# ---- mem_sram_adapter ----
### Cell placement, mem_sram_adapter

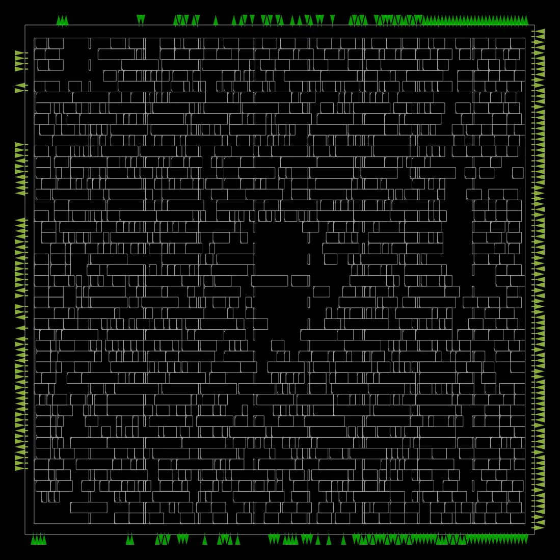

[config.mk]
export PLATFORM = sky130hd
export DESIGN_NAME = mem_sram_adapter
export DESIGN_NICKNAME = d
export VERILOG_FILES = /design/src/rtl/mem_pkg.sv /design/src/rtl/mem_rsp_fifo.sv /design/src/rtl/mem_sram_adapter.sv
export SDC_FILE = /design/constraint.sdc
export NUM_CORES = 1
export LEC_CHECK = 0
export ABC_AREA = 1
export CAP_MARGIN = 20
export CORE_MARGIN = 2
export CORE_UTILIZATION = 47
export DETAILED_ROUTE_END_ITERATION = 12
export GPL_TIMING_DRIVEN = 0
export MAX_ROUTING_LAYER = met4
export PLACE_DENSITY_LB_ADDON = 0.15
export SETUP_SLACK_MARGIN = 0.1
export SKIP_CTS_REPAIR_TIMING = 1
export SLEW_MARGIN = 20
export SYNTH_ARGS = -nofsm -noshare
export SYNTH_HDL_FRONTEND = slang
export SYNTH_SLANG_ARGS = --single-unit
[constraint.sdc]
create_clock -name g_clk -period 15.8 [get_ports g_clk]
set_input_delay 3.16 -clock g_clk [delete_from_list [all_inputs] [get_ports g_clk]]
set_output_delay 3.16 -clock g_clk [all_outputs]
set_load 0.02 [all_outputs]
[src/rtl/mem_pkg.sv]
`default_nettype none
// ============================================================================
// mem_pkg
// ----------------------------------------------------------------------------
// Shared definitions for the SRAM adapter slice: default geometry, derived
// widths, the response-entry type and width helper functions.
// Revision: 1.0
// ============================================================================
package mem_pkg;

  localparam int MEM_WIDTH    = 64;
  localparam int MEM_DEPTH    = 1024;
  localparam int MEM_STRB_W   = MEM_WIDTH / 8;
  localparam int MEM_OFF_BITS = $clog2(MEM_STRB_W);
  localparam int MEM_AW       = $clog2(MEM_DEPTH * MEM_STRB_W) + 1;

  // One response-buffer entry at the default geometry.
  typedef struct packed {
    logic [MEM_WIDTH-1:0] rdata;
    logic                 error;
  } mem_rsp_t;

  // Byte-address width: one bit beyond the SRAM byte range so that
  // out-of-range word indices remain visible to the adapter.
  function automatic int mem_aw(input int width, input int depth);
    return $clog2(depth * (width / 8)) + 1;
  endfunction

  // Number of byte-offset bits inside one data word.
  function automatic int mem_off_bits(input int width);
    return $clog2(width / 8);
  endfunction

endpackage
`default_nettype wire

[src/rtl/mem_rsp_fifo.sv]
`default_nettype none
// ============================================================================
// mem_rsp_fifo
// ----------------------------------------------------------------------------
// Two-entry synchronous response FIFO. A push and a pop in the same cycle
// are both honoured, including when the FIFO is full (the pop frees the
// slot the push writes into).
// Ports: g_clk, g_rst (async, active-high), push/wdata, pop/rdata,
//        full, empty, count (0..2).
// Revision: 1.0
// ============================================================================
module mem_rsp_fifo #(
  parameter int DW = 65
) (
  input  logic          g_clk,
  input  logic          g_rst,
  input  logic          push,
  input  logic [DW-1:0] wdata,
  input  logic          pop,
  output logic [DW-1:0] rdata,
  output logic          full,
  output logic          empty,
  output logic [1:0]    count
);

  logic [DW-1:0] mem_q [2];
  logic [DW-1:0] mem_d [2];
  logic          wptr_q, wptr_d;
  logic          rptr_q, rptr_d;
  logic [1:0]    cnt_q,  cnt_d;
  logic          do_push, do_pop;

  assign full  = (cnt_q == 2'd2);
  assign empty = (cnt_q == 2'd0);
  assign count = cnt_q;
  assign rdata = mem_q[rptr_q];

  always_comb begin
    mem_d   = mem_q;
    wptr_d  = wptr_q;
    rptr_d  = rptr_q;
    do_pop  = pop & ~empty;
    do_push = push & (~full | do_pop);
    if (do_push) begin
      mem_d[wptr_q] = wdata;
      wptr_d        = ~wptr_q;
    end
    if (do_pop) begin
      rptr_d = ~rptr_q;
    end
    cnt_d = cnt_q + 2'(do_push) - 2'(do_pop);
  end

  always_ff @(posedge g_clk or posedge g_rst) begin
    if (g_rst) begin
      mem_q  <= '{default: '0};
      wptr_q <= 1'b0;
      rptr_q <= 1'b0;
      cnt_q  <= 2'd0;
    end else begin
      mem_q  <= mem_d;
      wptr_q <= wptr_d;
      rptr_q <= rptr_d;
      cnt_q  <= cnt_d;
    end
  end

endmodule
`default_nettype wire

[src/rtl/mem_sram_adapter.sv]
`default_nettype none
// ============================================================================
// mem_sram_adapter
// ----------------------------------------------------------------------------
// Valid/grant request front-end for a one-cycle-latency SRAM. Drives the
// SRAM pins combinationally from accepted requests, captures read data one
// cycle later and returns in-order responses through a 2-entry buffer.
// Ports: g_clk, g_rst (async, active-high)
//        mem_req/mem_gnt/mem_wen/mem_strb/mem_addr/mem_wdata  request side
//        mem_recv/mem_ack/mem_rdata/mem_error                response side
//        sram_cen/sram_wstrb/sram_addr/sram_wdata/sram_rdata  SRAM pins
// Build option: MEM_SRAM_ADAPTER_CHECK_EN enables out-of-range and
//        write-to-ROM error responses.
// Revision: 1.0
// ============================================================================
module mem_sram_adapter
  import mem_pkg::*;
#(
  parameter  int WIDTH  = MEM_WIDTH,
  parameter  int DEPTH  = MEM_DEPTH,
  parameter  int ROM    = 0,
  localparam int STRB_W = WIDTH / 8,
  localparam int AW     = mem_aw(WIDTH, DEPTH)
) (
  input  logic              g_clk,
  input  logic              g_rst,
  input  logic              mem_req,
  output logic              mem_gnt,
  input  logic              mem_wen,
  input  logic [STRB_W-1:0] mem_strb,
  input  logic [AW-1:0]     mem_addr,
  input  logic [WIDTH-1:0]  mem_wdata,
  output logic              mem_recv,
  input  logic              mem_ack,
  output logic [WIDTH-1:0]  mem_rdata,
  output logic              mem_error,
  output logic              sram_cen,
  output logic [STRB_W-1:0] sram_wstrb,
  output logic [AW-2:0]     sram_addr,
  output logic [WIDTH-1:0]  sram_wdata,
  input  logic [WIDTH-1:0]  sram_rdata
);

  localparam int c_off = mem_off_bits(WIDTH);
  localparam int c_dw  = WIDTH + 1;

  logic             inflight_q,     inflight_d;
  logic             inflight_rd_q,  inflight_rd_d;
  logic             inflight_err_q, inflight_err_d;

  logic             accept;
  logic             req_err;
  logic [1:0]       cnt;
  logic             fifo_push, fifo_pop, fifo_empty, fifo_full_unused;
  logic [1:0]       fifo_cnt;
  logic [c_dw-1:0]  fifo_wdata, fifo_rdata;

`ifdef MEM_SRAM_ADAPTER_CHECK_EN
  localparam logic [AW-c_off-1:0] c_depth = (AW - c_off)'(DEPTH);
  logic [AW-c_off-1:0] word_idx;

  assign word_idx = mem_addr[AW-1:c_off];
  assign req_err  = (word_idx >= c_depth) | ((ROM != 0) & mem_wen);
`else
  logic unused_cfg;

  assign req_err    = 1'b0;
  assign unused_cfg = ^{mem_addr[AW-1], (ROM != 0)};
`endif

  // Occupancy counts the transaction still inside the SRAM so the buffer
  // always has a slot waiting for it.
  assign cnt      = fifo_cnt + 2'(inflight_q);
  assign mem_recv = ~fifo_empty;
  assign fifo_pop = mem_recv & mem_ack;
  assign mem_gnt  = ~g_rst & ((cnt < 2'd2) | fifo_pop);
  assign accept   = mem_req & mem_gnt;

  // Erroneous requests are accepted but never reach the SRAM.
  assign sram_cen   = accept & ~req_err;
  assign sram_wstrb = (sram_cen & mem_wen) ? mem_strb : '0;
  assign sram_addr  = mem_addr[AW-2:0] & ~((AW - 1)'(STRB_W - 1));
  assign sram_wdata = mem_wdata;

  // Only successful reads carry SRAM data; writes and errors return zero.
  assign fifo_push  = inflight_q;
  assign fifo_wdata = {(inflight_rd_q ? sram_rdata : {WIDTH{1'b0}}), inflight_err_q};

  assign mem_rdata  = mem_recv ? fifo_rdata[c_dw-1:1] : '0;
  assign mem_error  = mem_recv & fifo_rdata[0];

  always_comb begin
    inflight_d     = accept;
    inflight_rd_d  = accept & ~mem_wen & ~req_err;
    inflight_err_d = accept & req_err;
  end

  always_ff @(posedge g_clk or posedge g_rst) begin
    if (g_rst) begin
      inflight_q     <= 1'b0;
      inflight_rd_q  <= 1'b0;
      inflight_err_q <= 1'b0;
    end else begin
      inflight_q     <= inflight_d;
      inflight_rd_q  <= inflight_rd_d;
      inflight_err_q <= inflight_err_d;
    end
  end

  mem_rsp_fifo #(
    .DW (c_dw)
  ) u_rsp_fifo (
    .g_clk (g_clk),
    .g_rst (g_rst),
    .push  (fifo_push),
    .wdata (fifo_wdata),
    .pop   (fifo_pop),
    .rdata (fifo_rdata),
    .full  (fifo_full_unused),
    .empty (fifo_empty),
    .count (fifo_cnt)
  );

endmodule
`default_nettype wire

# ---- elevator_ctrl_fsm ----
File: src/rtl/elevator_ctrl_fsm.sv
// elevator_ctrl_fsm: car-motion and door controller for a 4-floor elevator.
// Consumes position-relative request summaries (here/above/below) from the
// request-decode stage and drives the car position, door and motion flags.
// Ports:
//   clk, reset           - clock, synchronous active-high reset
//   ctrl_button_up[2:0]  - hall-up calls   ([0] here, [1] above, [2] below)
//   ctrl_button_down[2:0]- hall-down calls (same encoding)
//   ctrl_button_in[2:0]  - in-car calls    (same encoding)
//   position[1:0]        - current floor 0..3
//   open                 - door open
//   moving_up/down       - car travelling up/down
//   dir_up               - direction preference, 1 = up
module elevator_ctrl_fsm #(
  parameter int unsigned DOOR_CYCLES   = 8,
  parameter int unsigned TRAVEL_CYCLES = 16
) (
  input  logic       clk,
  input  logic       reset,
  input  logic [2:0] ctrl_button_up,
  input  logic [2:0] ctrl_button_down,
  input  logic [2:0] ctrl_button_in,
  output logic [1:0] position,
  output logic       open,
  output logic       moving_up,
  output logic       moving_down,
  output logic       dir_up
);

  localparam int unsigned MAX_CYCLES = (DOOR_CYCLES > TRAVEL_CYCLES) ? DOOR_CYCLES : TRAVEL_CYCLES;
  localparam int unsigned CNT_W      = $clog2(MAX_CYCLES) + 1;
  localparam logic [CNT_W-1:0] DOOR_LAST = CNT_W'(DOOR_CYCLES - 1);
  localparam logic [CNT_W-1:0] TRAV_LAST = CNT_W'(TRAVEL_CYCLES - 1);
  localparam logic [1:0] TOP_FLOOR    = 2'd3;
  localparam logic [1:0] BOTTOM_FLOOR = 2'd0;

  typedef enum logic [1:0] {IDLE, DOOR, UP, DOWN} state_t;

  state_t           state, state_n;
  logic [1:0]       position_n;
  logic             dir_up_n;
  logic [CNT_W-1:0] door_cnt, door_cnt_n;
  logic [CNT_W-1:0] trav_cnt, trav_cnt_n;

  logic here_c, above_c, below_c;
  logic above_ok_c, below_ok_c;

  // Merge the three call sources; mask requests that would drive past the shaft ends.
  always_comb begin
    here_c     = ctrl_button_up[0] | ctrl_button_down[0] | ctrl_button_in[0];
    above_c    = ctrl_button_up[1] | ctrl_button_down[1] | ctrl_button_in[1];
    below_c    = ctrl_button_up[2] | ctrl_button_down[2] | ctrl_button_in[2];
    above_ok_c = above_c && (position != TOP_FLOOR);
    below_ok_c = below_c && (position != BOTTOM_FLOOR);
  end

  // State, position, preference, counters and registered flags.
  always_ff @(posedge clk) begin
    if (reset) begin
      state       <= IDLE;
      position    <= 2'd0;
      dir_up      <= 1'b1;
      door_cnt    <= '0;
      trav_cnt    <= '0;
      open        <= 1'b0;
      moving_up   <= 1'b0;
      moving_down <= 1'b0;
    end else begin
      state       <= state_n;
      position    <= position_n;
      dir_up      <= dir_up_n;
      door_cnt    <= door_cnt_n;
      trav_cnt    <= trav_cnt_n;
      open        <= (state_n == DOOR);
      moving_up   <= (state_n == UP);
      moving_down <= (state_n == DOWN);
    end
  end

  // Next-state logic; counters default to zero so they idle at zero outside their state.
  always_comb begin
    state_n    = state;
    position_n = position;
    dir_up_n   = dir_up;
    door_cnt_n = '0;
    trav_cnt_n = '0;
    case (state)
      IDLE: begin
        if (here_c) begin
          state_n = DOOR;
        end else if (dir_up && above_ok_c) begin
          state_n = UP;
        end else if (!dir_up && below_ok_c) begin
          state_n = DOWN;
        end else if (above_ok_c) begin
          state_n  = UP;
          dir_up_n = 1'b1;
        end else if (below_ok_c) begin
          state_n  = DOWN;
          dir_up_n = 1'b0;
        end
      end
      DOOR: begin
        // Timer is not restarted by new here-calls; IDLE always follows.
        if (door_cnt == DOOR_LAST) begin
          state_n = IDLE;
        end else begin
          door_cnt_n = door_cnt + CNT_W'(1);
        end
      end
      UP: begin
        if (trav_cnt == TRAV_LAST) begin
          state_n = IDLE;
          if (position != TOP_FLOOR) position_n = position + 2'd1;
        end else begin
          trav_cnt_n = trav_cnt + CNT_W'(1);
        end
      end
      DOWN: begin
        if (trav_cnt == TRAV_LAST) begin
          state_n = IDLE;
          if (position != BOTTOM_FLOOR) position_n = position - 2'd1;
        end else begin
          trav_cnt_n = trav_cnt + CNT_W'(1);
        end
      end
      default: state_n = IDLE;
    endcase
  end

endmodule

File: config.mk
export PLATFORM = sky130hd
export DESIGN_NAME = elevator_ctrl_fsm
export DESIGN_NICKNAME = d
export VERILOG_FILES = /design/src/rtl/elevator_ctrl_fsm.sv
export SDC_FILE = /design/constraint.sdc
export NUM_CORES = 1
export LEC_CHECK = 0
export CAP_MARGIN = 20
export CORE_UTILIZATION = 29
export CTS_CLUSTER_DIAMETER = 30
export CTS_CLUSTER_SIZE = 25
export DETAILED_ROUTE_END_ITERATION = 10
export GPL_ROUTABILITY_DRIVEN = 0
export PLACE_DENSITY = 0.53
export RECOVER_POWER = 50
export SETUP_SLACK_MARGIN = 0.4
export SLEW_MARGIN = 20
export SYNTH_ARGS = -nofsm -noshare
export SYNTH_HDL_FRONTEND = slang
export SYNTH_SLANG_ARGS = --single-unit
File: constraint.sdc
create_clock -name clk -period 4.5 [get_ports clk]
set_input_delay 0.45 -clock clk [delete_from_list [all_inputs] [get_ports clk]]
set_output_delay 0.45 -clock clk [all_outputs]
set_load 0.02 [all_outputs]
# ---- sng_decoder ----
<file path="config.mk">
export PLATFORM = sky130hd
export DESIGN_NAME = sng_decoder
export DESIGN_NICKNAME = d
export VERILOG_FILES = /design/src/rtl/sng_pkg.sv /design/src/rtl/sng_popcount.sv /design/src/rtl/sng_decoder.sv
export SDC_FILE = /design/constraint.sdc
export NUM_CORES = 1
export LEC_CHECK = 0
export CAP_MARGIN = 20
export CORE_ASPECT_RATIO = 1.25
export CORE_MARGIN = 3
export CORE_UTILIZATION = 30
export CTS_CLUSTER_DIAMETER = 200
export DETAILED_ROUTE_END_ITERATION = 16
export MAX_ROUTING_LAYER = met4
export SLEW_MARGIN = 20
export SYNTH_ARGS = -nofsm -noshare
export SYNTH_HDL_FRONTEND = slang
export SYNTH_HIERARCHICAL = 1
export SYNTH_SLANG_ARGS = --single-unit
</file>
<file path="constraint.sdc">
create_clock -name iClk -period 2.3 [get_ports iClk]
set_input_delay 0.46 -clock iClk [delete_from_list [all_inputs] [get_ports iClk]]
set_output_delay 0.46 -clock iClk [all_outputs]
set_load 0.05 [all_outputs]
</file>
<file path="src/rtl/sng_pkg.sv">
// Shared definitions for the stochastic-number decoder: default widths,
// FSM state encoding and the count-width helper.
package sng_pkg;

    localparam int QUANT_DEF     = 8;
    localparam int BITSTREAM_DEF = 64;

    typedef enum logic {
        S_ACC = 1'b0,
        S_OUT = 1'b1
    } state_t;

    // A frame of t bits can hold 0..t ones, so one extra bit over log2(t).
    function automatic int count_w(input int t);
        return $clog2(t) + 1;
    endfunction

endpackage

</file>
<file path="src/rtl/sng_popcount.sv">
// Purely combinational ones counter for one beat of stochastic bits.
module sng_popcount #(
    parameter int LANES = 8
) (
    input  logic [LANES-1:0]       bits,
    output logic [$clog2(LANES):0] ones
);

    localparam int PC_W = $clog2(LANES) + 1;

    always_comb begin
        ones = '0;
        for (int i = 0; i < LANES; i++) begin
            ones = ones + PC_W'(bits[i]);
        end
    end

endmodule

</file>
<file path="src/rtl/sng_decoder.sv">
// Accumulates the ones of a BITSTREAM-bit stochastic frame delivered LANES bits
// per beat and converts the count to a rounded, saturated signed value.
module sng_decoder
    import sng_pkg::*;
#(
    parameter int BITSTREAM = BITSTREAM_DEF,
    parameter int QUANT     = QUANT_DEF,
    parameter int LANES     = 8
) (
    input  logic                      iClk,
    input  logic                      iRst,
    input  logic                      iClear,
    input  logic                      iValid,
    output logic                      oReady,
    input  logic [LANES-1:0]          iBits,
    output logic                      oValid,
    input  logic                      iReady,
    output logic [QUANT-1:0]          oData,
    output logic [$clog2(BITSTREAM):0] oCount,
    output logic                      oSat
);

    localparam int LOG_T  = $clog2(BITSTREAM);
    localparam int CNT_W  = count_w(BITSTREAM);
    localparam int PC_W   = $clog2(LANES) + 1;
    localparam int BEATS  = BITSTREAM / LANES;
    localparam int BEAT_W = (BEATS > 1) ? $clog2(BEATS) : 1;
    localparam int DEC_W  = QUANT + LOG_T + 2;

    localparam logic [BEAT_W-1:0] LAST_BEAT = BEAT_W'(BEATS - 1);

    // Returns {sat, data}. Division by the frame length is a right shift with
    // half-LSB added beforehand for round-half-up.
    function automatic logic [QUANT:0] decode(input logic [CNT_W-1:0] cnt);
        logic signed [DEC_W-1:0] u;
        logic signed [DEC_W-1:0] q;
        logic signed [DEC_W-1:0] qmax;
        u    = (DEC_W'(cnt) << QUANT) + DEC_W'(BITSTREAM / 2);
        u    = u >>> LOG_T;
        q    = u - (DEC_W'(1) << (QUANT - 1));
        qmax = (DEC_W'(1) << (QUANT - 1)) - DEC_W'(1);
        if (q > qmax) begin
            return {1'b1, qmax[QUANT-1:0]};
        end
        return {1'b0, q[QUANT-1:0]};
    endfunction

    state_t             state_q, state_d;
    logic [BEAT_W-1:0]  beat_q, beat_d;
    logic [CNT_W-1:0]   acc_q, acc_d;
    logic [QUANT-1:0]   data_q, data_d;
    logic [CNT_W-1:0]   count_q, count_d;
    logic               sat_q, sat_d;

    logic [PC_W-1:0]    beat_ones;
    logic [CNT_W-1:0]   frame_sum;
    logic [QUANT:0]     dec;
    logic               beat_fire;
    logic               res_fire;

    sng_popcount #(
        .LANES(LANES)
    ) u_popcount (
        .bits(iBits),
        .ones(beat_ones)
    );

    assign oReady    = (state_q == S_OUT) ? iReady : 1'b1;
    assign oValid    = (state_q == S_OUT);
    assign oData     = data_q;
    assign oCount    = count_q;
    assign oSat      = sat_q;

    assign beat_fire = iValid && oReady;
    assign res_fire  = oValid && iReady;
    assign frame_sum = acc_q + CNT_W'(beat_ones);
    assign dec       = decode(frame_sum);

    always_comb begin
        state_d = state_q;
        beat_d  = beat_q;
        acc_d   = acc_q;
        data_d  = data_q;
        count_d = count_q;
        sat_d   = sat_q;
        if (iClear) begin
            state_d = S_ACC;
            beat_d  = '0;
            acc_d   = '0;
        end else begin
            if (res_fire) begin
                state_d = S_ACC;
            end
            // A beat can land in the same cycle the previous result retires.
            if (beat_fire) begin
                if (beat_q == LAST_BEAT) begin
                    beat_d  = '0;
                    acc_d   = '0;
                    count_d = frame_sum;
                    data_d  = dec[QUANT-1:0];
                    sat_d   = dec[QUANT];
                    state_d = S_OUT;
                end else begin
                    beat_d = beat_q + BEAT_W'(1);
                    acc_d  = frame_sum;
                end
            end
        end
    end

    always_ff @(posedge iClk or posedge iRst) begin
        if (iRst) begin
            state_q <= S_ACC;
            beat_q  <= '0;
            acc_q   <= '0;
            data_q  <= '0;
            count_q <= '0;
            sat_q   <= 1'b0;
        end else begin
            state_q <= state_d;
            beat_q  <= beat_d;
            acc_q   <= acc_d;
            data_q  <= data_d;
            count_q <= count_d;
            sat_q   <= sat_d;
        end
    end

endmodule
</file>
# ---- uart_tx ----
### src/rtl/uart_tx.sv
// uart_tx -- UART transmitter, one serial bit per CLK cycle.
//
// Accepts a parallel word on a single-cycle Data_Valid strobe while idle and sends it as a
// start bit (0), DATA_WIDTH data bits LSB first, an optional parity bit and a stop bit (1).
// The word, parity enable and parity type are latched at acceptance, so later changes to
// the inputs never affect a frame in flight. Strobes while busy are dropped, not queued.
//
// Ports:
//   CLK        in   TX baud clock, rising edge
//   RST        in   synchronous active-low reset
//   P_DATA     in   [DATA_WIDTH-1:0] word to send, sampled on an accepted strobe
//   Data_Valid in   single-cycle request strobe, honoured only while idle
//   PAR_EN     in   1 = append a parity bit
//   PAR_TYP    in   0 = even parity, 1 = odd parity
//   TX_OUT     out  serial line, idles high, registered
//   Busy       out  high for the whole frame (start..stop), registered

module uart_tx #(
    parameter int unsigned DATA_WIDTH = 8
) (
    input  logic                  CLK,
    input  logic                  RST,
    input  logic [DATA_WIDTH-1:0] P_DATA,
    input  logic                  Data_Valid,
    input  logic                  PAR_EN,
    input  logic                  PAR_TYP,
    output logic                  TX_OUT,
    output logic                  Busy
);

    // Counter must be at least one bit wide even for a one-bit word.
    localparam int unsigned CntW = (DATA_WIDTH > 1) ? $clog2(DATA_WIDTH) : 1;
    localparam logic [CntW-1:0] LastBit = CntW'(DATA_WIDTH - 1);

    typedef enum logic [2:0] {
        StIdle,
        StStart,
        StData,
        StParity,
        StStop
    } state_e;

    state_e                state_q, state_d;
    logic [DATA_WIDTH-1:0] data_q, data_d;     // latched word, kept intact for parity
    logic [DATA_WIDTH-1:0] shift_q, shift_d;   // copy that is shifted out LSB first
    logic                  par_en_q, par_en_d;
    logic                  par_typ_q, par_typ_d;
    logic [CntW-1:0]       bit_cnt_q, bit_cnt_d;
    logic                  tx_q, tx_d;
    logic                  busy_q, busy_d;

    logic                  parity_bit;

    // Even parity is the XOR of the latched word; odd parity is its inverse.
    assign parity_bit = (^data_q) ^ par_typ_q;

    // Next-state logic. The outputs are computed for the state being entered, so that the
    // registered TX_OUT/Busy already show the new state's values right after the edge.
    always_comb begin
        state_d   = state_q;
        data_d    = data_q;
        shift_d   = shift_q;
        par_en_d  = par_en_q;
        par_typ_d = par_typ_q;
        bit_cnt_d = bit_cnt_q;
        tx_d      = 1'b1;
        busy_d    = 1'b1;

        unique case (state_q)
            StIdle: begin
                if (Data_Valid) begin
                    state_d   = StStart;
                    data_d    = P_DATA;
                    shift_d   = P_DATA;
                    par_en_d  = PAR_EN;
                    par_typ_d = PAR_TYP;
                    bit_cnt_d = '0;
                    tx_d      = 1'b0;
                    busy_d    = 1'b1;
                end else begin
                    tx_d   = 1'b1;
                    busy_d = 1'b0;
                end
            end

            StStart: begin
                state_d   = StData;
                bit_cnt_d = '0;
                tx_d      = shift_q[0];
                shift_d   = shift_q >> 1;
            end

            StData: begin
                if (bit_cnt_q == LastBit) begin
                    bit_cnt_d = '0;
                    if (par_en_q) begin
                        state_d = StParity;
                        tx_d    = parity_bit;
                    end else begin
                        state_d = StStop;
                        tx_d    = 1'b1;
                    end
                end else begin
                    bit_cnt_d = bit_cnt_q + 1'b1;
                    tx_d      = shift_q[0];
                    shift_d   = shift_q >> 1;
                end
            end

            StParity: begin
                state_d = StStop;
                tx_d    = 1'b1;
            end

            StStop: begin
                state_d = StIdle;
                tx_d    = 1'b1;
                busy_d  = 1'b0;
            end

            default: begin
                state_d = StIdle;
                tx_d    = 1'b1;
                busy_d  = 1'b0;
            end
        endcase
    end

    // Synchronous reset wins over everything; a frame cut short leaves the line high.
    always_ff @(posedge CLK) begin
        if (!RST) begin
            state_q   <= StIdle;
            data_q    <= '0;
            shift_q   <= '0;
            par_en_q  <= 1'b0;
            par_typ_q <= 1'b0;
            bit_cnt_q <= '0;
            tx_q      <= 1'b1;
            busy_q    <= 1'b0;
        end else begin
            state_q   <= state_d;
            data_q    <= data_d;
            shift_q   <= shift_d;
            par_en_q  <= par_en_d;
            par_typ_q <= par_typ_d;
            bit_cnt_q <= bit_cnt_d;
            tx_q      <= tx_d;
            busy_q    <= busy_d;
        end
    end

    assign TX_OUT = tx_q;
    assign Busy   = busy_q;

endmodule

### config.mk
export PLATFORM = sky130hd
export DESIGN_NAME = uart_tx
export DESIGN_NICKNAME = d
export VERILOG_FILES = /design/src/rtl/uart_tx.sv
export SDC_FILE = /design/constraint.sdc
export NUM_CORES = 1
export LEC_CHECK = 0
export ABC_AREA = 1
export ABC_CLOCK_PERIOD_IN_PS = 1250
export CORE_ASPECT_RATIO = 2
export CORE_MARGIN = 5
export CORE_UTILIZATION = 49
export DETAILED_ROUTE_END_ITERATION = 10
export GPL_TIMING_DRIVEN = 1
export PLACE_DENSITY = 0.74
export SLEW_MARGIN = 40
export SYNTH_ARGS = -nofsm -noshare
export SYNTH_HDL_FRONTEND = slang
export SYNTH_SLANG_ARGS = --single-unit
### constraint.sdc
create_clock -name CLK -period 1.25 [get_ports CLK]
set_input_delay 0.1875 -clock CLK [delete_from_list [all_inputs] [get_ports CLK]]
set_output_delay 0.1875 -clock CLK [all_outputs]
set_load 0.02 [all_outputs]
### Cells colored by class, mem_sram_adapter

Fill, decap, tap and diode cells in gray.
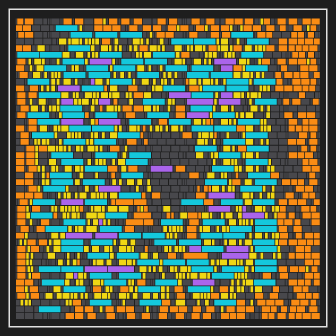
- orange: other buffers and delay cells (cells 360; share of their area 32%)
- cyan: flip-flops (cells 134; share of their area 33%)
- purple: clock drivers and dummy loads (cells 31; share of their area 6.5%)
- yellow: all other logic (cells 563; share of their area 28%)
fraction of area in registers: 0.320
post-route cell area: 0.0105 mm^2
final core utilization: 0.691

## Picture notes: 'Cell placement' of mem_sram_adapter
flip-flops: 134
Tapcells: 188
Layout Cells excl Fill: 1276
CORE AREA: 0.0151 mm^2

==> ci_impl_report.md, mem_sram_adapter <==
### Yosys + OpenROAD results

| Metric | Value |
|---|---|
| Async SR Flop Fraction | `1.00` |
| HP Class | `flop to flop` |
| Number of enable flip-flop cells | `0` |
| Critical Path AT | `roughly 5.7 ns` |
| Clock sinks | `~130` |
| Crit path cell chain | `clkdlybuf4s50_1, inv_8, buf_16, nand2_1, nor2_1, nand3_1, nor2_1, clkdlybuf4s50_1` |
| Worst path buffer plus inverter count | `4` |
| Fin crit period | `~9 ns` |
| CTS Buf Count | `17` |
| N_diodes | `0` |
| Outcome | `finished, final reports clean` |
| Fraction of area in multi-input gates | `0.269` |
| Reg2reg end | `u_rsp_fifo.count[1]$_DFF_PP0_` |
| Via/cell ratio | `about 5` |
| Port Buffers | `225` |
| Most numerous cell in the Yosys netlist | `nand2_1` |
| Logic pwr share | `0.370` |
| Post-synthesis sequential area ratio | `0.461` |
| GR Layer Usage met1 | `0.330` |
| HP Start | `u_rsp_fifo.mem_q[118]$_DFFE_PP0P_` |
| OpenROAD warning count | `30` |
| Int Power | `slightly above 900 uW` |
mem_sram_adapter: per-stage QoR:
| stage | setup WS (ns) | hold WS, ns | utilization | cell area [um^2] | std cells |
|---|---|---|---|---|---|
| 2_1_floorplan | 5.47 | 0.453 | - | 7290 | 831 |
| 3_3_place_gp | 3.64 | 0.464 | 0.645 | 9770 | 1244 |
| 3_5_place_dp | 6.85 | 0.467 | 0.648 | 9810 | 1245 |
| 4_1_cts | 6.84 | 0.481 | 0.691 | 10500 | 1276 |
| 5_1_grt | 6.59 | 0.495 | 0.691 | 10500 | 1276 |
| 6_report | 6.91 | 0.480 | 0.691 | 10500 | 1276 |
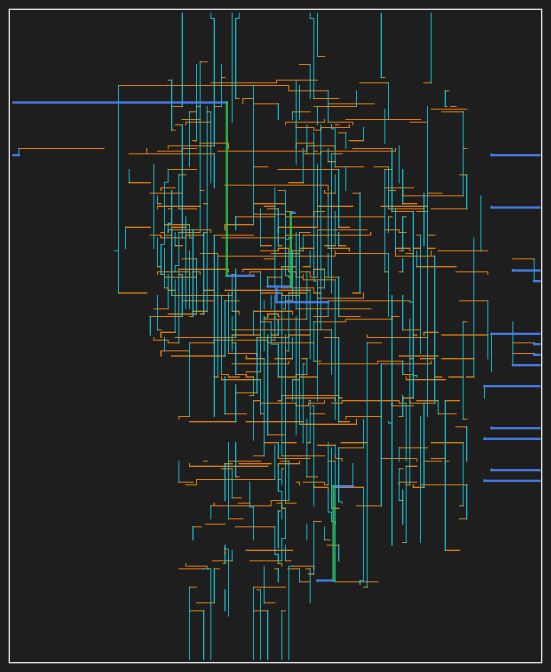
*Metal layers overlaid, sng_decoder*
- green: met4 (wire length 44.2 um)
- orange: met1 (wire length 1140 um)
- blue: met3 (wire length 110 um)
- cyan: met2 (wire length 1750 um)
GRT Util Overall: 0.120
Vias: 1142
Wirelength per Cell: 12.2 um

### Cells colored by class, sng_decoder

Fill, decap, tap and diode cells in gray.
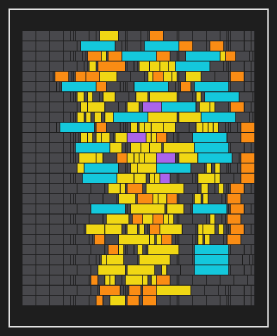
- cyan: flip-flops (cells 25; share of their area 31%)
- yellow: all other logic (cells 115; share of their area 46%)
- orange: other buffers and delay cells (cells 47; share of their area 21%)
- purple: clock drivers and dummy loads (cells 4; share of their area 2.4%)
post-route cell area: 0.00212 mm^2
fraction of area in registers: 0.295
final core utilization: 0.465
CORE AREA: 0.00456 mm^2

==> ci_impl_report.md, sng_decoder <==
### Yosys + OpenROAD results

| Metric | Value |
|---|---|
| Avg Inst Size Synth | `approximately 10 um^2` |
| WL met3 | `about 110 um` |
| Initial antenna violation count | `0` |
| Most frequent logic cell in the layout | `nand2_1` |
| Cells on worst reg2reg path | `8` |
| Syn Inst Count | `~150` |
| HP Class | `flop to flop` |
| Logic pwr share | `0.449` |
| PnR worst setup slack | `-1.32 ns` |
| Top cells by count | `nand2_1 (28), dfrtp_1 (25), inv_1 (18)` |
| DRC violation count after routing | `0` |
| Worst Setup SP | `iBits[2]` |
| Setup TNS | `-21.15 ns` |
| ANT nets after route | `0` |
| Synth top area cells | `dfrtp_1 (42%), ha_1 (7.6%), nand2_1 (7.1%)` |
| Worst Setup Slack post-DPL | `-2.15 ns` |
| Outcome | `complete, but fails checks` |
| Failing checks | `negative setup slack` |
| Int Power | `909 uW` |
| Maximum vdd drop | `~0.24 mV` |
| Final setup viols | `21` |
| Clk power | `around 260 uW` |
| Area of the mapped netlist | `0.00148 mm^2` |
| # resized after CTS | `26` |
| Clock latency on the worst-skew pair | `around 0.27 ns` |
| Via/cell ratio | `roughly 4.6` |
| Final WL | `~3000 um` |
| Critical path type | `primary input to flop` |
| Max_cap viols | `0` |
| YS chip area | `~0.0015 mm^2` |
| Detailed Routing Iterations Pass 1 | `4` |
| Worst r2r src | `acc_q[0]$_DFFE_PP0P_` |
| Cell Type Count | `36` |
| Wire length on met2 | `1750 um` |
| WL met1 | `around 1100 um` |
| Sw Share | `0.334` |
| First-pass GRT wire length | `5390 um` |
| H-tree depth | `1` |
| Layer with the highest usage | `met2` |
[sng_decoder: flip-flops by register name, summed over array words and instances (netlist names)]
signal,flops
beat_q,3
oData,7
oCount,7
acc_q,7
oValid,1
[sng_decoder: layout make-up]
| cell class | count | area (um^2) |
|---|---|---|
| Inverter | 18 | 75.1 |
| Sequential cell | 25 | 626 |
| Fill cell | 418 | 2440 |
| Multi-Input combinational cell | 97 | 862 |
| Clock buffer | 3 | 41.3 |
| Clock inverter | 1 | 7.51 |
| Timing Repair Buffer | 47 | 438 |
| Tap cell | 58 | 72.6 |
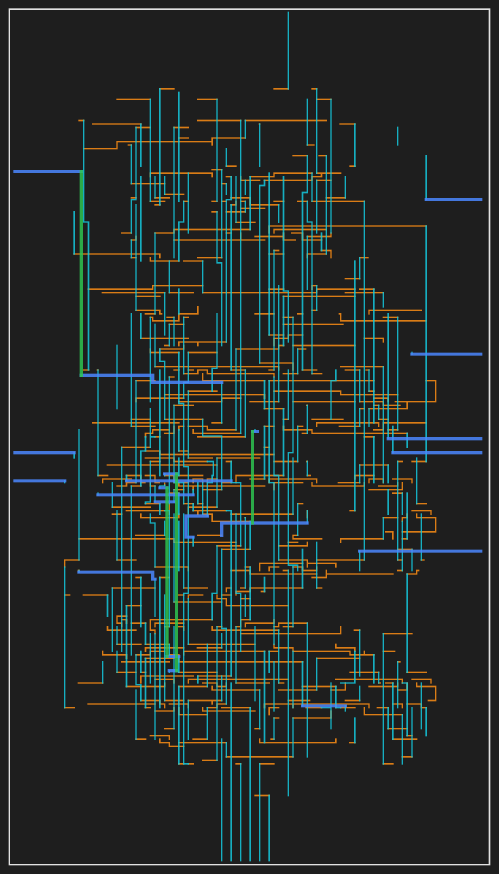
*Metal layers overlaid, uart_tx*
- green: met4 (wire length 63.9 um)
- cyan: met2 (wire length 1570 um)
- orange: met1 (wire length 1120 um)
- blue: met3 (wire length 124 um)
GRT Util Overall: 0.160
Wirelength per Cell: 12.6 um
Vias: 1198

==> ci_impl_report.md, uart_tx <==
### Yosys + OpenROAD results

| Metric | Value |
|---|---|
| Max Clock Skew | `about 0.0025 ns` |
| Outcome | `complete, but fails checks` |
| Worst hold stages | `2` |
| Failing checks | `negative setup slack` |
| Post-synth top area cell | `dfxtp_1` |
| Die area | `roughly 0.0038 mm^2` |
| Clock latency on the worst-skew pair | `around 0.26 ns` |
| PnR worst setup slack | `-0.0409 ns` |
| Die Wd | `46.3 um` |
| Tapcells | `28` |
| Multi-input comb cells | `123` |
| Layout Cells excl Fill | `228` |
| Top cells by count | `nand2_1 (36), dfxtp_1 (26), nor2_1 (21)` |
| Fraction of area in registers | `0.314` |
| Final setup viols | `9` |
uart_tx: cell families after synthesis:
group	share of synthesized area
AND-OR/OR-AND	0.148
XOR/XNOR	0.00678
adder cells (fa/ha/maj)	0.0194
buffers and inverters	0.0843
flip-flops	0.403
AND/OR/NAND/NOR	0.338
uart_tx: sequential cells by signal, summed over array words and instances (netlist names):
register	cells
bit_cnt_q	3
state_q	3
shift_q	8
par_typ_q	1
TX_OUT	1
par_en_q	1
data_q	8
Busy	1
### Cells colored by class, elevator_ctrl_fsm

Fill, decap, tap and diode cells in gray.
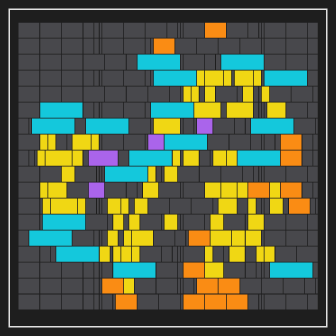
- orange: other buffers and delay cells (cells 16; share of their area 17%)
- purple: clock drivers and dummy loads (cells 4; share of their area 3.8%)
- cyan: flip-flops (cells 18; share of their area 38%)
- yellow: all other logic (cells 65; share of their area 42%)
fraction of area in registers: 0.362
post-route cell area: 995 um^2

==> ci_impl_report.md, elevator_ctrl_fsm <==
### Yosys + OpenROAD results

| Metric | Value |
|---|---|
| Met3 GRT Util | `0.0452` |
| Top cells by count | `dfxtp_1 (18), nor2_1 (15), nand3_1 (5)` |
| Setup TNS | `0 ns` |
| Comb area | `389 um^2` |
| Most numerous cell in the Yosys netlist | `dfxtp_1` |
| IO Pins | `17` |
| Die Wd | `53.8 um` |
| YS chip area | `a little under 800 um^2` |
| Wire length on met2 | `646 um` |
| Largest net degree at the start of global routing | `12` |
| Vias in the first global route | `569` |
| Number of enable flip-flop cells | `0` |
| Gr ovfl total | `0` |
| GRT Util Overall | `0.111` |
| Setup bufs post-CTS | `0` |
| Final setup viols | `0` |
| Sw Share | `0.228` |
| Outcome | `finished, final reports clean` |
| Worst-path clk slew | `0.10 ns` |
| Final core utilization | `0.398` |
| Fillers | `~240` |
| Tapcells | `30` |
| Yosys reg bits | `18` |
[elevator_ctrl_fsm: state kept, by name, indices dropped and copies added (netlist names)]
signal	flops
moving_up	1
open	1
state	2
dir_up	1
moving_down	1
position	2
door_cnt	5
trav_cnt	5
[elevator_ctrl_fsm: layout by cell type, fill, tap and decap left out, types with 2 or more instances in the layout]
cell and instances:
ha_1 3, nor2_1 15, or3_1 3, dfxtp_1 18, nand2_1 4, nand2b_1 2
o211ai_1 2, clkbuf_4 3, xor2_1 3, xnor2_1 2, o21ai_0 2, nor3_1 2
inv_1 3, clkdlybuf4s50_1 15, a21oi_1 3, nand3_1 5

==> layout pictures side by side <==
Port wiring.
shot_01.png
Bar = 50 um.
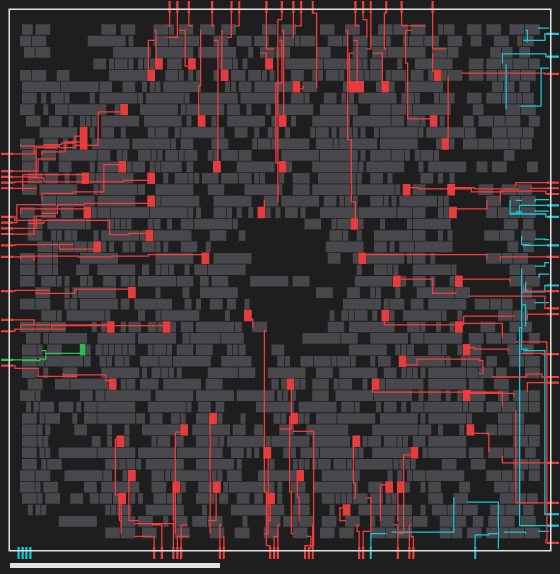
shot_02.png
Bar = 10 um.
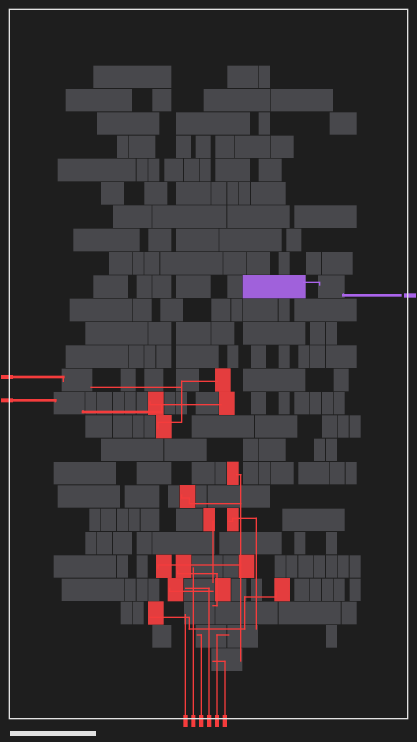
shot_03.png
Bar = 20 um.
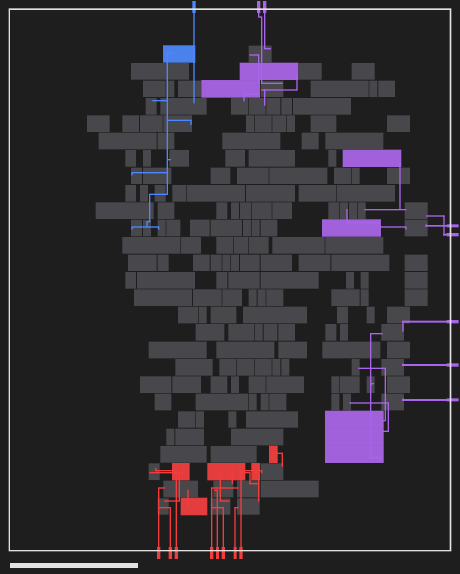
shot_04.png
Bar = 20 um.
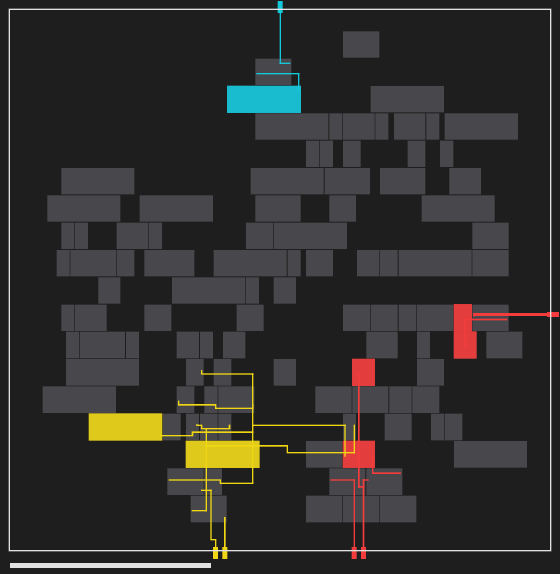
For elevator_ctrl_fsm, see shot_04.png.
For mem_sram_adapter, see shot_01.png.
For sng_decoder, see shot_03.png.
For uart_tx, see shot_02.png.
Of these, most cells: shot_01.png
Of these, largest die: shot_01.png

Key to shot_01.png:
- green: mem_gnt (direction output; edge left; end cells 1; buffers 1; wire 23.8 um)
- red: mem_rdata (direction output; edge 18 bottom, 17 top, 15 left, 14 right; end cells 64; buffers 64; wire 1910 um)
- cyan: mem_addr (direction input; edge 8 right, 6 bottom; end cells 0; buffers 20; wire 312 um)


# ---- ram_ps2 ----
### Cell placement, ram_ps2

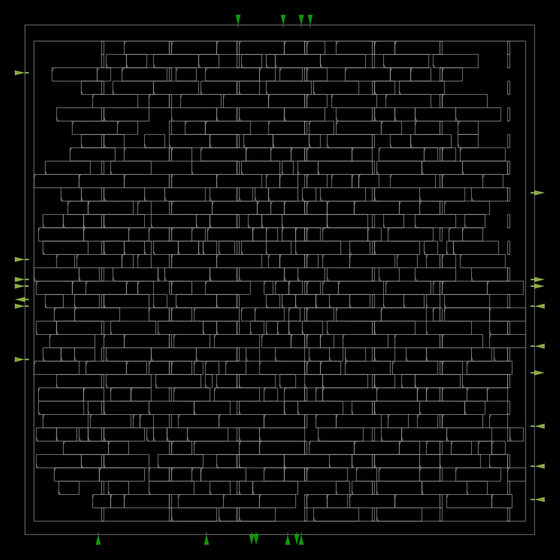

[src/rtl/ram_ps2.sv]
// ram_ps2 -- 16 x 8 simple-dual-port RAM holding PS/2 quadrant values.
//
// One write port and one registered read port on a shared clock. The array
// is built from flops so that the whole contents, and q, clear
// asynchronously while rst_n is low.
//
// Ports:
//   clock      in   system clock, rising-edge active
//   rst_n      in   asynchronous active-low reset (clears q and every entry)
//   data       in   write data
//   wraddress  in   write address
//   wren       in   write enable, active high
//   rdaddress  in   read address, sampled every rising edge
//   q          out  registered read data (one cycle latency)
//
// Configuration macro:
//   RAM_PS2_WR_BYPASS_EN  defined   -> same-address read-during-write
//                                      returns the new data (write-first)
//                         undefined -> returns the old contents (read-first)

module ram_ps2 #(
    parameter int DATA_WIDTH = 8,
    parameter int ADDR_WIDTH = 4
) (
    input  logic                  clock,
    input  logic                  rst_n,
    input  logic [DATA_WIDTH-1:0] data,
    input  logic [ADDR_WIDTH-1:0] wraddress,
    input  logic                  wren,
    input  logic [ADDR_WIDTH-1:0] rdaddress,
    output logic [DATA_WIDTH-1:0] q
);

    localparam int DEPTH = 2 ** ADDR_WIDTH;

    logic [DATA_WIDTH-1:0] mem [DEPTH];
    logic [DATA_WIDTH-1:0] rd_data;

    // Read-side selection; the bypass only matters when both ports hit the
    // same entry on the same edge.
    always_comb begin
        rd_data = mem[rdaddress];
`ifdef RAM_PS2_WR_BYPASS_EN
        if (wren && (wraddress == rdaddress)) begin
            rd_data = data;
        end
`endif
    end

    always_ff @(posedge clock or negedge rst_n) begin
        if (!rst_n) begin
            for (int unsigned i = 0; i < DEPTH; i++) begin
                mem[i] <= '0;
            end
        end else if (wren) begin
            mem[wraddress] <= data;
        end
    end

    always_ff @(posedge clock or negedge rst_n) begin
        if (!rst_n) begin
            q <= '0;
        end else begin
            q <= rd_data;
        end
    end

endmodule

[config.mk]
export PLATFORM = sky130hd
export DESIGN_NAME = ram_ps2
export DESIGN_NICKNAME = d
export VERILOG_FILES = /design/src/rtl/ram_ps2.sv
export SDC_FILE = /design/constraint.sdc
export NUM_CORES = 1
export LEC_CHECK = 0
export CAP_MARGIN = 40
export CORE_MARGIN = 1.5
export CORE_UTILIZATION = 60
export DETAILED_ROUTE_END_ITERATION = 8
export PLACE_DENSITY_LB_ADDON = 0.25
export SLEW_MARGIN = 20
export SYNTH_ARGS = -nofsm -noshare
export SYNTH_HDL_FRONTEND = slang
export SYNTH_SLANG_ARGS = --single-unit
[constraint.sdc]
create_clock -name clock -period 1.4 [get_ports clock]
set_input_delay 0.28 -clock clock [delete_from_list [all_inputs] [get_ports clock]]
set_output_delay 0.28 -clock clock [all_outputs]
set_load 0.1 [all_outputs]
# ---- tdm_demux4_flat ----
File: config.mk
export PLATFORM = sky130hd
export DESIGN_NAME = tdm_demux4_flat
export DESIGN_NICKNAME = d
export VERILOG_FILES = /design/src/rtl/tdm_pkg.sv /design/src/rtl/tdm_demux4_if.sv /design/src/rtl/tdm_slot_ctr.sv /design/src/rtl/tdm_demux4.sv /design/src/flat_wrapper.sv
export SDC_FILE = /design/constraint.sdc
export NUM_CORES = 1
export LEC_CHECK = 0
export CAP_MARGIN = 10
export CELL_PAD_IN_SITES_DETAIL_PLACEMENT = 0
export CELL_PAD_IN_SITES_GLOBAL_PLACEMENT = 1
export CORE_AREA = 2 2 83 85
export DETAILED_ROUTE_END_ITERATION = 10
export DIE_AREA = 0 0 85 87
export PLACE_DENSITY = 0.74
export SLEW_MARGIN = 30
export SYNTH_ARGS = -nofsm -noshare
export SYNTH_HDL_FRONTEND = slang
export SYNTH_SLANG_ARGS = --single-unit
File: constraint.sdc
create_clock -name clk -period 1.85 [get_ports clk]
set_input_delay 0.185 -clock clk [delete_from_list [all_inputs] [get_ports clk]]
set_output_delay 0.185 -clock clk [all_outputs]
set_load 0.02 [all_outputs]
File: src/rtl/tdm_pkg.sv
// Shared constants and types for the four-slot TDM demultiplexer.
package tdm_pkg;

  localparam int NUM_CH = 4;
  localparam int SLOT_W = 2;

  typedef enum logic {
    HUNT   = 1'b0,
    LOCKED = 1'b1
  } tdm_state_t;

  // True when the given slot index is the final slot of a frame.
  function automatic logic is_last_slot(input logic [SLOT_W-1:0] s);
    return s == SLOT_W'(NUM_CH - 1);
  endfunction

endpackage

File: src/rtl/tdm_demux4_if.sv
// Serial beat input and demultiplexed lane outputs of tdm_demux4, plus FSM debug state.
interface tdm_demux4_if #(parameter int W = 8);
  import tdm_pkg::*;

  // din/frame_sync are meaningful only when din_valid=1; there is no ready,
  // the demux accepts every valid beat on the clock edge where it is presented.
  logic [W-1:0]      din;
  logic              din_valid;
  logic              frame_sync;

  logic [W-1:0]      y_a;
  logic [W-1:0]      y_b;
  logic [W-1:0]      y_c;
  logic [W-1:0]      y_d;
  logic              frame_valid;
  logic              locked;
  logic              sync_err;
  logic [SLOT_W-1:0] slot;
  tdm_state_t        state;

  modport master (
    output din, din_valid, frame_sync,
    input  y_a, y_b, y_c, y_d, frame_valid, locked, sync_err, slot, state
  );

  modport slave (
    input  din, din_valid, frame_sync,
    output y_a, y_b, y_c, y_d, frame_valid, locked, sync_err, slot, state
  );

endinterface

File: src/rtl/tdm_slot_ctr.sv
// Next-expected-slot counter: clear loads 1 (the sync beat is slot 0), enable wraps modulo NUM_CH.
module tdm_slot_ctr
  import tdm_pkg::*;
(
  input  logic              clk,
  input  logic              rst,
  input  logic              clr,
  input  logic              en,
  output logic [SLOT_W-1:0] slot
);

  always_ff @(posedge clk) begin
    if (rst) begin
      slot <= '0;
    end else if (clr) begin
      slot <= SLOT_W'(1);
    end else if (en) begin
      slot <= slot + SLOT_W'(1);
    end
  end

endmodule

File: src/rtl/tdm_demux4.sv
// Four-slot TDM demultiplexer: collects a frame into shadow registers and
// publishes all four lanes atomically when the slot-3 beat arrives.
module tdm_demux4
  import tdm_pkg::*;
#(
  parameter int W = 8
) (
  input  logic          clk,
  input  logic          rst,
  tdm_demux4_if.slave   bus
);

  tdm_state_t        state_q;
  tdm_state_t        state_d;
  logic [SLOT_W-1:0] slot_q;

  logic              ctr_clr;
  logic              ctr_en;
  logic              cap_first;
  logic              cap_mid;
  logic              publish;
  logic              err_d;

  logic [W-1:0]      sh_a;
  logic [W-1:0]      sh_b;
  logic [W-1:0]      sh_c;
  logic [W-1:0]      y_a_q;
  logic [W-1:0]      y_b_q;
  logic [W-1:0]      y_c_q;
  logic [W-1:0]      y_d_q;
  logic              frame_valid_q;
  logic              sync_err_q;

  tdm_slot_ctr u_slot_ctr (
    .clk  (clk),
    .rst  (rst),
    .clr  (ctr_clr),
    .en   (ctr_en),
    .slot (slot_q)
  );

  always_ff @(posedge clk) begin
    if (rst) begin
      state_q <= HUNT;
    end else begin
      state_q <= state_d;
    end
  end

  // In HUNT the slot counter is always 0, so a sync beat simply restarts it.
  always_comb begin
    state_d   = state_q;
    ctr_clr   = 1'b0;
    ctr_en    = 1'b0;
    cap_first = 1'b0;
    cap_mid   = 1'b0;
    publish   = 1'b0;
    err_d     = 1'b0;
    if (bus.din_valid) begin
      unique case (state_q)
        HUNT: begin
          if (bus.frame_sync) begin
            cap_first = 1'b1;
            ctr_clr   = 1'b1;
            state_d   = LOCKED;
          end
        end
        LOCKED: begin
          if (bus.frame_sync) begin
            // Early sync abandons the partial frame and restarts at slot 0.
            cap_first = 1'b1;
            ctr_clr   = 1'b1;
            err_d     = (slot_q != '0);
          end else if (slot_q == '0) begin
            err_d   = 1'b1;
            state_d = HUNT;
          end else begin
            ctr_en = 1'b1;
            if (is_last_slot(slot_q)) begin
              publish = 1'b1;
            end else begin
              cap_mid = 1'b1;
            end
          end
        end
        default: state_d = HUNT;
      endcase
    end
  end

  always_ff @(posedge clk) begin
    if (rst) begin
      sh_a          <= '0;
      sh_b          <= '0;
      sh_c          <= '0;
      y_a_q         <= '0;
      y_b_q         <= '0;
      y_c_q         <= '0;
      y_d_q         <= '0;
      frame_valid_q <= 1'b0;
      sync_err_q    <= 1'b0;
    end else begin
      if (cap_first) begin
        sh_a <= bus.din;
      end
      if (cap_mid) begin
        if (slot_q == SLOT_W'(1)) begin
          sh_b <= bus.din;
        end else begin
          sh_c <= bus.din;
        end
      end
      // Lanes only change here, so a partial frame can never leak out.
      if (publish) begin
        y_a_q <= sh_a;
        y_b_q <= sh_b;
        y_c_q <= sh_c;
        y_d_q <= bus.din;
      end
      frame_valid_q <= publish;
      sync_err_q    <= err_d;
    end
  end

  assign bus.y_a         = y_a_q;
  assign bus.y_b         = y_b_q;
  assign bus.y_c         = y_c_q;
  assign bus.y_d         = y_d_q;
  assign bus.frame_valid = frame_valid_q;
  assign bus.sync_err    = sync_err_q;
  assign bus.locked      = (state_q == LOCKED);
  assign bus.slot        = slot_q;
  assign bus.state       = state_q;

endmodule

File: src/flat_wrapper.sv
// flat-port wrapper written by rule: the top's interface ports become plain ports
module tdm_demux4_flat import tdm_pkg::*;
#(
  parameter int W = 8
)
  (clk, rst, bus_din, bus_din_valid, bus_frame_sync, bus_y_a, bus_y_b, bus_y_c, bus_y_d, bus_frame_valid, bus_locked, bus_sync_err, bus_slot, bus_state);
  tdm_demux4_if #(.W(W)) bus_i ();
  input  logic clk;
  input  logic rst;
  input wire logic [$bits(bus_i.din)-1:0] bus_din;
  input wire logic [$bits(bus_i.din_valid)-1:0] bus_din_valid;
  input wire logic [$bits(bus_i.frame_sync)-1:0] bus_frame_sync;
  output wire logic [$bits(bus_i.y_a)-1:0] bus_y_a;
  output wire logic [$bits(bus_i.y_b)-1:0] bus_y_b;
  output wire logic [$bits(bus_i.y_c)-1:0] bus_y_c;
  output wire logic [$bits(bus_i.y_d)-1:0] bus_y_d;
  output wire logic [$bits(bus_i.frame_valid)-1:0] bus_frame_valid;
  output wire logic [$bits(bus_i.locked)-1:0] bus_locked;
  output wire logic [$bits(bus_i.sync_err)-1:0] bus_sync_err;
  output wire logic [$bits(bus_i.slot)-1:0] bus_slot;
  output wire logic [$bits(bus_i.state)-1:0] bus_state;
  assign bus_i.din = bus_din;
  assign bus_i.din_valid = bus_din_valid;
  assign bus_i.frame_sync = bus_frame_sync;
  assign bus_y_a = bus_i.y_a;
  assign bus_y_b = bus_i.y_b;
  assign bus_y_c = bus_i.y_c;
  assign bus_y_d = bus_i.y_d;
  assign bus_frame_valid = bus_i.frame_valid;
  assign bus_locked = bus_i.locked;
  assign bus_sync_err = bus_i.sync_err;
  assign bus_slot = bus_i.slot;
  assign bus_state = bus_i.state;
  tdm_demux4 #(.W(W)) u_core (.clk(clk), .rst(rst), .bus(bus_i));
endmodule
# ---- muldiv_unit ----
[config.mk]
export PLATFORM = sky130hd
export DESIGN_NAME = muldiv_unit
export DESIGN_NICKNAME = d
export VERILOG_FILES = /design/src/rtl/muldiv_pkg.sv /design/src/rtl/muldiv_unit.sv
export SDC_FILE = /design/constraint.sdc
export NUM_CORES = 1
export LEC_CHECK = 0
export ABC_AREA = 0
export CAP_MARGIN = 20
export CORE_ASPECT_RATIO = 1.5
export CORE_MARGIN = 2
export CORE_UTILIZATION = 50
export CTS_BUF_LIST = sky130_fd_sc_hd__clkbuf_8 sky130_fd_sc_hd__clkbuf_16
export CTS_CLUSTER_DIAMETER = 50
export DETAILED_ROUTE_END_ITERATION = 10
export PLACE_DENSITY = 0.71
export SYNTH_ARGS = -nofsm -noshare
export SYNTH_HDL_FRONTEND = slang
export SYNTH_SLANG_ARGS = --single-unit
[constraint.sdc]
create_clock -name clk -period 22.3 [get_ports clk]
set_input_delay 6.69 -clock clk [delete_from_list [all_inputs] [get_ports clk]]
set_output_delay 6.69 -clock clk [all_outputs]
set_load 0.005 [all_outputs]
[src/rtl/muldiv_pkg.sv]
// muldiv_pkg: op and state encodings plus the default iteration count for muldiv_unit
package muldiv_pkg;
  localparam logic [1:0] OP_MULT  = 2'b00;
  localparam logic [1:0] OP_MULTU = 2'b01;
  localparam logic [1:0] OP_DIV   = 2'b10;
  localparam logic [1:0] OP_DIVU  = 2'b11;
  localparam int ITER_DEF = 32;
  typedef enum logic [1:0] {S_IDLE, S_RUN, S_FIX} state_t;
endpackage

[src/rtl/muldiv_unit.sv]
// muldiv_unit: iterative MULT/MULTU/DIV/DIVU unit holding the HI/LO registers, one bit per clock
// ports: clk/rst(async, high)/ena; start+op+a+b request an op; we_hi/we_lo+wdata are MTHI/MTLO;
//        busy while in flight, done pulses when hi/lo take a result
module muldiv_unit
  import muldiv_pkg::*;
#(
  parameter int WIDTH = 32,
  parameter int ITER  = ITER_DEF
) (
  input  logic             clk,
  input  logic             rst,
  input  logic             ena,
  input  logic             start,
  input  logic [1:0]       op,
  input  logic [WIDTH-1:0] a,
  input  logic [WIDTH-1:0] b,
  input  logic             we_hi,
  input  logic             we_lo,
  input  logic [WIDTH-1:0] wdata,
  output logic             busy,
  output logic             done,
  output logic [WIDTH-1:0] hi,
  output logic [WIDTH-1:0] lo
);
  localparam int CW = $clog2(ITER + 1);
  state_t           state_q;
  logic [CW-1:0]    cnt_q;
  logic             div_q, neg_q, rneg_q, dz_q, done_q;
  logic [WIDTH-1:0] m_q, wh_q, wl_q, a_q, hi_q, lo_q;
  logic             sgn, ge;
  logic [WIDTH-1:0] abs_a, abs_b, step_hi, step_lo, fix_hi, fix_lo;
  logic [WIDTH:0]   sum, t;
  logic [2*WIDTH-1:0] prod;
  assign sgn   = ~op[0];
  assign abs_a = (sgn && a[WIDTH-1]) ? -a : a;
  assign abs_b = (sgn && b[WIDTH-1]) ? -b : b;
  // wh_q/wl_q: multiply keeps {partial product, multiplier} shifting right;
  // divide keeps {remainder, dividend/quotient} shifting left
  always_comb begin
    sum     = {1'b0, wh_q} + (wl_q[0] ? {1'b0, m_q} : '0);
    t       = {wh_q, wl_q[WIDTH-1]};
    ge      = t >= {1'b0, m_q};
    step_hi = div_q ? (ge ? t[WIDTH-1:0] - m_q : t[WIDTH-1:0]) : sum[WIDTH:1];
    step_lo = div_q ? {wl_q[WIDTH-2:0], ge} : {sum[0], wl_q[WIDTH-1:1]};
    prod    = neg_q ? -{wh_q, wl_q} : {wh_q, wl_q};
    fix_hi  = !div_q ? prod[2*WIDTH-1:WIDTH] : dz_q ? a_q : rneg_q ? -wh_q : wh_q;
    fix_lo  = !div_q ? prod[WIDTH-1:0] : dz_q ? '1 : neg_q ? -wl_q : wl_q;
  end
  always_ff @(posedge clk or posedge rst) begin
    if (rst) begin
      state_q <= S_IDLE;
      cnt_q   <= '0;
      div_q   <= 1'b0;
      neg_q   <= 1'b0;
      rneg_q  <= 1'b0;
      dz_q    <= 1'b0;
      done_q  <= 1'b0;
      m_q     <= '0;
      wh_q    <= '0;
      wl_q    <= '0;
      a_q     <= '0;
      hi_q    <= '0;
      lo_q    <= '0;
    end else if (ena) begin
      done_q <= state_q == S_FIX;
      case (state_q)
        S_IDLE: begin
          if (we_hi) hi_q <= wdata;
          if (we_lo) lo_q <= wdata;
          if (start) begin
            state_q <= S_RUN;
            cnt_q   <= '0;
            div_q   <= op[1];
            m_q     <= op[1] ? abs_b : abs_a;
            wh_q    <= '0;
            wl_q    <= op[1] ? abs_a : abs_b;
            neg_q   <= sgn & (a[WIDTH-1] ^ b[WIDTH-1]);
            rneg_q  <= sgn & a[WIDTH-1];
            dz_q    <= op[1] & (b == '0);
            a_q     <= a;
          end
        end
        S_RUN: begin
          wh_q  <= step_hi;
          wl_q  <= step_lo;
          cnt_q <= cnt_q + 1'b1;
          if (cnt_q == CW'(ITER - 1)) state_q <= S_FIX;
        end
        S_FIX: begin
          hi_q    <= fix_hi;
          lo_q    <= fix_lo;
          state_q <= S_IDLE;
        end
        default: state_q <= S_IDLE;
      endcase
    end
  end
  assign busy = state_q != S_IDLE;
  assign done = done_q;
  assign hi   = hi_q;
  assign lo   = lo_q;
endmodule

# ---- seg_s2p_rx ----
`src/rtl/seg_s2p_rx.sv`:
```
`timescale 1ns/1ps
// seg_s2p_rx: serial-to-parallel receiver for the 7-segment serial link.
// Rebuilds the 64-bit segment word shifted out on seg_clk/seg_sout and commits
// it on the rising edge of SEG_PEN. Every link input is asynchronous to clk,
// so each one passes through a synchronizer chain before edge detection.
module seg_s2p_rx #(
  parameter int FRAME_BITS  = 64,
  parameter int SYNC_STAGES = 2,
  parameter int TIMEOUT     = 1024
) (
  input  logic                  clk,
  input  logic                  rst,
  input  logic                  seg_clk,
  input  logic                  seg_sout,
  input  logic                  SEG_PEN,
  input  logic                  seg_clrn,
  output logic [FRAME_BITS-1:0] P_Data,
  output logic                  frame_valid,
  output logic                  frame_err,
  output logic [7:0]            err_cnt,
  output logic                  busy
);

  // A chain shorter than two flops gives no metastability protection.
  localparam int STAGES = (SYNC_STAGES < 2) ? 2 : SYNC_STAGES;
  // The bit count has to hold FRAME_BITS+1, the overrun marker.
  localparam int CNT_W  = $clog2(FRAME_BITS + 2);
  localparam int TMO_W  = $clog2(TIMEOUT + 1);

  localparam logic [CNT_W-1:0] CNT_FULL    = CNT_W'(FRAME_BITS);
  localparam logic [CNT_W-1:0] CNT_OVERRUN = CNT_W'(FRAME_BITS + 1);
  localparam logic [CNT_W-1:0] CNT_LAST    = CNT_W'(FRAME_BITS - 1);
  localparam logic [TMO_W-1:0] TMO_LAST    = TMO_W'(TIMEOUT - 1);

  typedef enum logic [1:0] {
    IDLE  = 2'd0,
    SHIFT = 2'd1,
    FULL  = 2'd2
  } state_t;

  // Synchronizer chains; bit 0 faces the pin.
  logic [STAGES-1:0] clk_sync_q,  clk_sync_d;
  logic [STAGES-1:0] sout_sync_q, sout_sync_d;
  logic [STAGES-1:0] pen_sync_q,  pen_sync_d;
  logic [STAGES-1:0] clrn_sync_q, clrn_sync_d;

  // Edge detection stage. Every conditioned signal gets exactly one extra
  // register here, so seg_clk, seg_sout, SEG_PEN and seg_clrn stay aligned.
  logic clk_prev_q, clk_prev_d;
  logic pen_prev_q, pen_prev_d;
  logic clk_rise_q, clk_rise_d;
  logic pen_rise_q, pen_rise_d;
  logic sout_q,     sout_d;
  logic clrn_q,     clrn_d;

  // Frame state.
  state_t                  state_q,   state_d;
  logic [CNT_W-1:0]        count_q,   count_d;
  logic [FRAME_BITS-1:0]   shreg_q,   shreg_d;
  logic [TMO_W-1:0]        tmo_q,     tmo_d;
  logic [FRAME_BITS-1:0]   p_data_q,  p_data_d;
  logic                    valid_q,   valid_d;
  logic                    err_q,     err_d;
  logic [7:0]              err_cnt_q, err_cnt_d;
  logic                    busy_q,    busy_d;

  logic                    count_is_full;
  logic                    tmo_expired;
  logic [7:0]              err_cnt_inc;

  // Next values of the synchronizer chains: shift each pin in one stage per clk.
  always_comb begin
    clk_sync_d  = {clk_sync_q[STAGES-2:0],  seg_clk};
    sout_sync_d = {sout_sync_q[STAGES-2:0], seg_sout};
    pen_sync_d  = {pen_sync_q[STAGES-2:0],  SEG_PEN};
    clrn_sync_d = {clrn_sync_q[STAGES-2:0], seg_clrn};
  end

  // Synchronizer flops; reset to the idle levels of the link.
  always_ff @(posedge clk or posedge rst) begin
    if (rst) begin
      clk_sync_q  <= '0;
      sout_sync_q <= '0;
      pen_sync_q  <= '0;
      clrn_sync_q <= '1;
    end else begin
      clk_sync_q  <= clk_sync_d;
      sout_sync_q <= sout_sync_d;
      pen_sync_q  <= pen_sync_d;
      clrn_sync_q <= clrn_sync_d;
    end
  end

  // Rising-edge detection on the synced shift clock and latch enable. Data is
  // taken from the same stage as seg_clk so the sampled bit matches its edge.
  always_comb begin
    clk_prev_d = clk_sync_q[STAGES-1];
    pen_prev_d = pen_sync_q[STAGES-1];
    clk_rise_d = clk_sync_q[STAGES-1] & ~clk_prev_q;
    pen_rise_d = pen_sync_q[STAGES-1] & ~pen_prev_q;
    sout_d     = sout_sync_q[STAGES-1];
    clrn_d     = clrn_sync_q[STAGES-1];
  end

  // Registered edge pulses and aligned data/clear levels.
  always_ff @(posedge clk or posedge rst) begin
    if (rst) begin
      clk_prev_q <= 1'b0;
      pen_prev_q <= 1'b0;
      clk_rise_q <= 1'b0;
      pen_rise_q <= 1'b0;
      sout_q     <= 1'b0;
      clrn_q     <= 1'b1;
    end else begin
      clk_prev_q <= clk_prev_d;
      pen_prev_q <= pen_prev_d;
      clk_rise_q <= clk_rise_d;
      pen_rise_q <= pen_rise_d;
      sout_q     <= sout_d;
      clrn_q     <= clrn_d;
    end
  end

  assign count_is_full = (count_q == CNT_FULL);
  assign tmo_expired   = (tmo_q == TMO_LAST);
  assign err_cnt_inc   = (err_cnt_q == 8'hFF) ? err_cnt_q : (err_cnt_q + 8'd1);

  // Frame FSM next state. Events are resolved in priority order: clear, latch
  // enable, timeout, shift edge. A shift edge coinciding with the latch enable
  // is dropped so the committed frame is judged on the count it already had.
  always_comb begin
    state_d   = state_q;
    count_d   = count_q;
    shreg_d   = shreg_q;
    tmo_d     = tmo_q;
    p_data_d  = p_data_q;
    valid_d   = 1'b0;
    err_d     = 1'b0;
    err_cnt_d = err_cnt_q;

    if (!clrn_q) begin
      state_d = IDLE;
      count_d = '0;
      shreg_d = '0;
      tmo_d   = '0;
    end else if (pen_rise_q && (state_q != IDLE)) begin
      if ((state_q == FULL) && count_is_full) begin
        p_data_d = shreg_q;
        valid_d  = 1'b1;
      end else begin
        err_d     = 1'b1;
        err_cnt_d = err_cnt_inc;
      end
      state_d = IDLE;
      count_d = '0;
      tmo_d   = '0;
    end else if ((state_q != IDLE) && !clk_rise_q && tmo_expired) begin
      err_d     = 1'b1;
      err_cnt_d = err_cnt_inc;
      state_d   = IDLE;
      count_d   = '0;
      tmo_d     = '0;
    end else if (clk_rise_q) begin
      shreg_d = {shreg_q[FRAME_BITS-2:0], sout_q};
      tmo_d   = '0;
      if (count_q != CNT_OVERRUN) begin
        count_d = count_q + 1'b1;
      end
      if (count_q >= CNT_LAST) begin
        state_d = FULL;
      end else begin
        state_d = SHIFT;
      end
    end else if (state_q != IDLE) begin
      tmo_d = tmo_q + 1'b1;
    end

    busy_d = (state_d != IDLE);
  end

  // Frame FSM and its registered outputs.
  always_ff @(posedge clk or posedge rst) begin
    if (rst) begin
      state_q   <= IDLE;
      count_q   <= '0;
      shreg_q   <= '0;
      tmo_q     <= '0;
      p_data_q  <= '0;
      valid_q   <= 1'b0;
      err_q     <= 1'b0;
      err_cnt_q <= 8'd0;
      busy_q    <= 1'b0;
    end else begin
      state_q   <= state_d;
      count_q   <= count_d;
      shreg_q   <= shreg_d;
      tmo_q     <= tmo_d;
      p_data_q  <= p_data_d;
      valid_q   <= valid_d;
      err_q     <= err_d;
      err_cnt_q <= err_cnt_d;
      busy_q    <= busy_d;
    end
  end

  assign P_Data      = p_data_q;
  assign frame_valid = valid_q;
  assign frame_err   = err_q;
  assign err_cnt     = err_cnt_q;
  assign busy        = busy_q;

endmodule

```
`config.mk`:
```
export PLATFORM = sky130hd
export DESIGN_NAME = seg_s2p_rx
export DESIGN_NICKNAME = d
export VERILOG_FILES = /design/src/rtl/seg_s2p_rx.sv
export SDC_FILE = /design/constraint.sdc
export NUM_CORES = 1
export LEC_CHECK = 0
export ABC_AREA = 1
export CORE_MARGIN = 8
export CORE_UTILIZATION = 39
export CTS_BUF_LIST = sky130_fd_sc_hd__clkbuf_4 sky130_fd_sc_hd__clkbuf_8
export DETAILED_ROUTE_END_ITERATION = 7
export PLACE_DENSITY = 0.68
export SYNTH_ARGS = -nofsm -noshare
export SYNTH_HDL_FRONTEND = slang
export SYNTH_SLANG_ARGS = --single-unit
```
`constraint.sdc`:
```
create_clock -name clk -period 6.3 [get_ports clk]
set_clock_uncertainty 0.15 [all_clocks]
set_input_delay 0.945 -clock clk [delete_from_list [all_inputs] [get_ports clk]]
set_output_delay 0.945 -clock clk [all_outputs]
set_load 0.005 [all_outputs]
```
### Cell placement, seg_s2p_rx

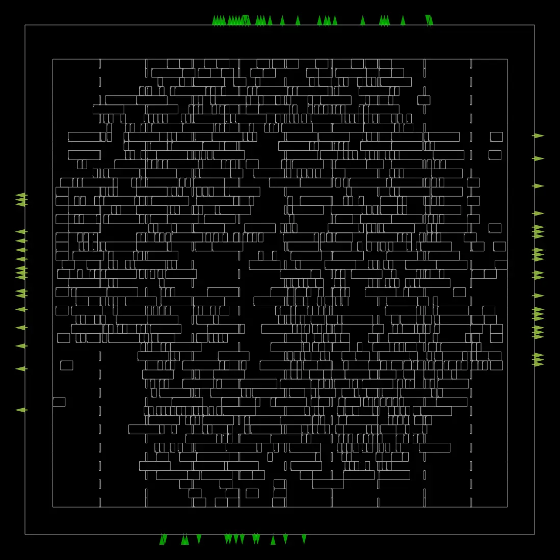
row count: 49
final core utilization: 0.473
Layout Cells excl Fill: 1125
Tapcells: 229
CORE AREA: 0.0180 mm^2

==> ci_impl_report.md, seg_s2p_rx <==
### Yosys + OpenROAD results

| Metric | Value |
|---|---|
| HP Class | `flop to flop` |
| Cells in synth_stat.txt | `between 800 and 900` |
| CP startpoint kind | `flop` |
| IO Pins | `roughly 80` |
| Setup bufs post-CTS | `0` |
| Outcome | `finished, final reports clean` |
| Fin nets | `just under 900` |
| RSZ-0062 raised after global routing | `false` |
| Static leakage | `~4.6 nW` |
| First DRT Iteration DRCs | `approximately 350` |
| Critical path depth | `1` |
| Crit path max-delay family | `buffers and inverters` |
| Reg2reg end | `shreg_q[46]$_DFFE_PP0P_` |
| Worst Setup SP | `err_cnt[3]$_DFFE_PP0P_` |
| Crit path capture type | `output port` |
| Max_slew headroom | `0.268` |
| Largest net degree at the start of global routing | `approximately 96` |
| Worst Setup Slack post-DPL | `3.49 ns` |
| Die Wd | `about 150 um` |
| Final WL | `between 10000 and 15000 um` |
| Pwr Total | `2.15 mW` |
| Xor/xnor share | `0.00977` |
| Most frequent logic cell in the layout | `nand2_1` |
| Syn Inst Count | `about 810` |
| Avg Inst Size Synth | `roughly 8.9 um^2` |
| Port Buffers | `roughly 80` |
| Slowest stage delay, CP | `roughly 0.55 ns` |
| Maximum vdd drop | `0.131 mV` |
| And-or/or-and share of the synthesized area | `0.0124` |
| Synth warn | `0` |
| WL met3 | `around 700 um` |
| Cells on worst reg2reg path | `8` |
| Share of the synthesized area in the top cell type | `0.593` |
| Met2 Use GR | `0.218` |
| Int Power | `between 1.5 and 2 mW` |
| Layer with the highest usage | `met2` |
| ANT nets after route | `0` |
| Number of enable flip-flop cells | `0` |
| Seq pwr | `approximately 1.1 mW` |
| Synth mux share | `0` |
| Fin crit period | `2.58 ns` |
| Worst hold stages | `0` |
| Area delta synth->final | `18.8%` |
| Clock latency on the worst-skew pair | `0.45 ns` |
| Synth Flop Type | `dfrtp_1` |
| Worst path buffer plus inverter count | `1` |
| CP Data Required Time | `approximately 5.2 ns` |
| First-pass GRT wire length | `about 25000 um` |
| Root Buffer | `clkbuf_8` |
| Switching pwr | `484 uW` |
| Flop-to-flop setup slack | `around 4 ns` |
| Post-synth top area cell | `dfrtp_1` |
| Critical Path AT | `about 1.5 ns` |
| Comb group | `95.1 uW` |
| Wirelength per Cell | `around 13 um` |
| Max_cap viols | `0` |
| WL met1 | `roughly 6900 um` |
seg_s2p_rx: cell type report:
cell class	instances	area [um^2]
Sequential cell	173	4330
Clock buffer	21	283
Fill cell	1753	9510
Timing Repair Buffer	84	831
Tap cell	229	287
Multi-Input combinational cell	568	2430
Inverter	39	151
Clock inverter	11	201
seg_s2p_rx: flip-flops by register name (all words and copies together), names as in the netlist, 2 cells and up:
signal and count:
P_Data 64, clk_sync_q 2, clrn_sync_q 2, count_q 7
err_cnt 8, pen_sync_q 2, shreg_q 64, sout_sync_q 2
state_q 2, tmo_q 11
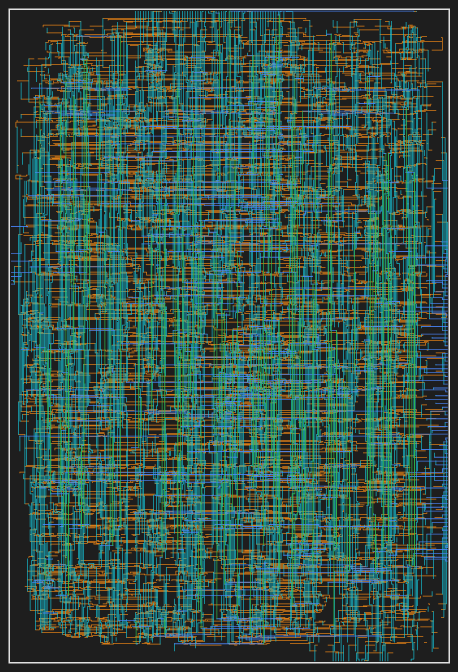
*Metal layers overlaid, muldiv_unit*
- blue: met3 (wire length 5060 um)
- green: met4 (wire length 6860 um)
- cyan: met2 (wire length 34.0 mm)
- orange: met1 (wire length 24.9 mm)
Vias: 18.0k
Wirelength per Cell: 25.6 um
GRT Util Overall: 0.387
final WL: 70900 um

### Cells colored by class, muldiv_unit

Fill, decap, tap and diode cells in gray.
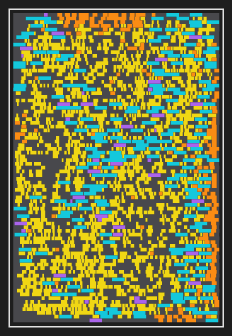
- orange: other buffers and delay cells (cells 201; share of their area 10%)
- yellow: all other logic (cells 1897; share of their area 59%)
- purple: clock drivers and dummy loads (cells 40; share of their area 3.9%)
- cyan: flip-flops (cells 205; share of their area 27%)
post-route cell area: 0.0198 mm^2
final core utilization: 0.583
fraction of area in registers: 0.259
CORE AREA: 0.0340 mm^2

==> ci_impl_report.md, muldiv_unit <==
### Yosys + OpenROAD results

| Metric | Value |
|---|---|
| N_diodes | `2` |
| Post-synth top area cell | `dfrtp_1` |
| Yosys reg bits | `roughly 210` |
| Flop-to-flop setup slack | `~18 ns` |
| DP Cell Count | `between 2k and 3k` |
| Cell Type Count | `around 75` |
| Syn Inst Count | `2260` |
| Top sig layer | `met4` |
| Die Wd | `approximately 160 um` |
| Critical path depth | `10` |
| Clock sinks | `approximately 210` |
| Port Buffers | `between 150 and 200` |
| Row count | `about 83` |
| H-tree depth | `1` |
| Synth top area cells | `dfrtp_1 (30%), o21ai_0 (7.3%), nand2_1 (7.3%)` |
| Critical path type | `primary input to flop` |
| Max_slew headroom | `0.301` |
| Crit path cell chain | `clkdlybuf4s50_1, or4_4, or4_4, or3_4, or3_4, o31a_2, xor2_1, nor2_1, a211oi_1, o22a_1` |
| Slowest cell on crit path | `or4_4` |
| Flip-flops | `205` |
| Core Util at FP | `0.504` |
| Via/cell ratio | `around 6.5` |
| Peak Freq | `roughly 100 MHz` |
| Worst-path clk slew | `approximately 0.06 ns` |
| CP Data Required Time | `22.80 ns` |
| RSZ-0062 raised after global routing | `false` |
| GR Layer Usage met1 | `0.434` |
| Area of the mapped netlist | `about 0.017 mm^2` |
| Gr ovfl total | `0` |
| Crit path capture type | `flop` |
| First DRT Iteration DRCs | `approximately 1.7k` |
| Slew Limit Fails | `0` |
| Comb area | `0.0112 mm^2` |
| Hold Violations, Final | `0` |
| Tapcells | `~430` |
| P per Cell Area | `between 150 and 200 mW/mm^2` |
| ANT nets after route | `0` |
| Data buffer area share | `0.0975` |
| Root Buffer | `clkbuf_16` |
| Clock latency on the worst-skew pair | `around 0.56 ns` |
| CTS Buf Count | `25` |
| Final setup viols | `0` |
| Synth warn | `0` |
| Outcome | `finished, final reports clean` |
| Max FO, Critical Path | `5` |
| Reg2reg end | `wh_q[31]$_DFFE_PP0P_` |
| Most frequent logic cell in the layout | `nand2_1` |
| PnR worst setup slack | `12.77 ns` |
| Fin nets | `roughly 2.5k` |
muldiv_unit: cells by family after synthesis:
family	count (synthesis)	synth area share
xor gates and xnor gates	173	0.0885
and+or+nand+nor	792	0.211
muxes	55	0.0326
adders and majority gates	71	0.0528
DFF	205	0.300
AOI/OAI and AO/OA	743	0.267
buffers and inverters	221	0.0489
muldiv_unit: power breakdown:
group          internal, mW  leakage [nW]  switching, mW
logic                 0.772          5.45           1.07
registers             0.543          2.56          0.286
clock network         0.211         0.379          0.176
total                  1.53          8.38           1.53
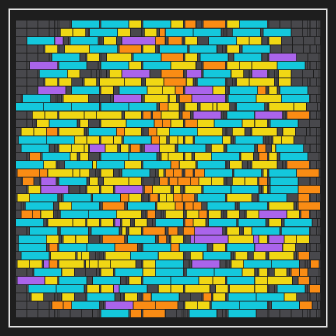
*Cells colored by class, ram_ps2*
Fill, decap, tap and diode cells in gray.
- cyan: flip-flops (cells 136; share of their area 45%)
- orange: other buffers and delay cells (cells 86; share of their area 12%)
- yellow: all other logic (cells 213; share of their area 35%)
- purple: clock drivers and dummy loads (cells 31; share of their area 8.0%)
fraction of area in registers: 0.439
row count: 36

About 'Cell placement' of ram_ps2:
flip-flops: 136
Layout Cells excl Fill: 600

==> ci_impl_report.md, ram_ps2 <==
### Yosys + OpenROAD results

| Metric | Value |
|---|---|
| Top cells by count | `dfrtp_1 (136), mux2_2 (120), mux4_2 (32)` |
| Crit path max-delay family | `flip-flops` |
| N_diodes | `1` |
| GR Layer Usage met1 | `0.353` |
| Comb group | `between 2 and 3 mW` |
| Sw Share | `0.261` |
| Tapcells | `approximately 130` |
| Crit path capture type | `output port` |
| Outcome | `finished, final reports clean` |
| Vias | `3569` |
| Hold WS | `0.213 ns` |
| Logic pwr share | `0.211` |
| Via/cell ratio | `~5.9` |
| Cell Type Count | `25` |
| CLK BUF | `23` |
| CP startpoint kind | `flop` |
| Comb area | `between 0.002 and 0.003 mm^2` |
| Worst path buffer plus inverter count | `1` |
| Max-area cell class | `sequential cells` |
| Fin nets | `roughly 470` |
| Setup bufs post-CTS | `2` |
| CTS Buf Count | `17` |
| First DRT Iteration DRCs | `approximately 120` |
| Most numerous cell in the Yosys netlist | `dfrtp_1` |
| PnR worst setup slack | `roughly 0.017 ns` |
| Max_slew headroom | `0.524` |
| Post-cts hold-fix buffer tally | `1` |
| Data buffer area share | `0.121` |
| Top sig layer | `met4` |
| Xor/xnor share | `0` |
| Die area | `approximately 0.011 mm^2` |
| Cells in synth_stat.txt | `373` |
## ram_ps2: worst paths after layout
path / startpoint / to / slack [ns] / cells past startpoint
min: rst_n / mem[18]$_DFFE_PN0P_ / 0.21 / 2
min reg2reg: mem[13]$_DFFE_PN0P_ / mem[13]$_DFFE_PN0P_ / 0.50 / 1
max: q[6]$_DFF_PN0_ / q[6] / 0.02 / 1
max in group asynchronous: rst_n / mem[69]$_DFFE_PN0P_ / 0.66 / 3
max reg2reg: mem[125]$_DFFE_PN0P_ / q[5]$_DFF_PN0_ / 0.03 / 3
min in group clock: wraddress[2] / mem[120]$_DFFE_PN0P_ / 0.45 / 4
### Cells colored by class, tdm_demux4_flat

Fill, decap, tap and diode cells in gray.
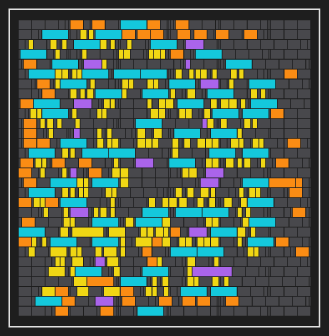
- purple: clock drivers and dummy loads (cells 16; share of their area 6.5%)
- orange: other buffers and delay cells (cells 55; share of their area 19%)
- yellow: all other logic (cells 202; share of their area 34%)
- cyan: flip-flops (cells 61; share of their area 41%)
row count: 30
CORE AREA: 0.00657 mm^2
fraction of area in registers: 0.396

### Metal layers overlaid, tdm_demux4_flat

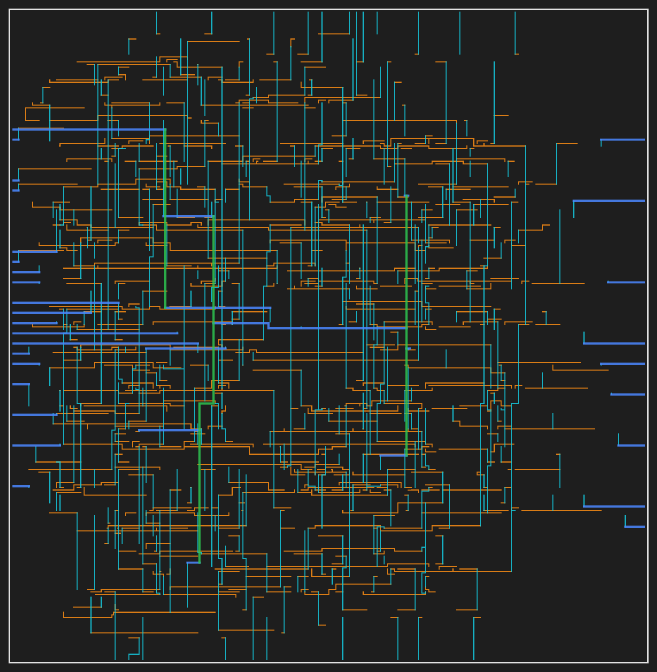
- cyan: met2 (wire length 2210 um)
- orange: met1 (wire length 2590 um)
- blue: met3 (wire length 257 um)
- green: met4 (wire length 107 um)
Wirelength per Cell: 12.5 um
final WL: 5160 um
Vias: 1956
GRT Util Overall: 0.152

==> ci_impl_report.md, tdm_demux4_flat <==
### Yosys + OpenROAD results

| Metric | Value |
|---|---|
| Outcome | `finished, final reports clean` |
| Layout cells sized above 1 | `0.0659` |
| Worst Setup SP | `u_core.bus.locked$_SDFFE_PP0P_` |
| DP Cell Count | `around 400` |
| Static leakage | `about 1.1 nW` |
| Maximum vdd drop | `0.419 mV` |
| Post-cts hold-fix buffer tally | `0` |
| Synth top area cells | `dfxtp_1 (52%), nand2_1 (13%), a21oi_1 (8.7%)` |
| Vias in the first global route | `~1.8k` |
| Slew Limit Fails | `0` |
| Area of the mapped netlist | `between 0.002 and 0.0025 mm^2` |
| Die area | `0.00740 mm^2` |
| Fin crit period | `1.70 ns` |
| Top non-seq family | `simple AND/OR/NAND/NOR gates` |
| HP Class | `primary input to flop` |
| Synth Flop Type | `dfxtp_1` |
| Port Buffers | `about 50` |
| HP Start | `rst` |
| Net Count, Synth | `about 300` |
| Worst hold stages | `3` |
| Layer with the highest usage | `met2` |
| Slowest cell on crit path | `clkdlybuf4s50_1` |
| Cells in synth_stat.txt | `~280` |
| Placed Area | `slightly below 0.003 mm^2` |
| Simple share | `0.231` |
| PnR worst setup slack | `~0.15 ns` |
| Flop-to-flop setup slack | `0.26 ns` |
| Yosys reg bits | `61` |
| Clock latency on the worst-skew pair | `approximately 0.34 ns` |
## tdm_demux4_flat: report_power, final
group / switching (mW) / total [mW] / internal, mW / leakage, nW
logic: 0.0786 / 0.135 / 0.0562 / 0.505
clock network: 0.509 / 1.16 / 0.655 / 0.0964
registers: 0.0103 / 1.34 / 1.33 / 0.493
## tdm_demux4_flat: area by class of cell
| class | count | share of cell area |
|---|---|---|
| sequential | 61 | 0.396 |
| multi-input combinational | 197 | 0.323 |
| timing repair buffer | 55 | 0.180 |
| clock buffer | 12 | 0.0470 |
| tap | 80 | 0.0324 |
| clock inverter | 4 | 0.0154 |
| inverter | 5 | 0.00608 |

==> gallery <==
Port wiring.
Plate I
Bar = 20 um.
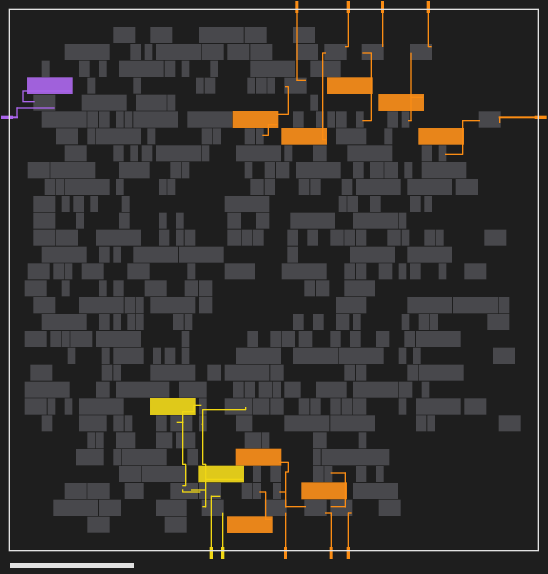
Plate II
Bar = 20 um.
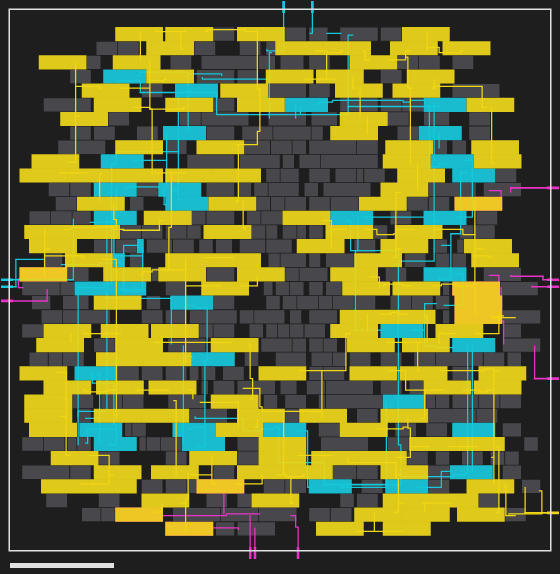
Plate III
Bar = 50 um.
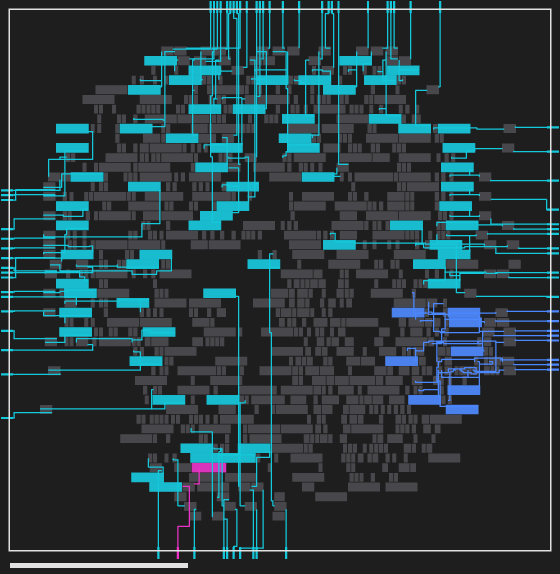
Plate IV
Bar = 50 um.
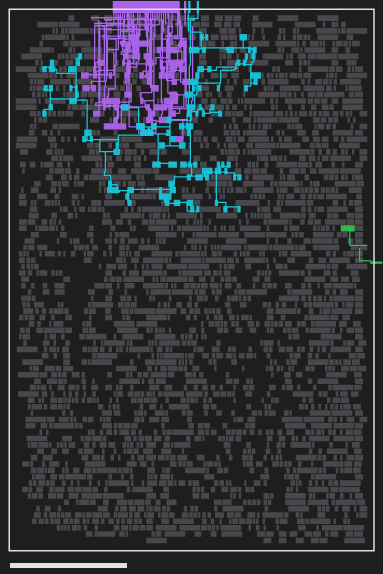
Plate III is seg_s2p_rx.
Plate I is tdm_demux4_flat.
Plate II is ram_ps2.
Plate IV is muldiv_unit.


# ---- tdc_capture_avg_flat ----
<file path="src/rtl/tdc_pkg.sv">
// Shared types and helpers for the TDC capture/average stage.
package tdc_pkg;

  typedef enum logic [1:0] {
    IDLE    = 2'd0,
    RUN     = 2'd1,
    SETTLE  = 2'd2,
    CAPTURE = 2'd3
  } tdc_state_e;

  localparam int TDC_SETTLE_DEF  = 2;
  localparam int TDC_TIMEOUT_DEF = 1024;

  // Width needed to hold a tap count of 0..N inclusive.
  function automatic int tdc_sw(input int n);
    return $clog2(n + 1);
  endfunction

endpackage

</file>
<file path="src/rtl/tdc_capture_avg_if.sv">
// Pin/result bundle between the tap line, the capture stage and the output mux.
// Carries bubble_err_o only when TDC_BUBBLE_CHECK_EN is defined.
interface tdc_capture_avg_if #(
  parameter int N_DELAY = 32,
  parameter int SW      = 6
);
  logic               start_i;
  logic               stop_i;
  logic [N_DELAY-1:0] tap_i;
  logic [SW-1:0]      sample_o;
  logic               sample_valid_o;
  logic               ovf_o;
  logic [SW-1:0]      avg_o;
  logic               avg_valid_o;
  logic               busy_o;
`ifdef TDC_BUBBLE_CHECK_EN
  logic               bubble_err_o;
`endif

  modport master (
    output start_i, stop_i, tap_i,
    input  sample_o, sample_valid_o, ovf_o, avg_o, avg_valid_o, busy_o
`ifdef TDC_BUBBLE_CHECK_EN
    , input bubble_err_o
`endif
  );

  modport slave (
    input  start_i, stop_i, tap_i,
    output sample_o, sample_valid_o, ovf_o, avg_o, avg_valid_o, busy_o
`ifdef TDC_BUBBLE_CHECK_EN
    , output bubble_err_o
`endif
  );
endinterface

</file>
<file path="src/rtl/tdc_therm_encoder.sv">
// Thermometer tap vector to binary count; popcount keeps bubbles from corrupting it.
// Optional clean-code check under TDC_BUBBLE_CHECK_EN.
module tdc_therm_encoder #(
  parameter int N  = 32,
  parameter int SW = 6
) (
  input  logic [N-1:0]  tap,
  output logic [SW-1:0] count
`ifdef TDC_BUBBLE_CHECK_EN
  , output logic        bubble
`endif
);

  always_comb begin
    count = '0;
    for (int i = 0; i < N; i++) count = count + SW'(tap[i]);
  end

`ifdef TDC_BUBBLE_CHECK_EN
  // A set tap above a clear tap breaks the thermometer shape.
  assign bubble = |(tap[N-1:1] & ~tap[N-2:0]);
`endif

endmodule

</file>
<file path="src/rtl/tdc_capture_avg.sv">
// Start/stop synchronised TDC capture with settle window, popcount encode and
// power-of-two averaging. Optional bubble check via TDC_BUBBLE_CHECK_EN.
module tdc_capture_avg
  import tdc_pkg::*;
#(
  parameter int N_DELAY        = 32,
  parameter int AVG_LOG2       = 3,
  parameter int SETTLE_CYCLES  = TDC_SETTLE_DEF,
  parameter int TIMEOUT_CYCLES = TDC_TIMEOUT_DEF
) (
  input logic              clk,
  input logic              rst_n,
  tdc_capture_avg_if.slave bus
);

  localparam int SW  = tdc_sw(N_DELAY);
  localparam int AW  = SW + AVG_LOG2;
  localparam int CW  = (AVG_LOG2 > 0) ? AVG_LOG2 : 1;
  localparam int TW  = (TIMEOUT_CYCLES > 1) ? $clog2(TIMEOUT_CYCLES) : 1;
  localparam int STW = (SETTLE_CYCLES > 1) ? $clog2(SETTLE_CYCLES) : 1;
  localparam logic [CW-1:0] CNT_LAST = CW'((1 << AVG_LOG2) - 1);

  // [0],[1] synchroniser, [2] history
  logic [2:0] start_sync, stop_sync;
  logic       start_edge, stop_edge;

  always_ff @(posedge clk) begin
    if (rst_n) begin
      start_sync <= '0;
      stop_sync  <= '0;
    end else begin
      start_sync <= {start_sync[1:0], bus.start_i};
      stop_sync  <= {stop_sync[1:0],  bus.stop_i};
    end
  end

  assign start_edge = start_sync[1] & ~start_sync[2];
  assign stop_edge  = stop_sync[1]  & ~stop_sync[2];

  logic [SW-1:0] enc_count;
  logic          enc_bubble;

  tdc_therm_encoder #(.N(N_DELAY), .SW(SW)) u_enc (
    .tap   (bus.tap_i),
    .count (enc_count)
`ifdef TDC_BUBBLE_CHECK_EN
    , .bubble(enc_bubble)
`endif
  );

`ifndef TDC_BUBBLE_CHECK_EN
  assign enc_bubble = 1'b0;
`endif

  tdc_state_e     state;
  logic [TW-1:0]  tcnt;
  logic [STW-1:0] scnt;
  logic           force_ovf;
  logic [SW-1:0]  sample_q;
  logic           sample_vld, ovf_q, busy_q, bubble_q;

  always_ff @(posedge clk) begin
    if (rst_n) begin
      state      <= IDLE;
      tcnt       <= '0;
      scnt       <= '0;
      force_ovf  <= 1'b0;
      sample_q   <= '0;
      sample_vld <= 1'b0;
      ovf_q      <= 1'b0;
      busy_q     <= 1'b0;
      bubble_q   <= 1'b0;
    end else begin
      sample_vld <= 1'b0;
      case (state)
        IDLE: if (start_edge) begin
          state     <= RUN;
          tcnt      <= '0;
          force_ovf <= 1'b0;
          busy_q    <= 1'b1;
        end
        RUN: begin
          if (stop_edge) begin
            state <= SETTLE;
            scnt  <= STW'(SETTLE_CYCLES - 1);
          end else if (tcnt == TW'(TIMEOUT_CYCLES - 1)) begin
            state     <= CAPTURE;
            force_ovf <= 1'b1;
          end else begin
            tcnt <= tcnt + TW'(1);
          end
        end
        SETTLE: begin
          if (scnt == '0) state <= CAPTURE;
          else            scnt  <= scnt - STW'(1);
        end
        CAPTURE: begin
          state      <= IDLE;
          busy_q     <= 1'b0;
          sample_vld <= 1'b1;
          if (force_ovf) begin
            sample_q <= SW'(N_DELAY);
            ovf_q    <= 1'b1;
            bubble_q <= 1'b0;
          end else begin
            sample_q <= enc_count;
            ovf_q    <= (enc_count == SW'(N_DELAY));
            bubble_q <= enc_bubble;
          end
        end
        default: state <= IDLE;
      endcase
    end
  end

  logic [AW-1:0] acc, sum, mean;
  logic [CW-1:0] cnt;
  logic [SW-1:0] avg_q;
  logic          avg_vld;

  assign sum  = acc + AW'(sample_q);
  assign mean = sum >> AVG_LOG2;

  always_ff @(posedge clk) begin
    if (rst_n) begin
      acc     <= '0;
      cnt     <= '0;
      avg_q   <= '0;
      avg_vld <= 1'b0;
    end else begin
      avg_vld <= 1'b0;
      if (sample_vld) begin
        if (cnt == CNT_LAST) begin
          avg_q   <= mean[SW-1:0];
          avg_vld <= 1'b1;
          acc     <= '0;
          cnt     <= '0;
        end else begin
          acc <= sum;
          cnt <= cnt + CW'(1);
        end
      end
    end
  end

  assign bus.sample_o       = sample_q;
  assign bus.sample_valid_o = sample_vld;
  assign bus.ovf_o          = ovf_q;
  assign bus.avg_o          = avg_q;
  assign bus.avg_valid_o    = avg_vld;
  assign bus.busy_o         = busy_q;
`ifdef TDC_BUBBLE_CHECK_EN
  assign bus.bubble_err_o   = bubble_q;
`else
  logic unused_bubble;
  assign unused_bubble = bubble_q ^ enc_bubble;
`endif

endmodule

</file>
<file path="src/flat_wrapper.sv">
// flat-port wrapper written by rule: the top's interface ports become plain ports
module tdc_capture_avg_flat import tdc_pkg::*;
#(
  parameter int N_DELAY        = 32,
  parameter int AVG_LOG2       = 3,
  parameter int SETTLE_CYCLES  = TDC_SETTLE_DEF,
  parameter int TIMEOUT_CYCLES = TDC_TIMEOUT_DEF
)
  (clk, rst_n, bus_start_i, bus_stop_i, bus_tap_i, bus_sample_o, bus_sample_valid_o, bus_ovf_o, bus_avg_o, bus_avg_valid_o, bus_busy_o);
  tdc_capture_avg_if #(.N_DELAY(N_DELAY), .SW(6)) bus_i ();
  input logic clk;
  input logic rst_n;
  input wire logic [$bits(bus_i.start_i)-1:0] bus_start_i;
  input wire logic [$bits(bus_i.stop_i)-1:0] bus_stop_i;
  input wire logic [$bits(bus_i.tap_i)-1:0] bus_tap_i;
  output wire logic [$bits(bus_i.sample_o)-1:0] bus_sample_o;
  output wire logic [$bits(bus_i.sample_valid_o)-1:0] bus_sample_valid_o;
  output wire logic [$bits(bus_i.ovf_o)-1:0] bus_ovf_o;
  output wire logic [$bits(bus_i.avg_o)-1:0] bus_avg_o;
  output wire logic [$bits(bus_i.avg_valid_o)-1:0] bus_avg_valid_o;
  output wire logic [$bits(bus_i.busy_o)-1:0] bus_busy_o;
  assign bus_i.start_i = bus_start_i;
  assign bus_i.stop_i = bus_stop_i;
  assign bus_i.tap_i = bus_tap_i;
  assign bus_sample_o = bus_i.sample_o;
  assign bus_sample_valid_o = bus_i.sample_valid_o;
  assign bus_ovf_o = bus_i.ovf_o;
  assign bus_avg_o = bus_i.avg_o;
  assign bus_avg_valid_o = bus_i.avg_valid_o;
  assign bus_busy_o = bus_i.busy_o;
  tdc_capture_avg #(.N_DELAY(N_DELAY), .AVG_LOG2(AVG_LOG2), .SETTLE_CYCLES(SETTLE_CYCLES), .TIMEOUT_CYCLES(TIMEOUT_CYCLES)) u_core (.clk(clk), .rst_n(rst_n), .bus(bus_i));
endmodule
</file>
<file path="config.mk">
export PLATFORM = sky130hd
export DESIGN_NAME = tdc_capture_avg_flat
export DESIGN_NICKNAME = d
export VERILOG_FILES = /design/src/rtl/tdc_pkg.sv /design/src/rtl/tdc_capture_avg_if.sv /design/src/rtl/tdc_therm_encoder.sv /design/src/rtl/tdc_capture_avg.sv /design/src/flat_wrapper.sv
export SDC_FILE = /design/constraint.sdc
export NUM_CORES = 1
export LEC_CHECK = 0
export CAP_MARGIN = 20
export CORE_MARGIN = 1.5
export CORE_UTILIZATION = 49
export CTS_BUF_LIST = sky130_fd_sc_hd__clkbuf_4 sky130_fd_sc_hd__clkbuf_8 sky130_fd_sc_hd__clkbuf_16
export CTS_CLUSTER_SIZE = 16
export DETAILED_ROUTE_END_ITERATION = 16
export PLACE_DENSITY = 0.77
export SKIP_CTS_REPAIR_TIMING = 1
export SYNTH_ARGS = -nofsm -noshare
export SYNTH_HDL_FRONTEND = slang
export SYNTH_HIERARCHICAL = 1
export SYNTH_SLANG_ARGS = --single-unit
</file>
<file path="constraint.sdc">
create_clock -name clk -period 6.63 [get_ports clk]
set_input_delay 1.989 -clock clk [delete_from_list [all_inputs] [get_ports clk]]
set_output_delay 1.989 -clock clk [all_outputs]
set_load 0.005 [all_outputs]
</file>
### Cell placement, tdc_capture_avg_flat

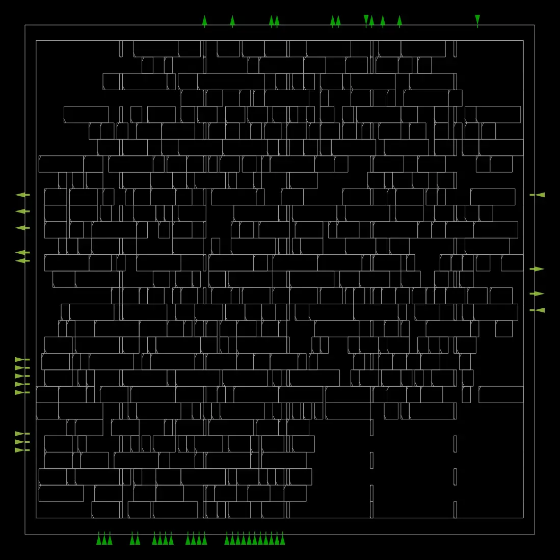
CORE AREA: 0.00635 mm^2
fraction of area in registers: 0.239
flip-flops: 48

==> ci_impl_report.md <==
### Yosys + OpenROAD results

| Metric | Value |
|---|---|
| HP Class | `flop to flop` |
| Crit path max-delay family | `adder cells` |
| Final core utilization | `0.633` |
| DRC violation count after routing | `0` |
| Hold Violations, Final | `0` |
| Static leakage | `roughly 1.8 nW` |
| Avg Inst Size Synth | `~9 um^2` |
| Slew Limit Fails | `0` |
| Die Wd | `about 84 um` |
| Cell Type Count | `between 60 and 70` |
| Syn Inst Count | `between 300 and 400` |
| IO Pins | `approximately 52` |
| DP Cell Count | `between 400 and 500` |
| Synth warn | `6` |
| Final setup viols | `1` |
| Top sig layer | `met4` |
| Most flop-heavy register | `u_core/tcnt` |
| Comb area | `roughly 0.0020 mm^2` |
| HP Start | `u_core/stop_sync[0]$_SDFF_PP0_` |
| Top Consumer | `combinational cells` |
| Failing checks | `negative setup slack` |
| WL met1 | `slightly above 3000 um` |
| Row count | `29` |
| GR Layer Usage met1 | `0.248` |
| Slew @ Worst Pin | `about 0.75 ns` |
| Outcome | `complete, but fails checks` |
| Most numerous cell in the Yosys netlist | `inv_1` |
| Vert. Die Dim | `between 80 and 90 um` |
| Worst path buffer plus inverter count | `4` |
| Slowest stage delay, CP | `~0.54 ns` |
| CP startpoint kind | `primary input` |
| Fin crit period | `6.70 ns` |
| Slowest cell on crit path | `fa_1` |
| First-pass GRT wire length | `11300 um` |
| GPL Wtd Cong | `0.832` |
| RSZ-0062 raised after global routing | `true` |
| Max_slew headroom | `0.500` |
| Initial antenna violation count | `0` |
| Detailed Routing Iterations Pass 1 | `4` |
| Flop area | `just under 0.001 mm^2` |
| Critical path type | `primary input to flop` |
| Number of enable flip-flop cells | `0` |
| Pwr Total | `1.59 mW` |
| Layer with the highest usage | `met2` |
| YS chip area | `between 0.003 and 0.004 mm^2` |
| Vias | `~2.7k` |
| Synth top area cells | `dfxtp_1 (30%), fa_1 (16%), ha_1 (8.1%)` |
| Share of total power in the clock network | `0.142` |
| ANT nets after route | `0` |
| N_diodes | `0` |
| Signal inverters | `between 60 and 70` |
| PnR worst setup slack | `-0.0678 ns` |
| Root Buffer | `clkbuf_8` |
| Seq pwr | `~310 uW` |
| Area of the mapped netlist | `approximately 0.0032 mm^2` |
| Via/cell ratio | `5.45` |
| Layout Cells excl Fill | `492` |
| Worst Setup Slack post-DPL | `-0.642 ns` |
| CP Data Required Time | `between 6 and 7 ns` |
### Metal layers overlaid, tdc_capture_avg_flat

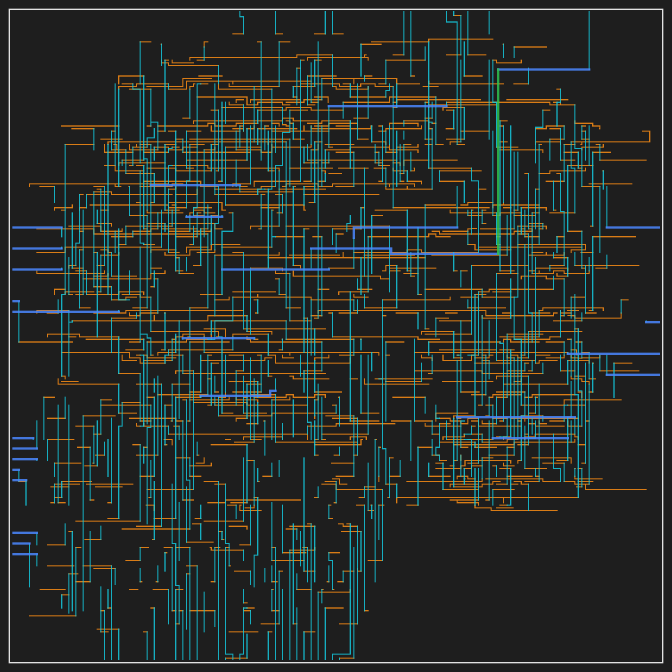
- orange: met1 (wire length 3050 um)
- blue: met3 (wire length 219 um)
- cyan: met2 (wire length 3390 um)
- green: met4 (wire length 23.8 um)
Wirelength per Cell: 13.6 um
GRT Util Overall: 0.195
final WL: 6680 um

[cell families (layout without fill, tap and decap cells)]
kind of cell             after synthesis  after routing  synth area share
buffers and inverters                 71            128            0.0841
AND-OR/OR-AND                         81             81             0.181
multiplexers                           4              4            0.0128
XOR/XNOR                               6              6            0.0163
flip-flops                            48             48             0.298
adder cells (fa/ha/maj)               46             46             0.236
AND/OR/NAND/NOR                      102            102             0.171
[worst register-to-register path, stage by stage (launching register included)]
cell and delay [ns]:
dfxtp_1 0.39, inv_1 0.09, ha_1 0.27, and3b_1 0.24, a211oi_2 0.60, nand3_1 0.21
o41ai_1 0.28


==> gallery <==
Metal layers overlaid.
(a)
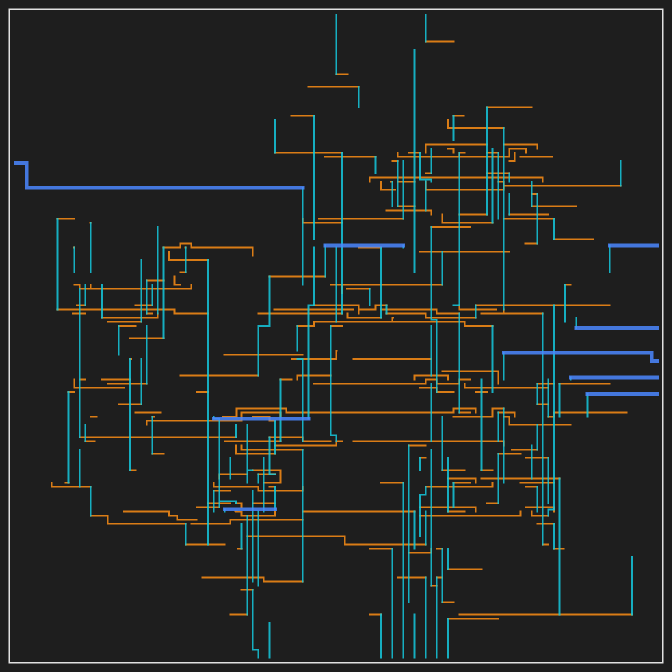
(b)
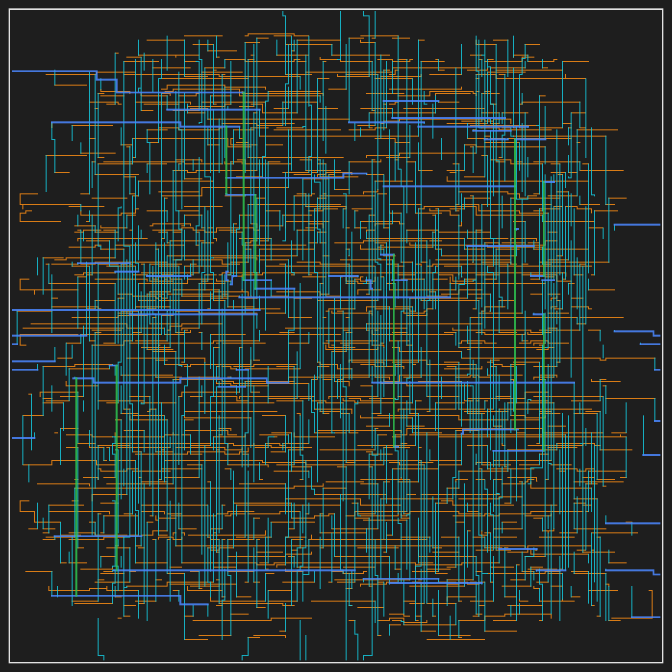
(c)
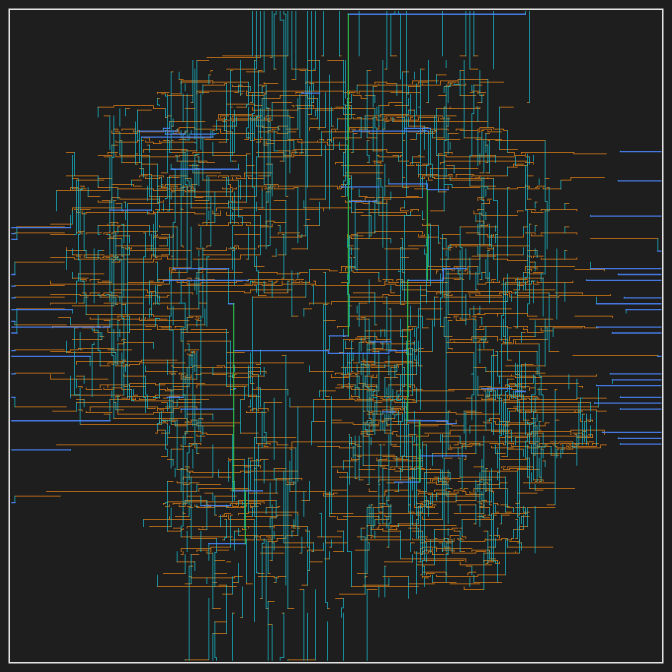
(d)
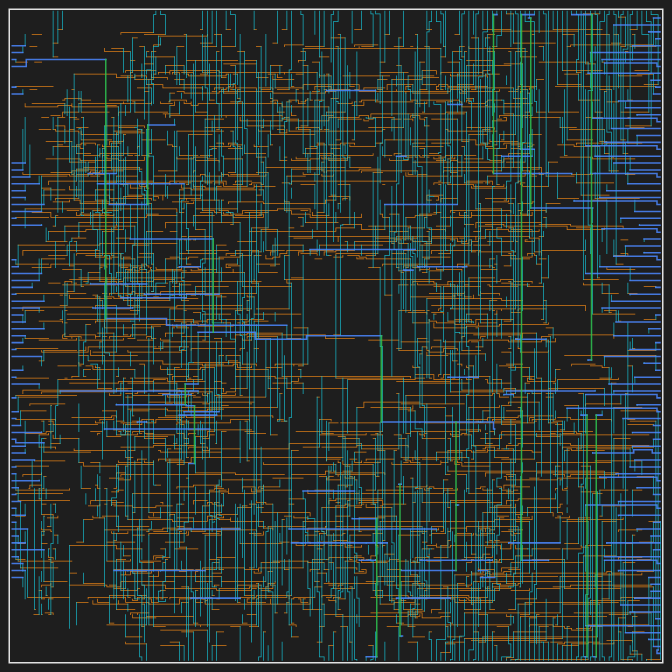
ram_ps2: (b)
elevator_ctrl_fsm: (a)
seg_s2p_rx: (c)
mem_sram_adapter: (d)
The one with the most wire is (d).


==> gallery <==
Cell placement.
panel A
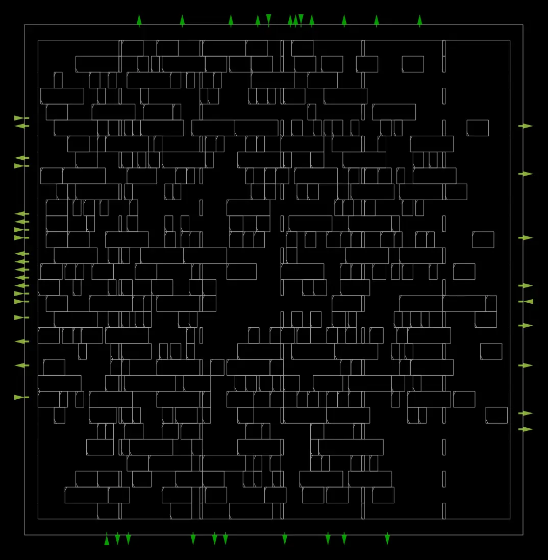
panel B
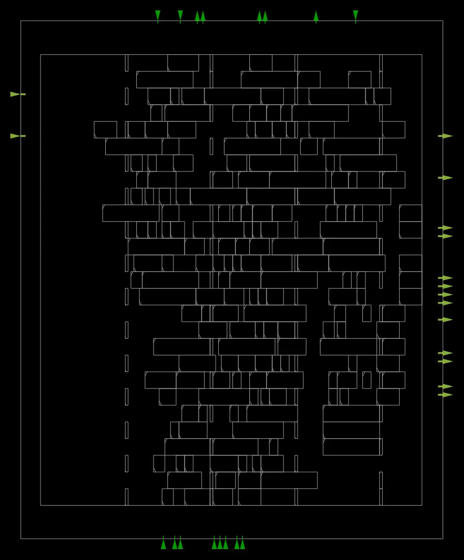
panel C
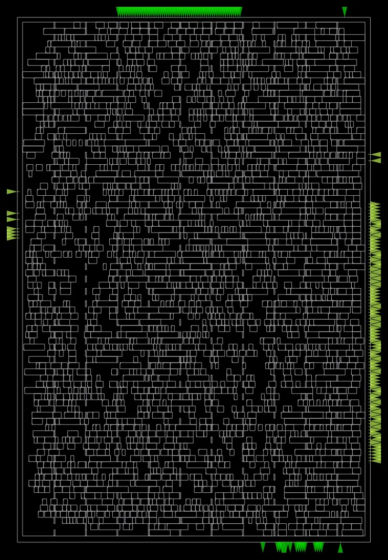
panel D
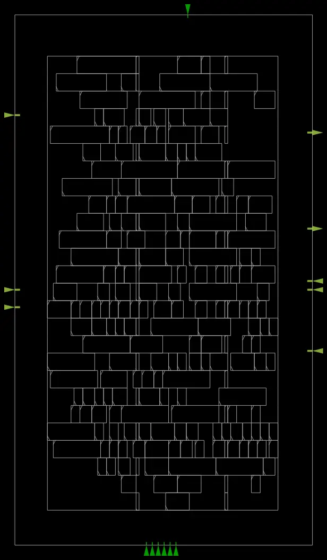
panel E
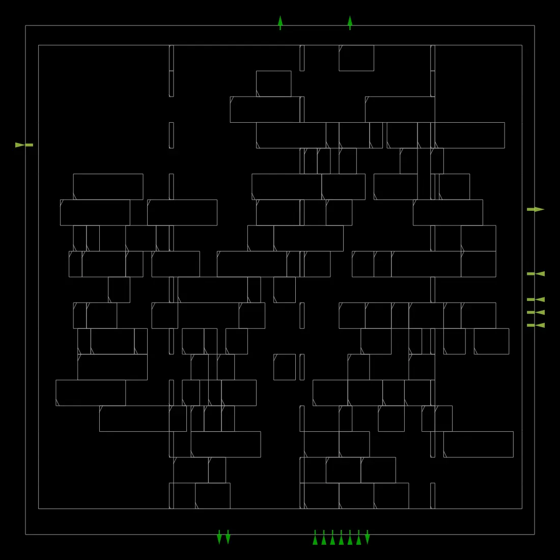
panel B: sng_decoder
panel E: elevator_ctrl_fsm
panel D: uart_tx
panel A: tdm_demux4_flat
panel C: muldiv_unit
- most sequential cells: panel C
- most cells: panel C

Power figures rest on the tool's default switching activity, not on a simulated workload.
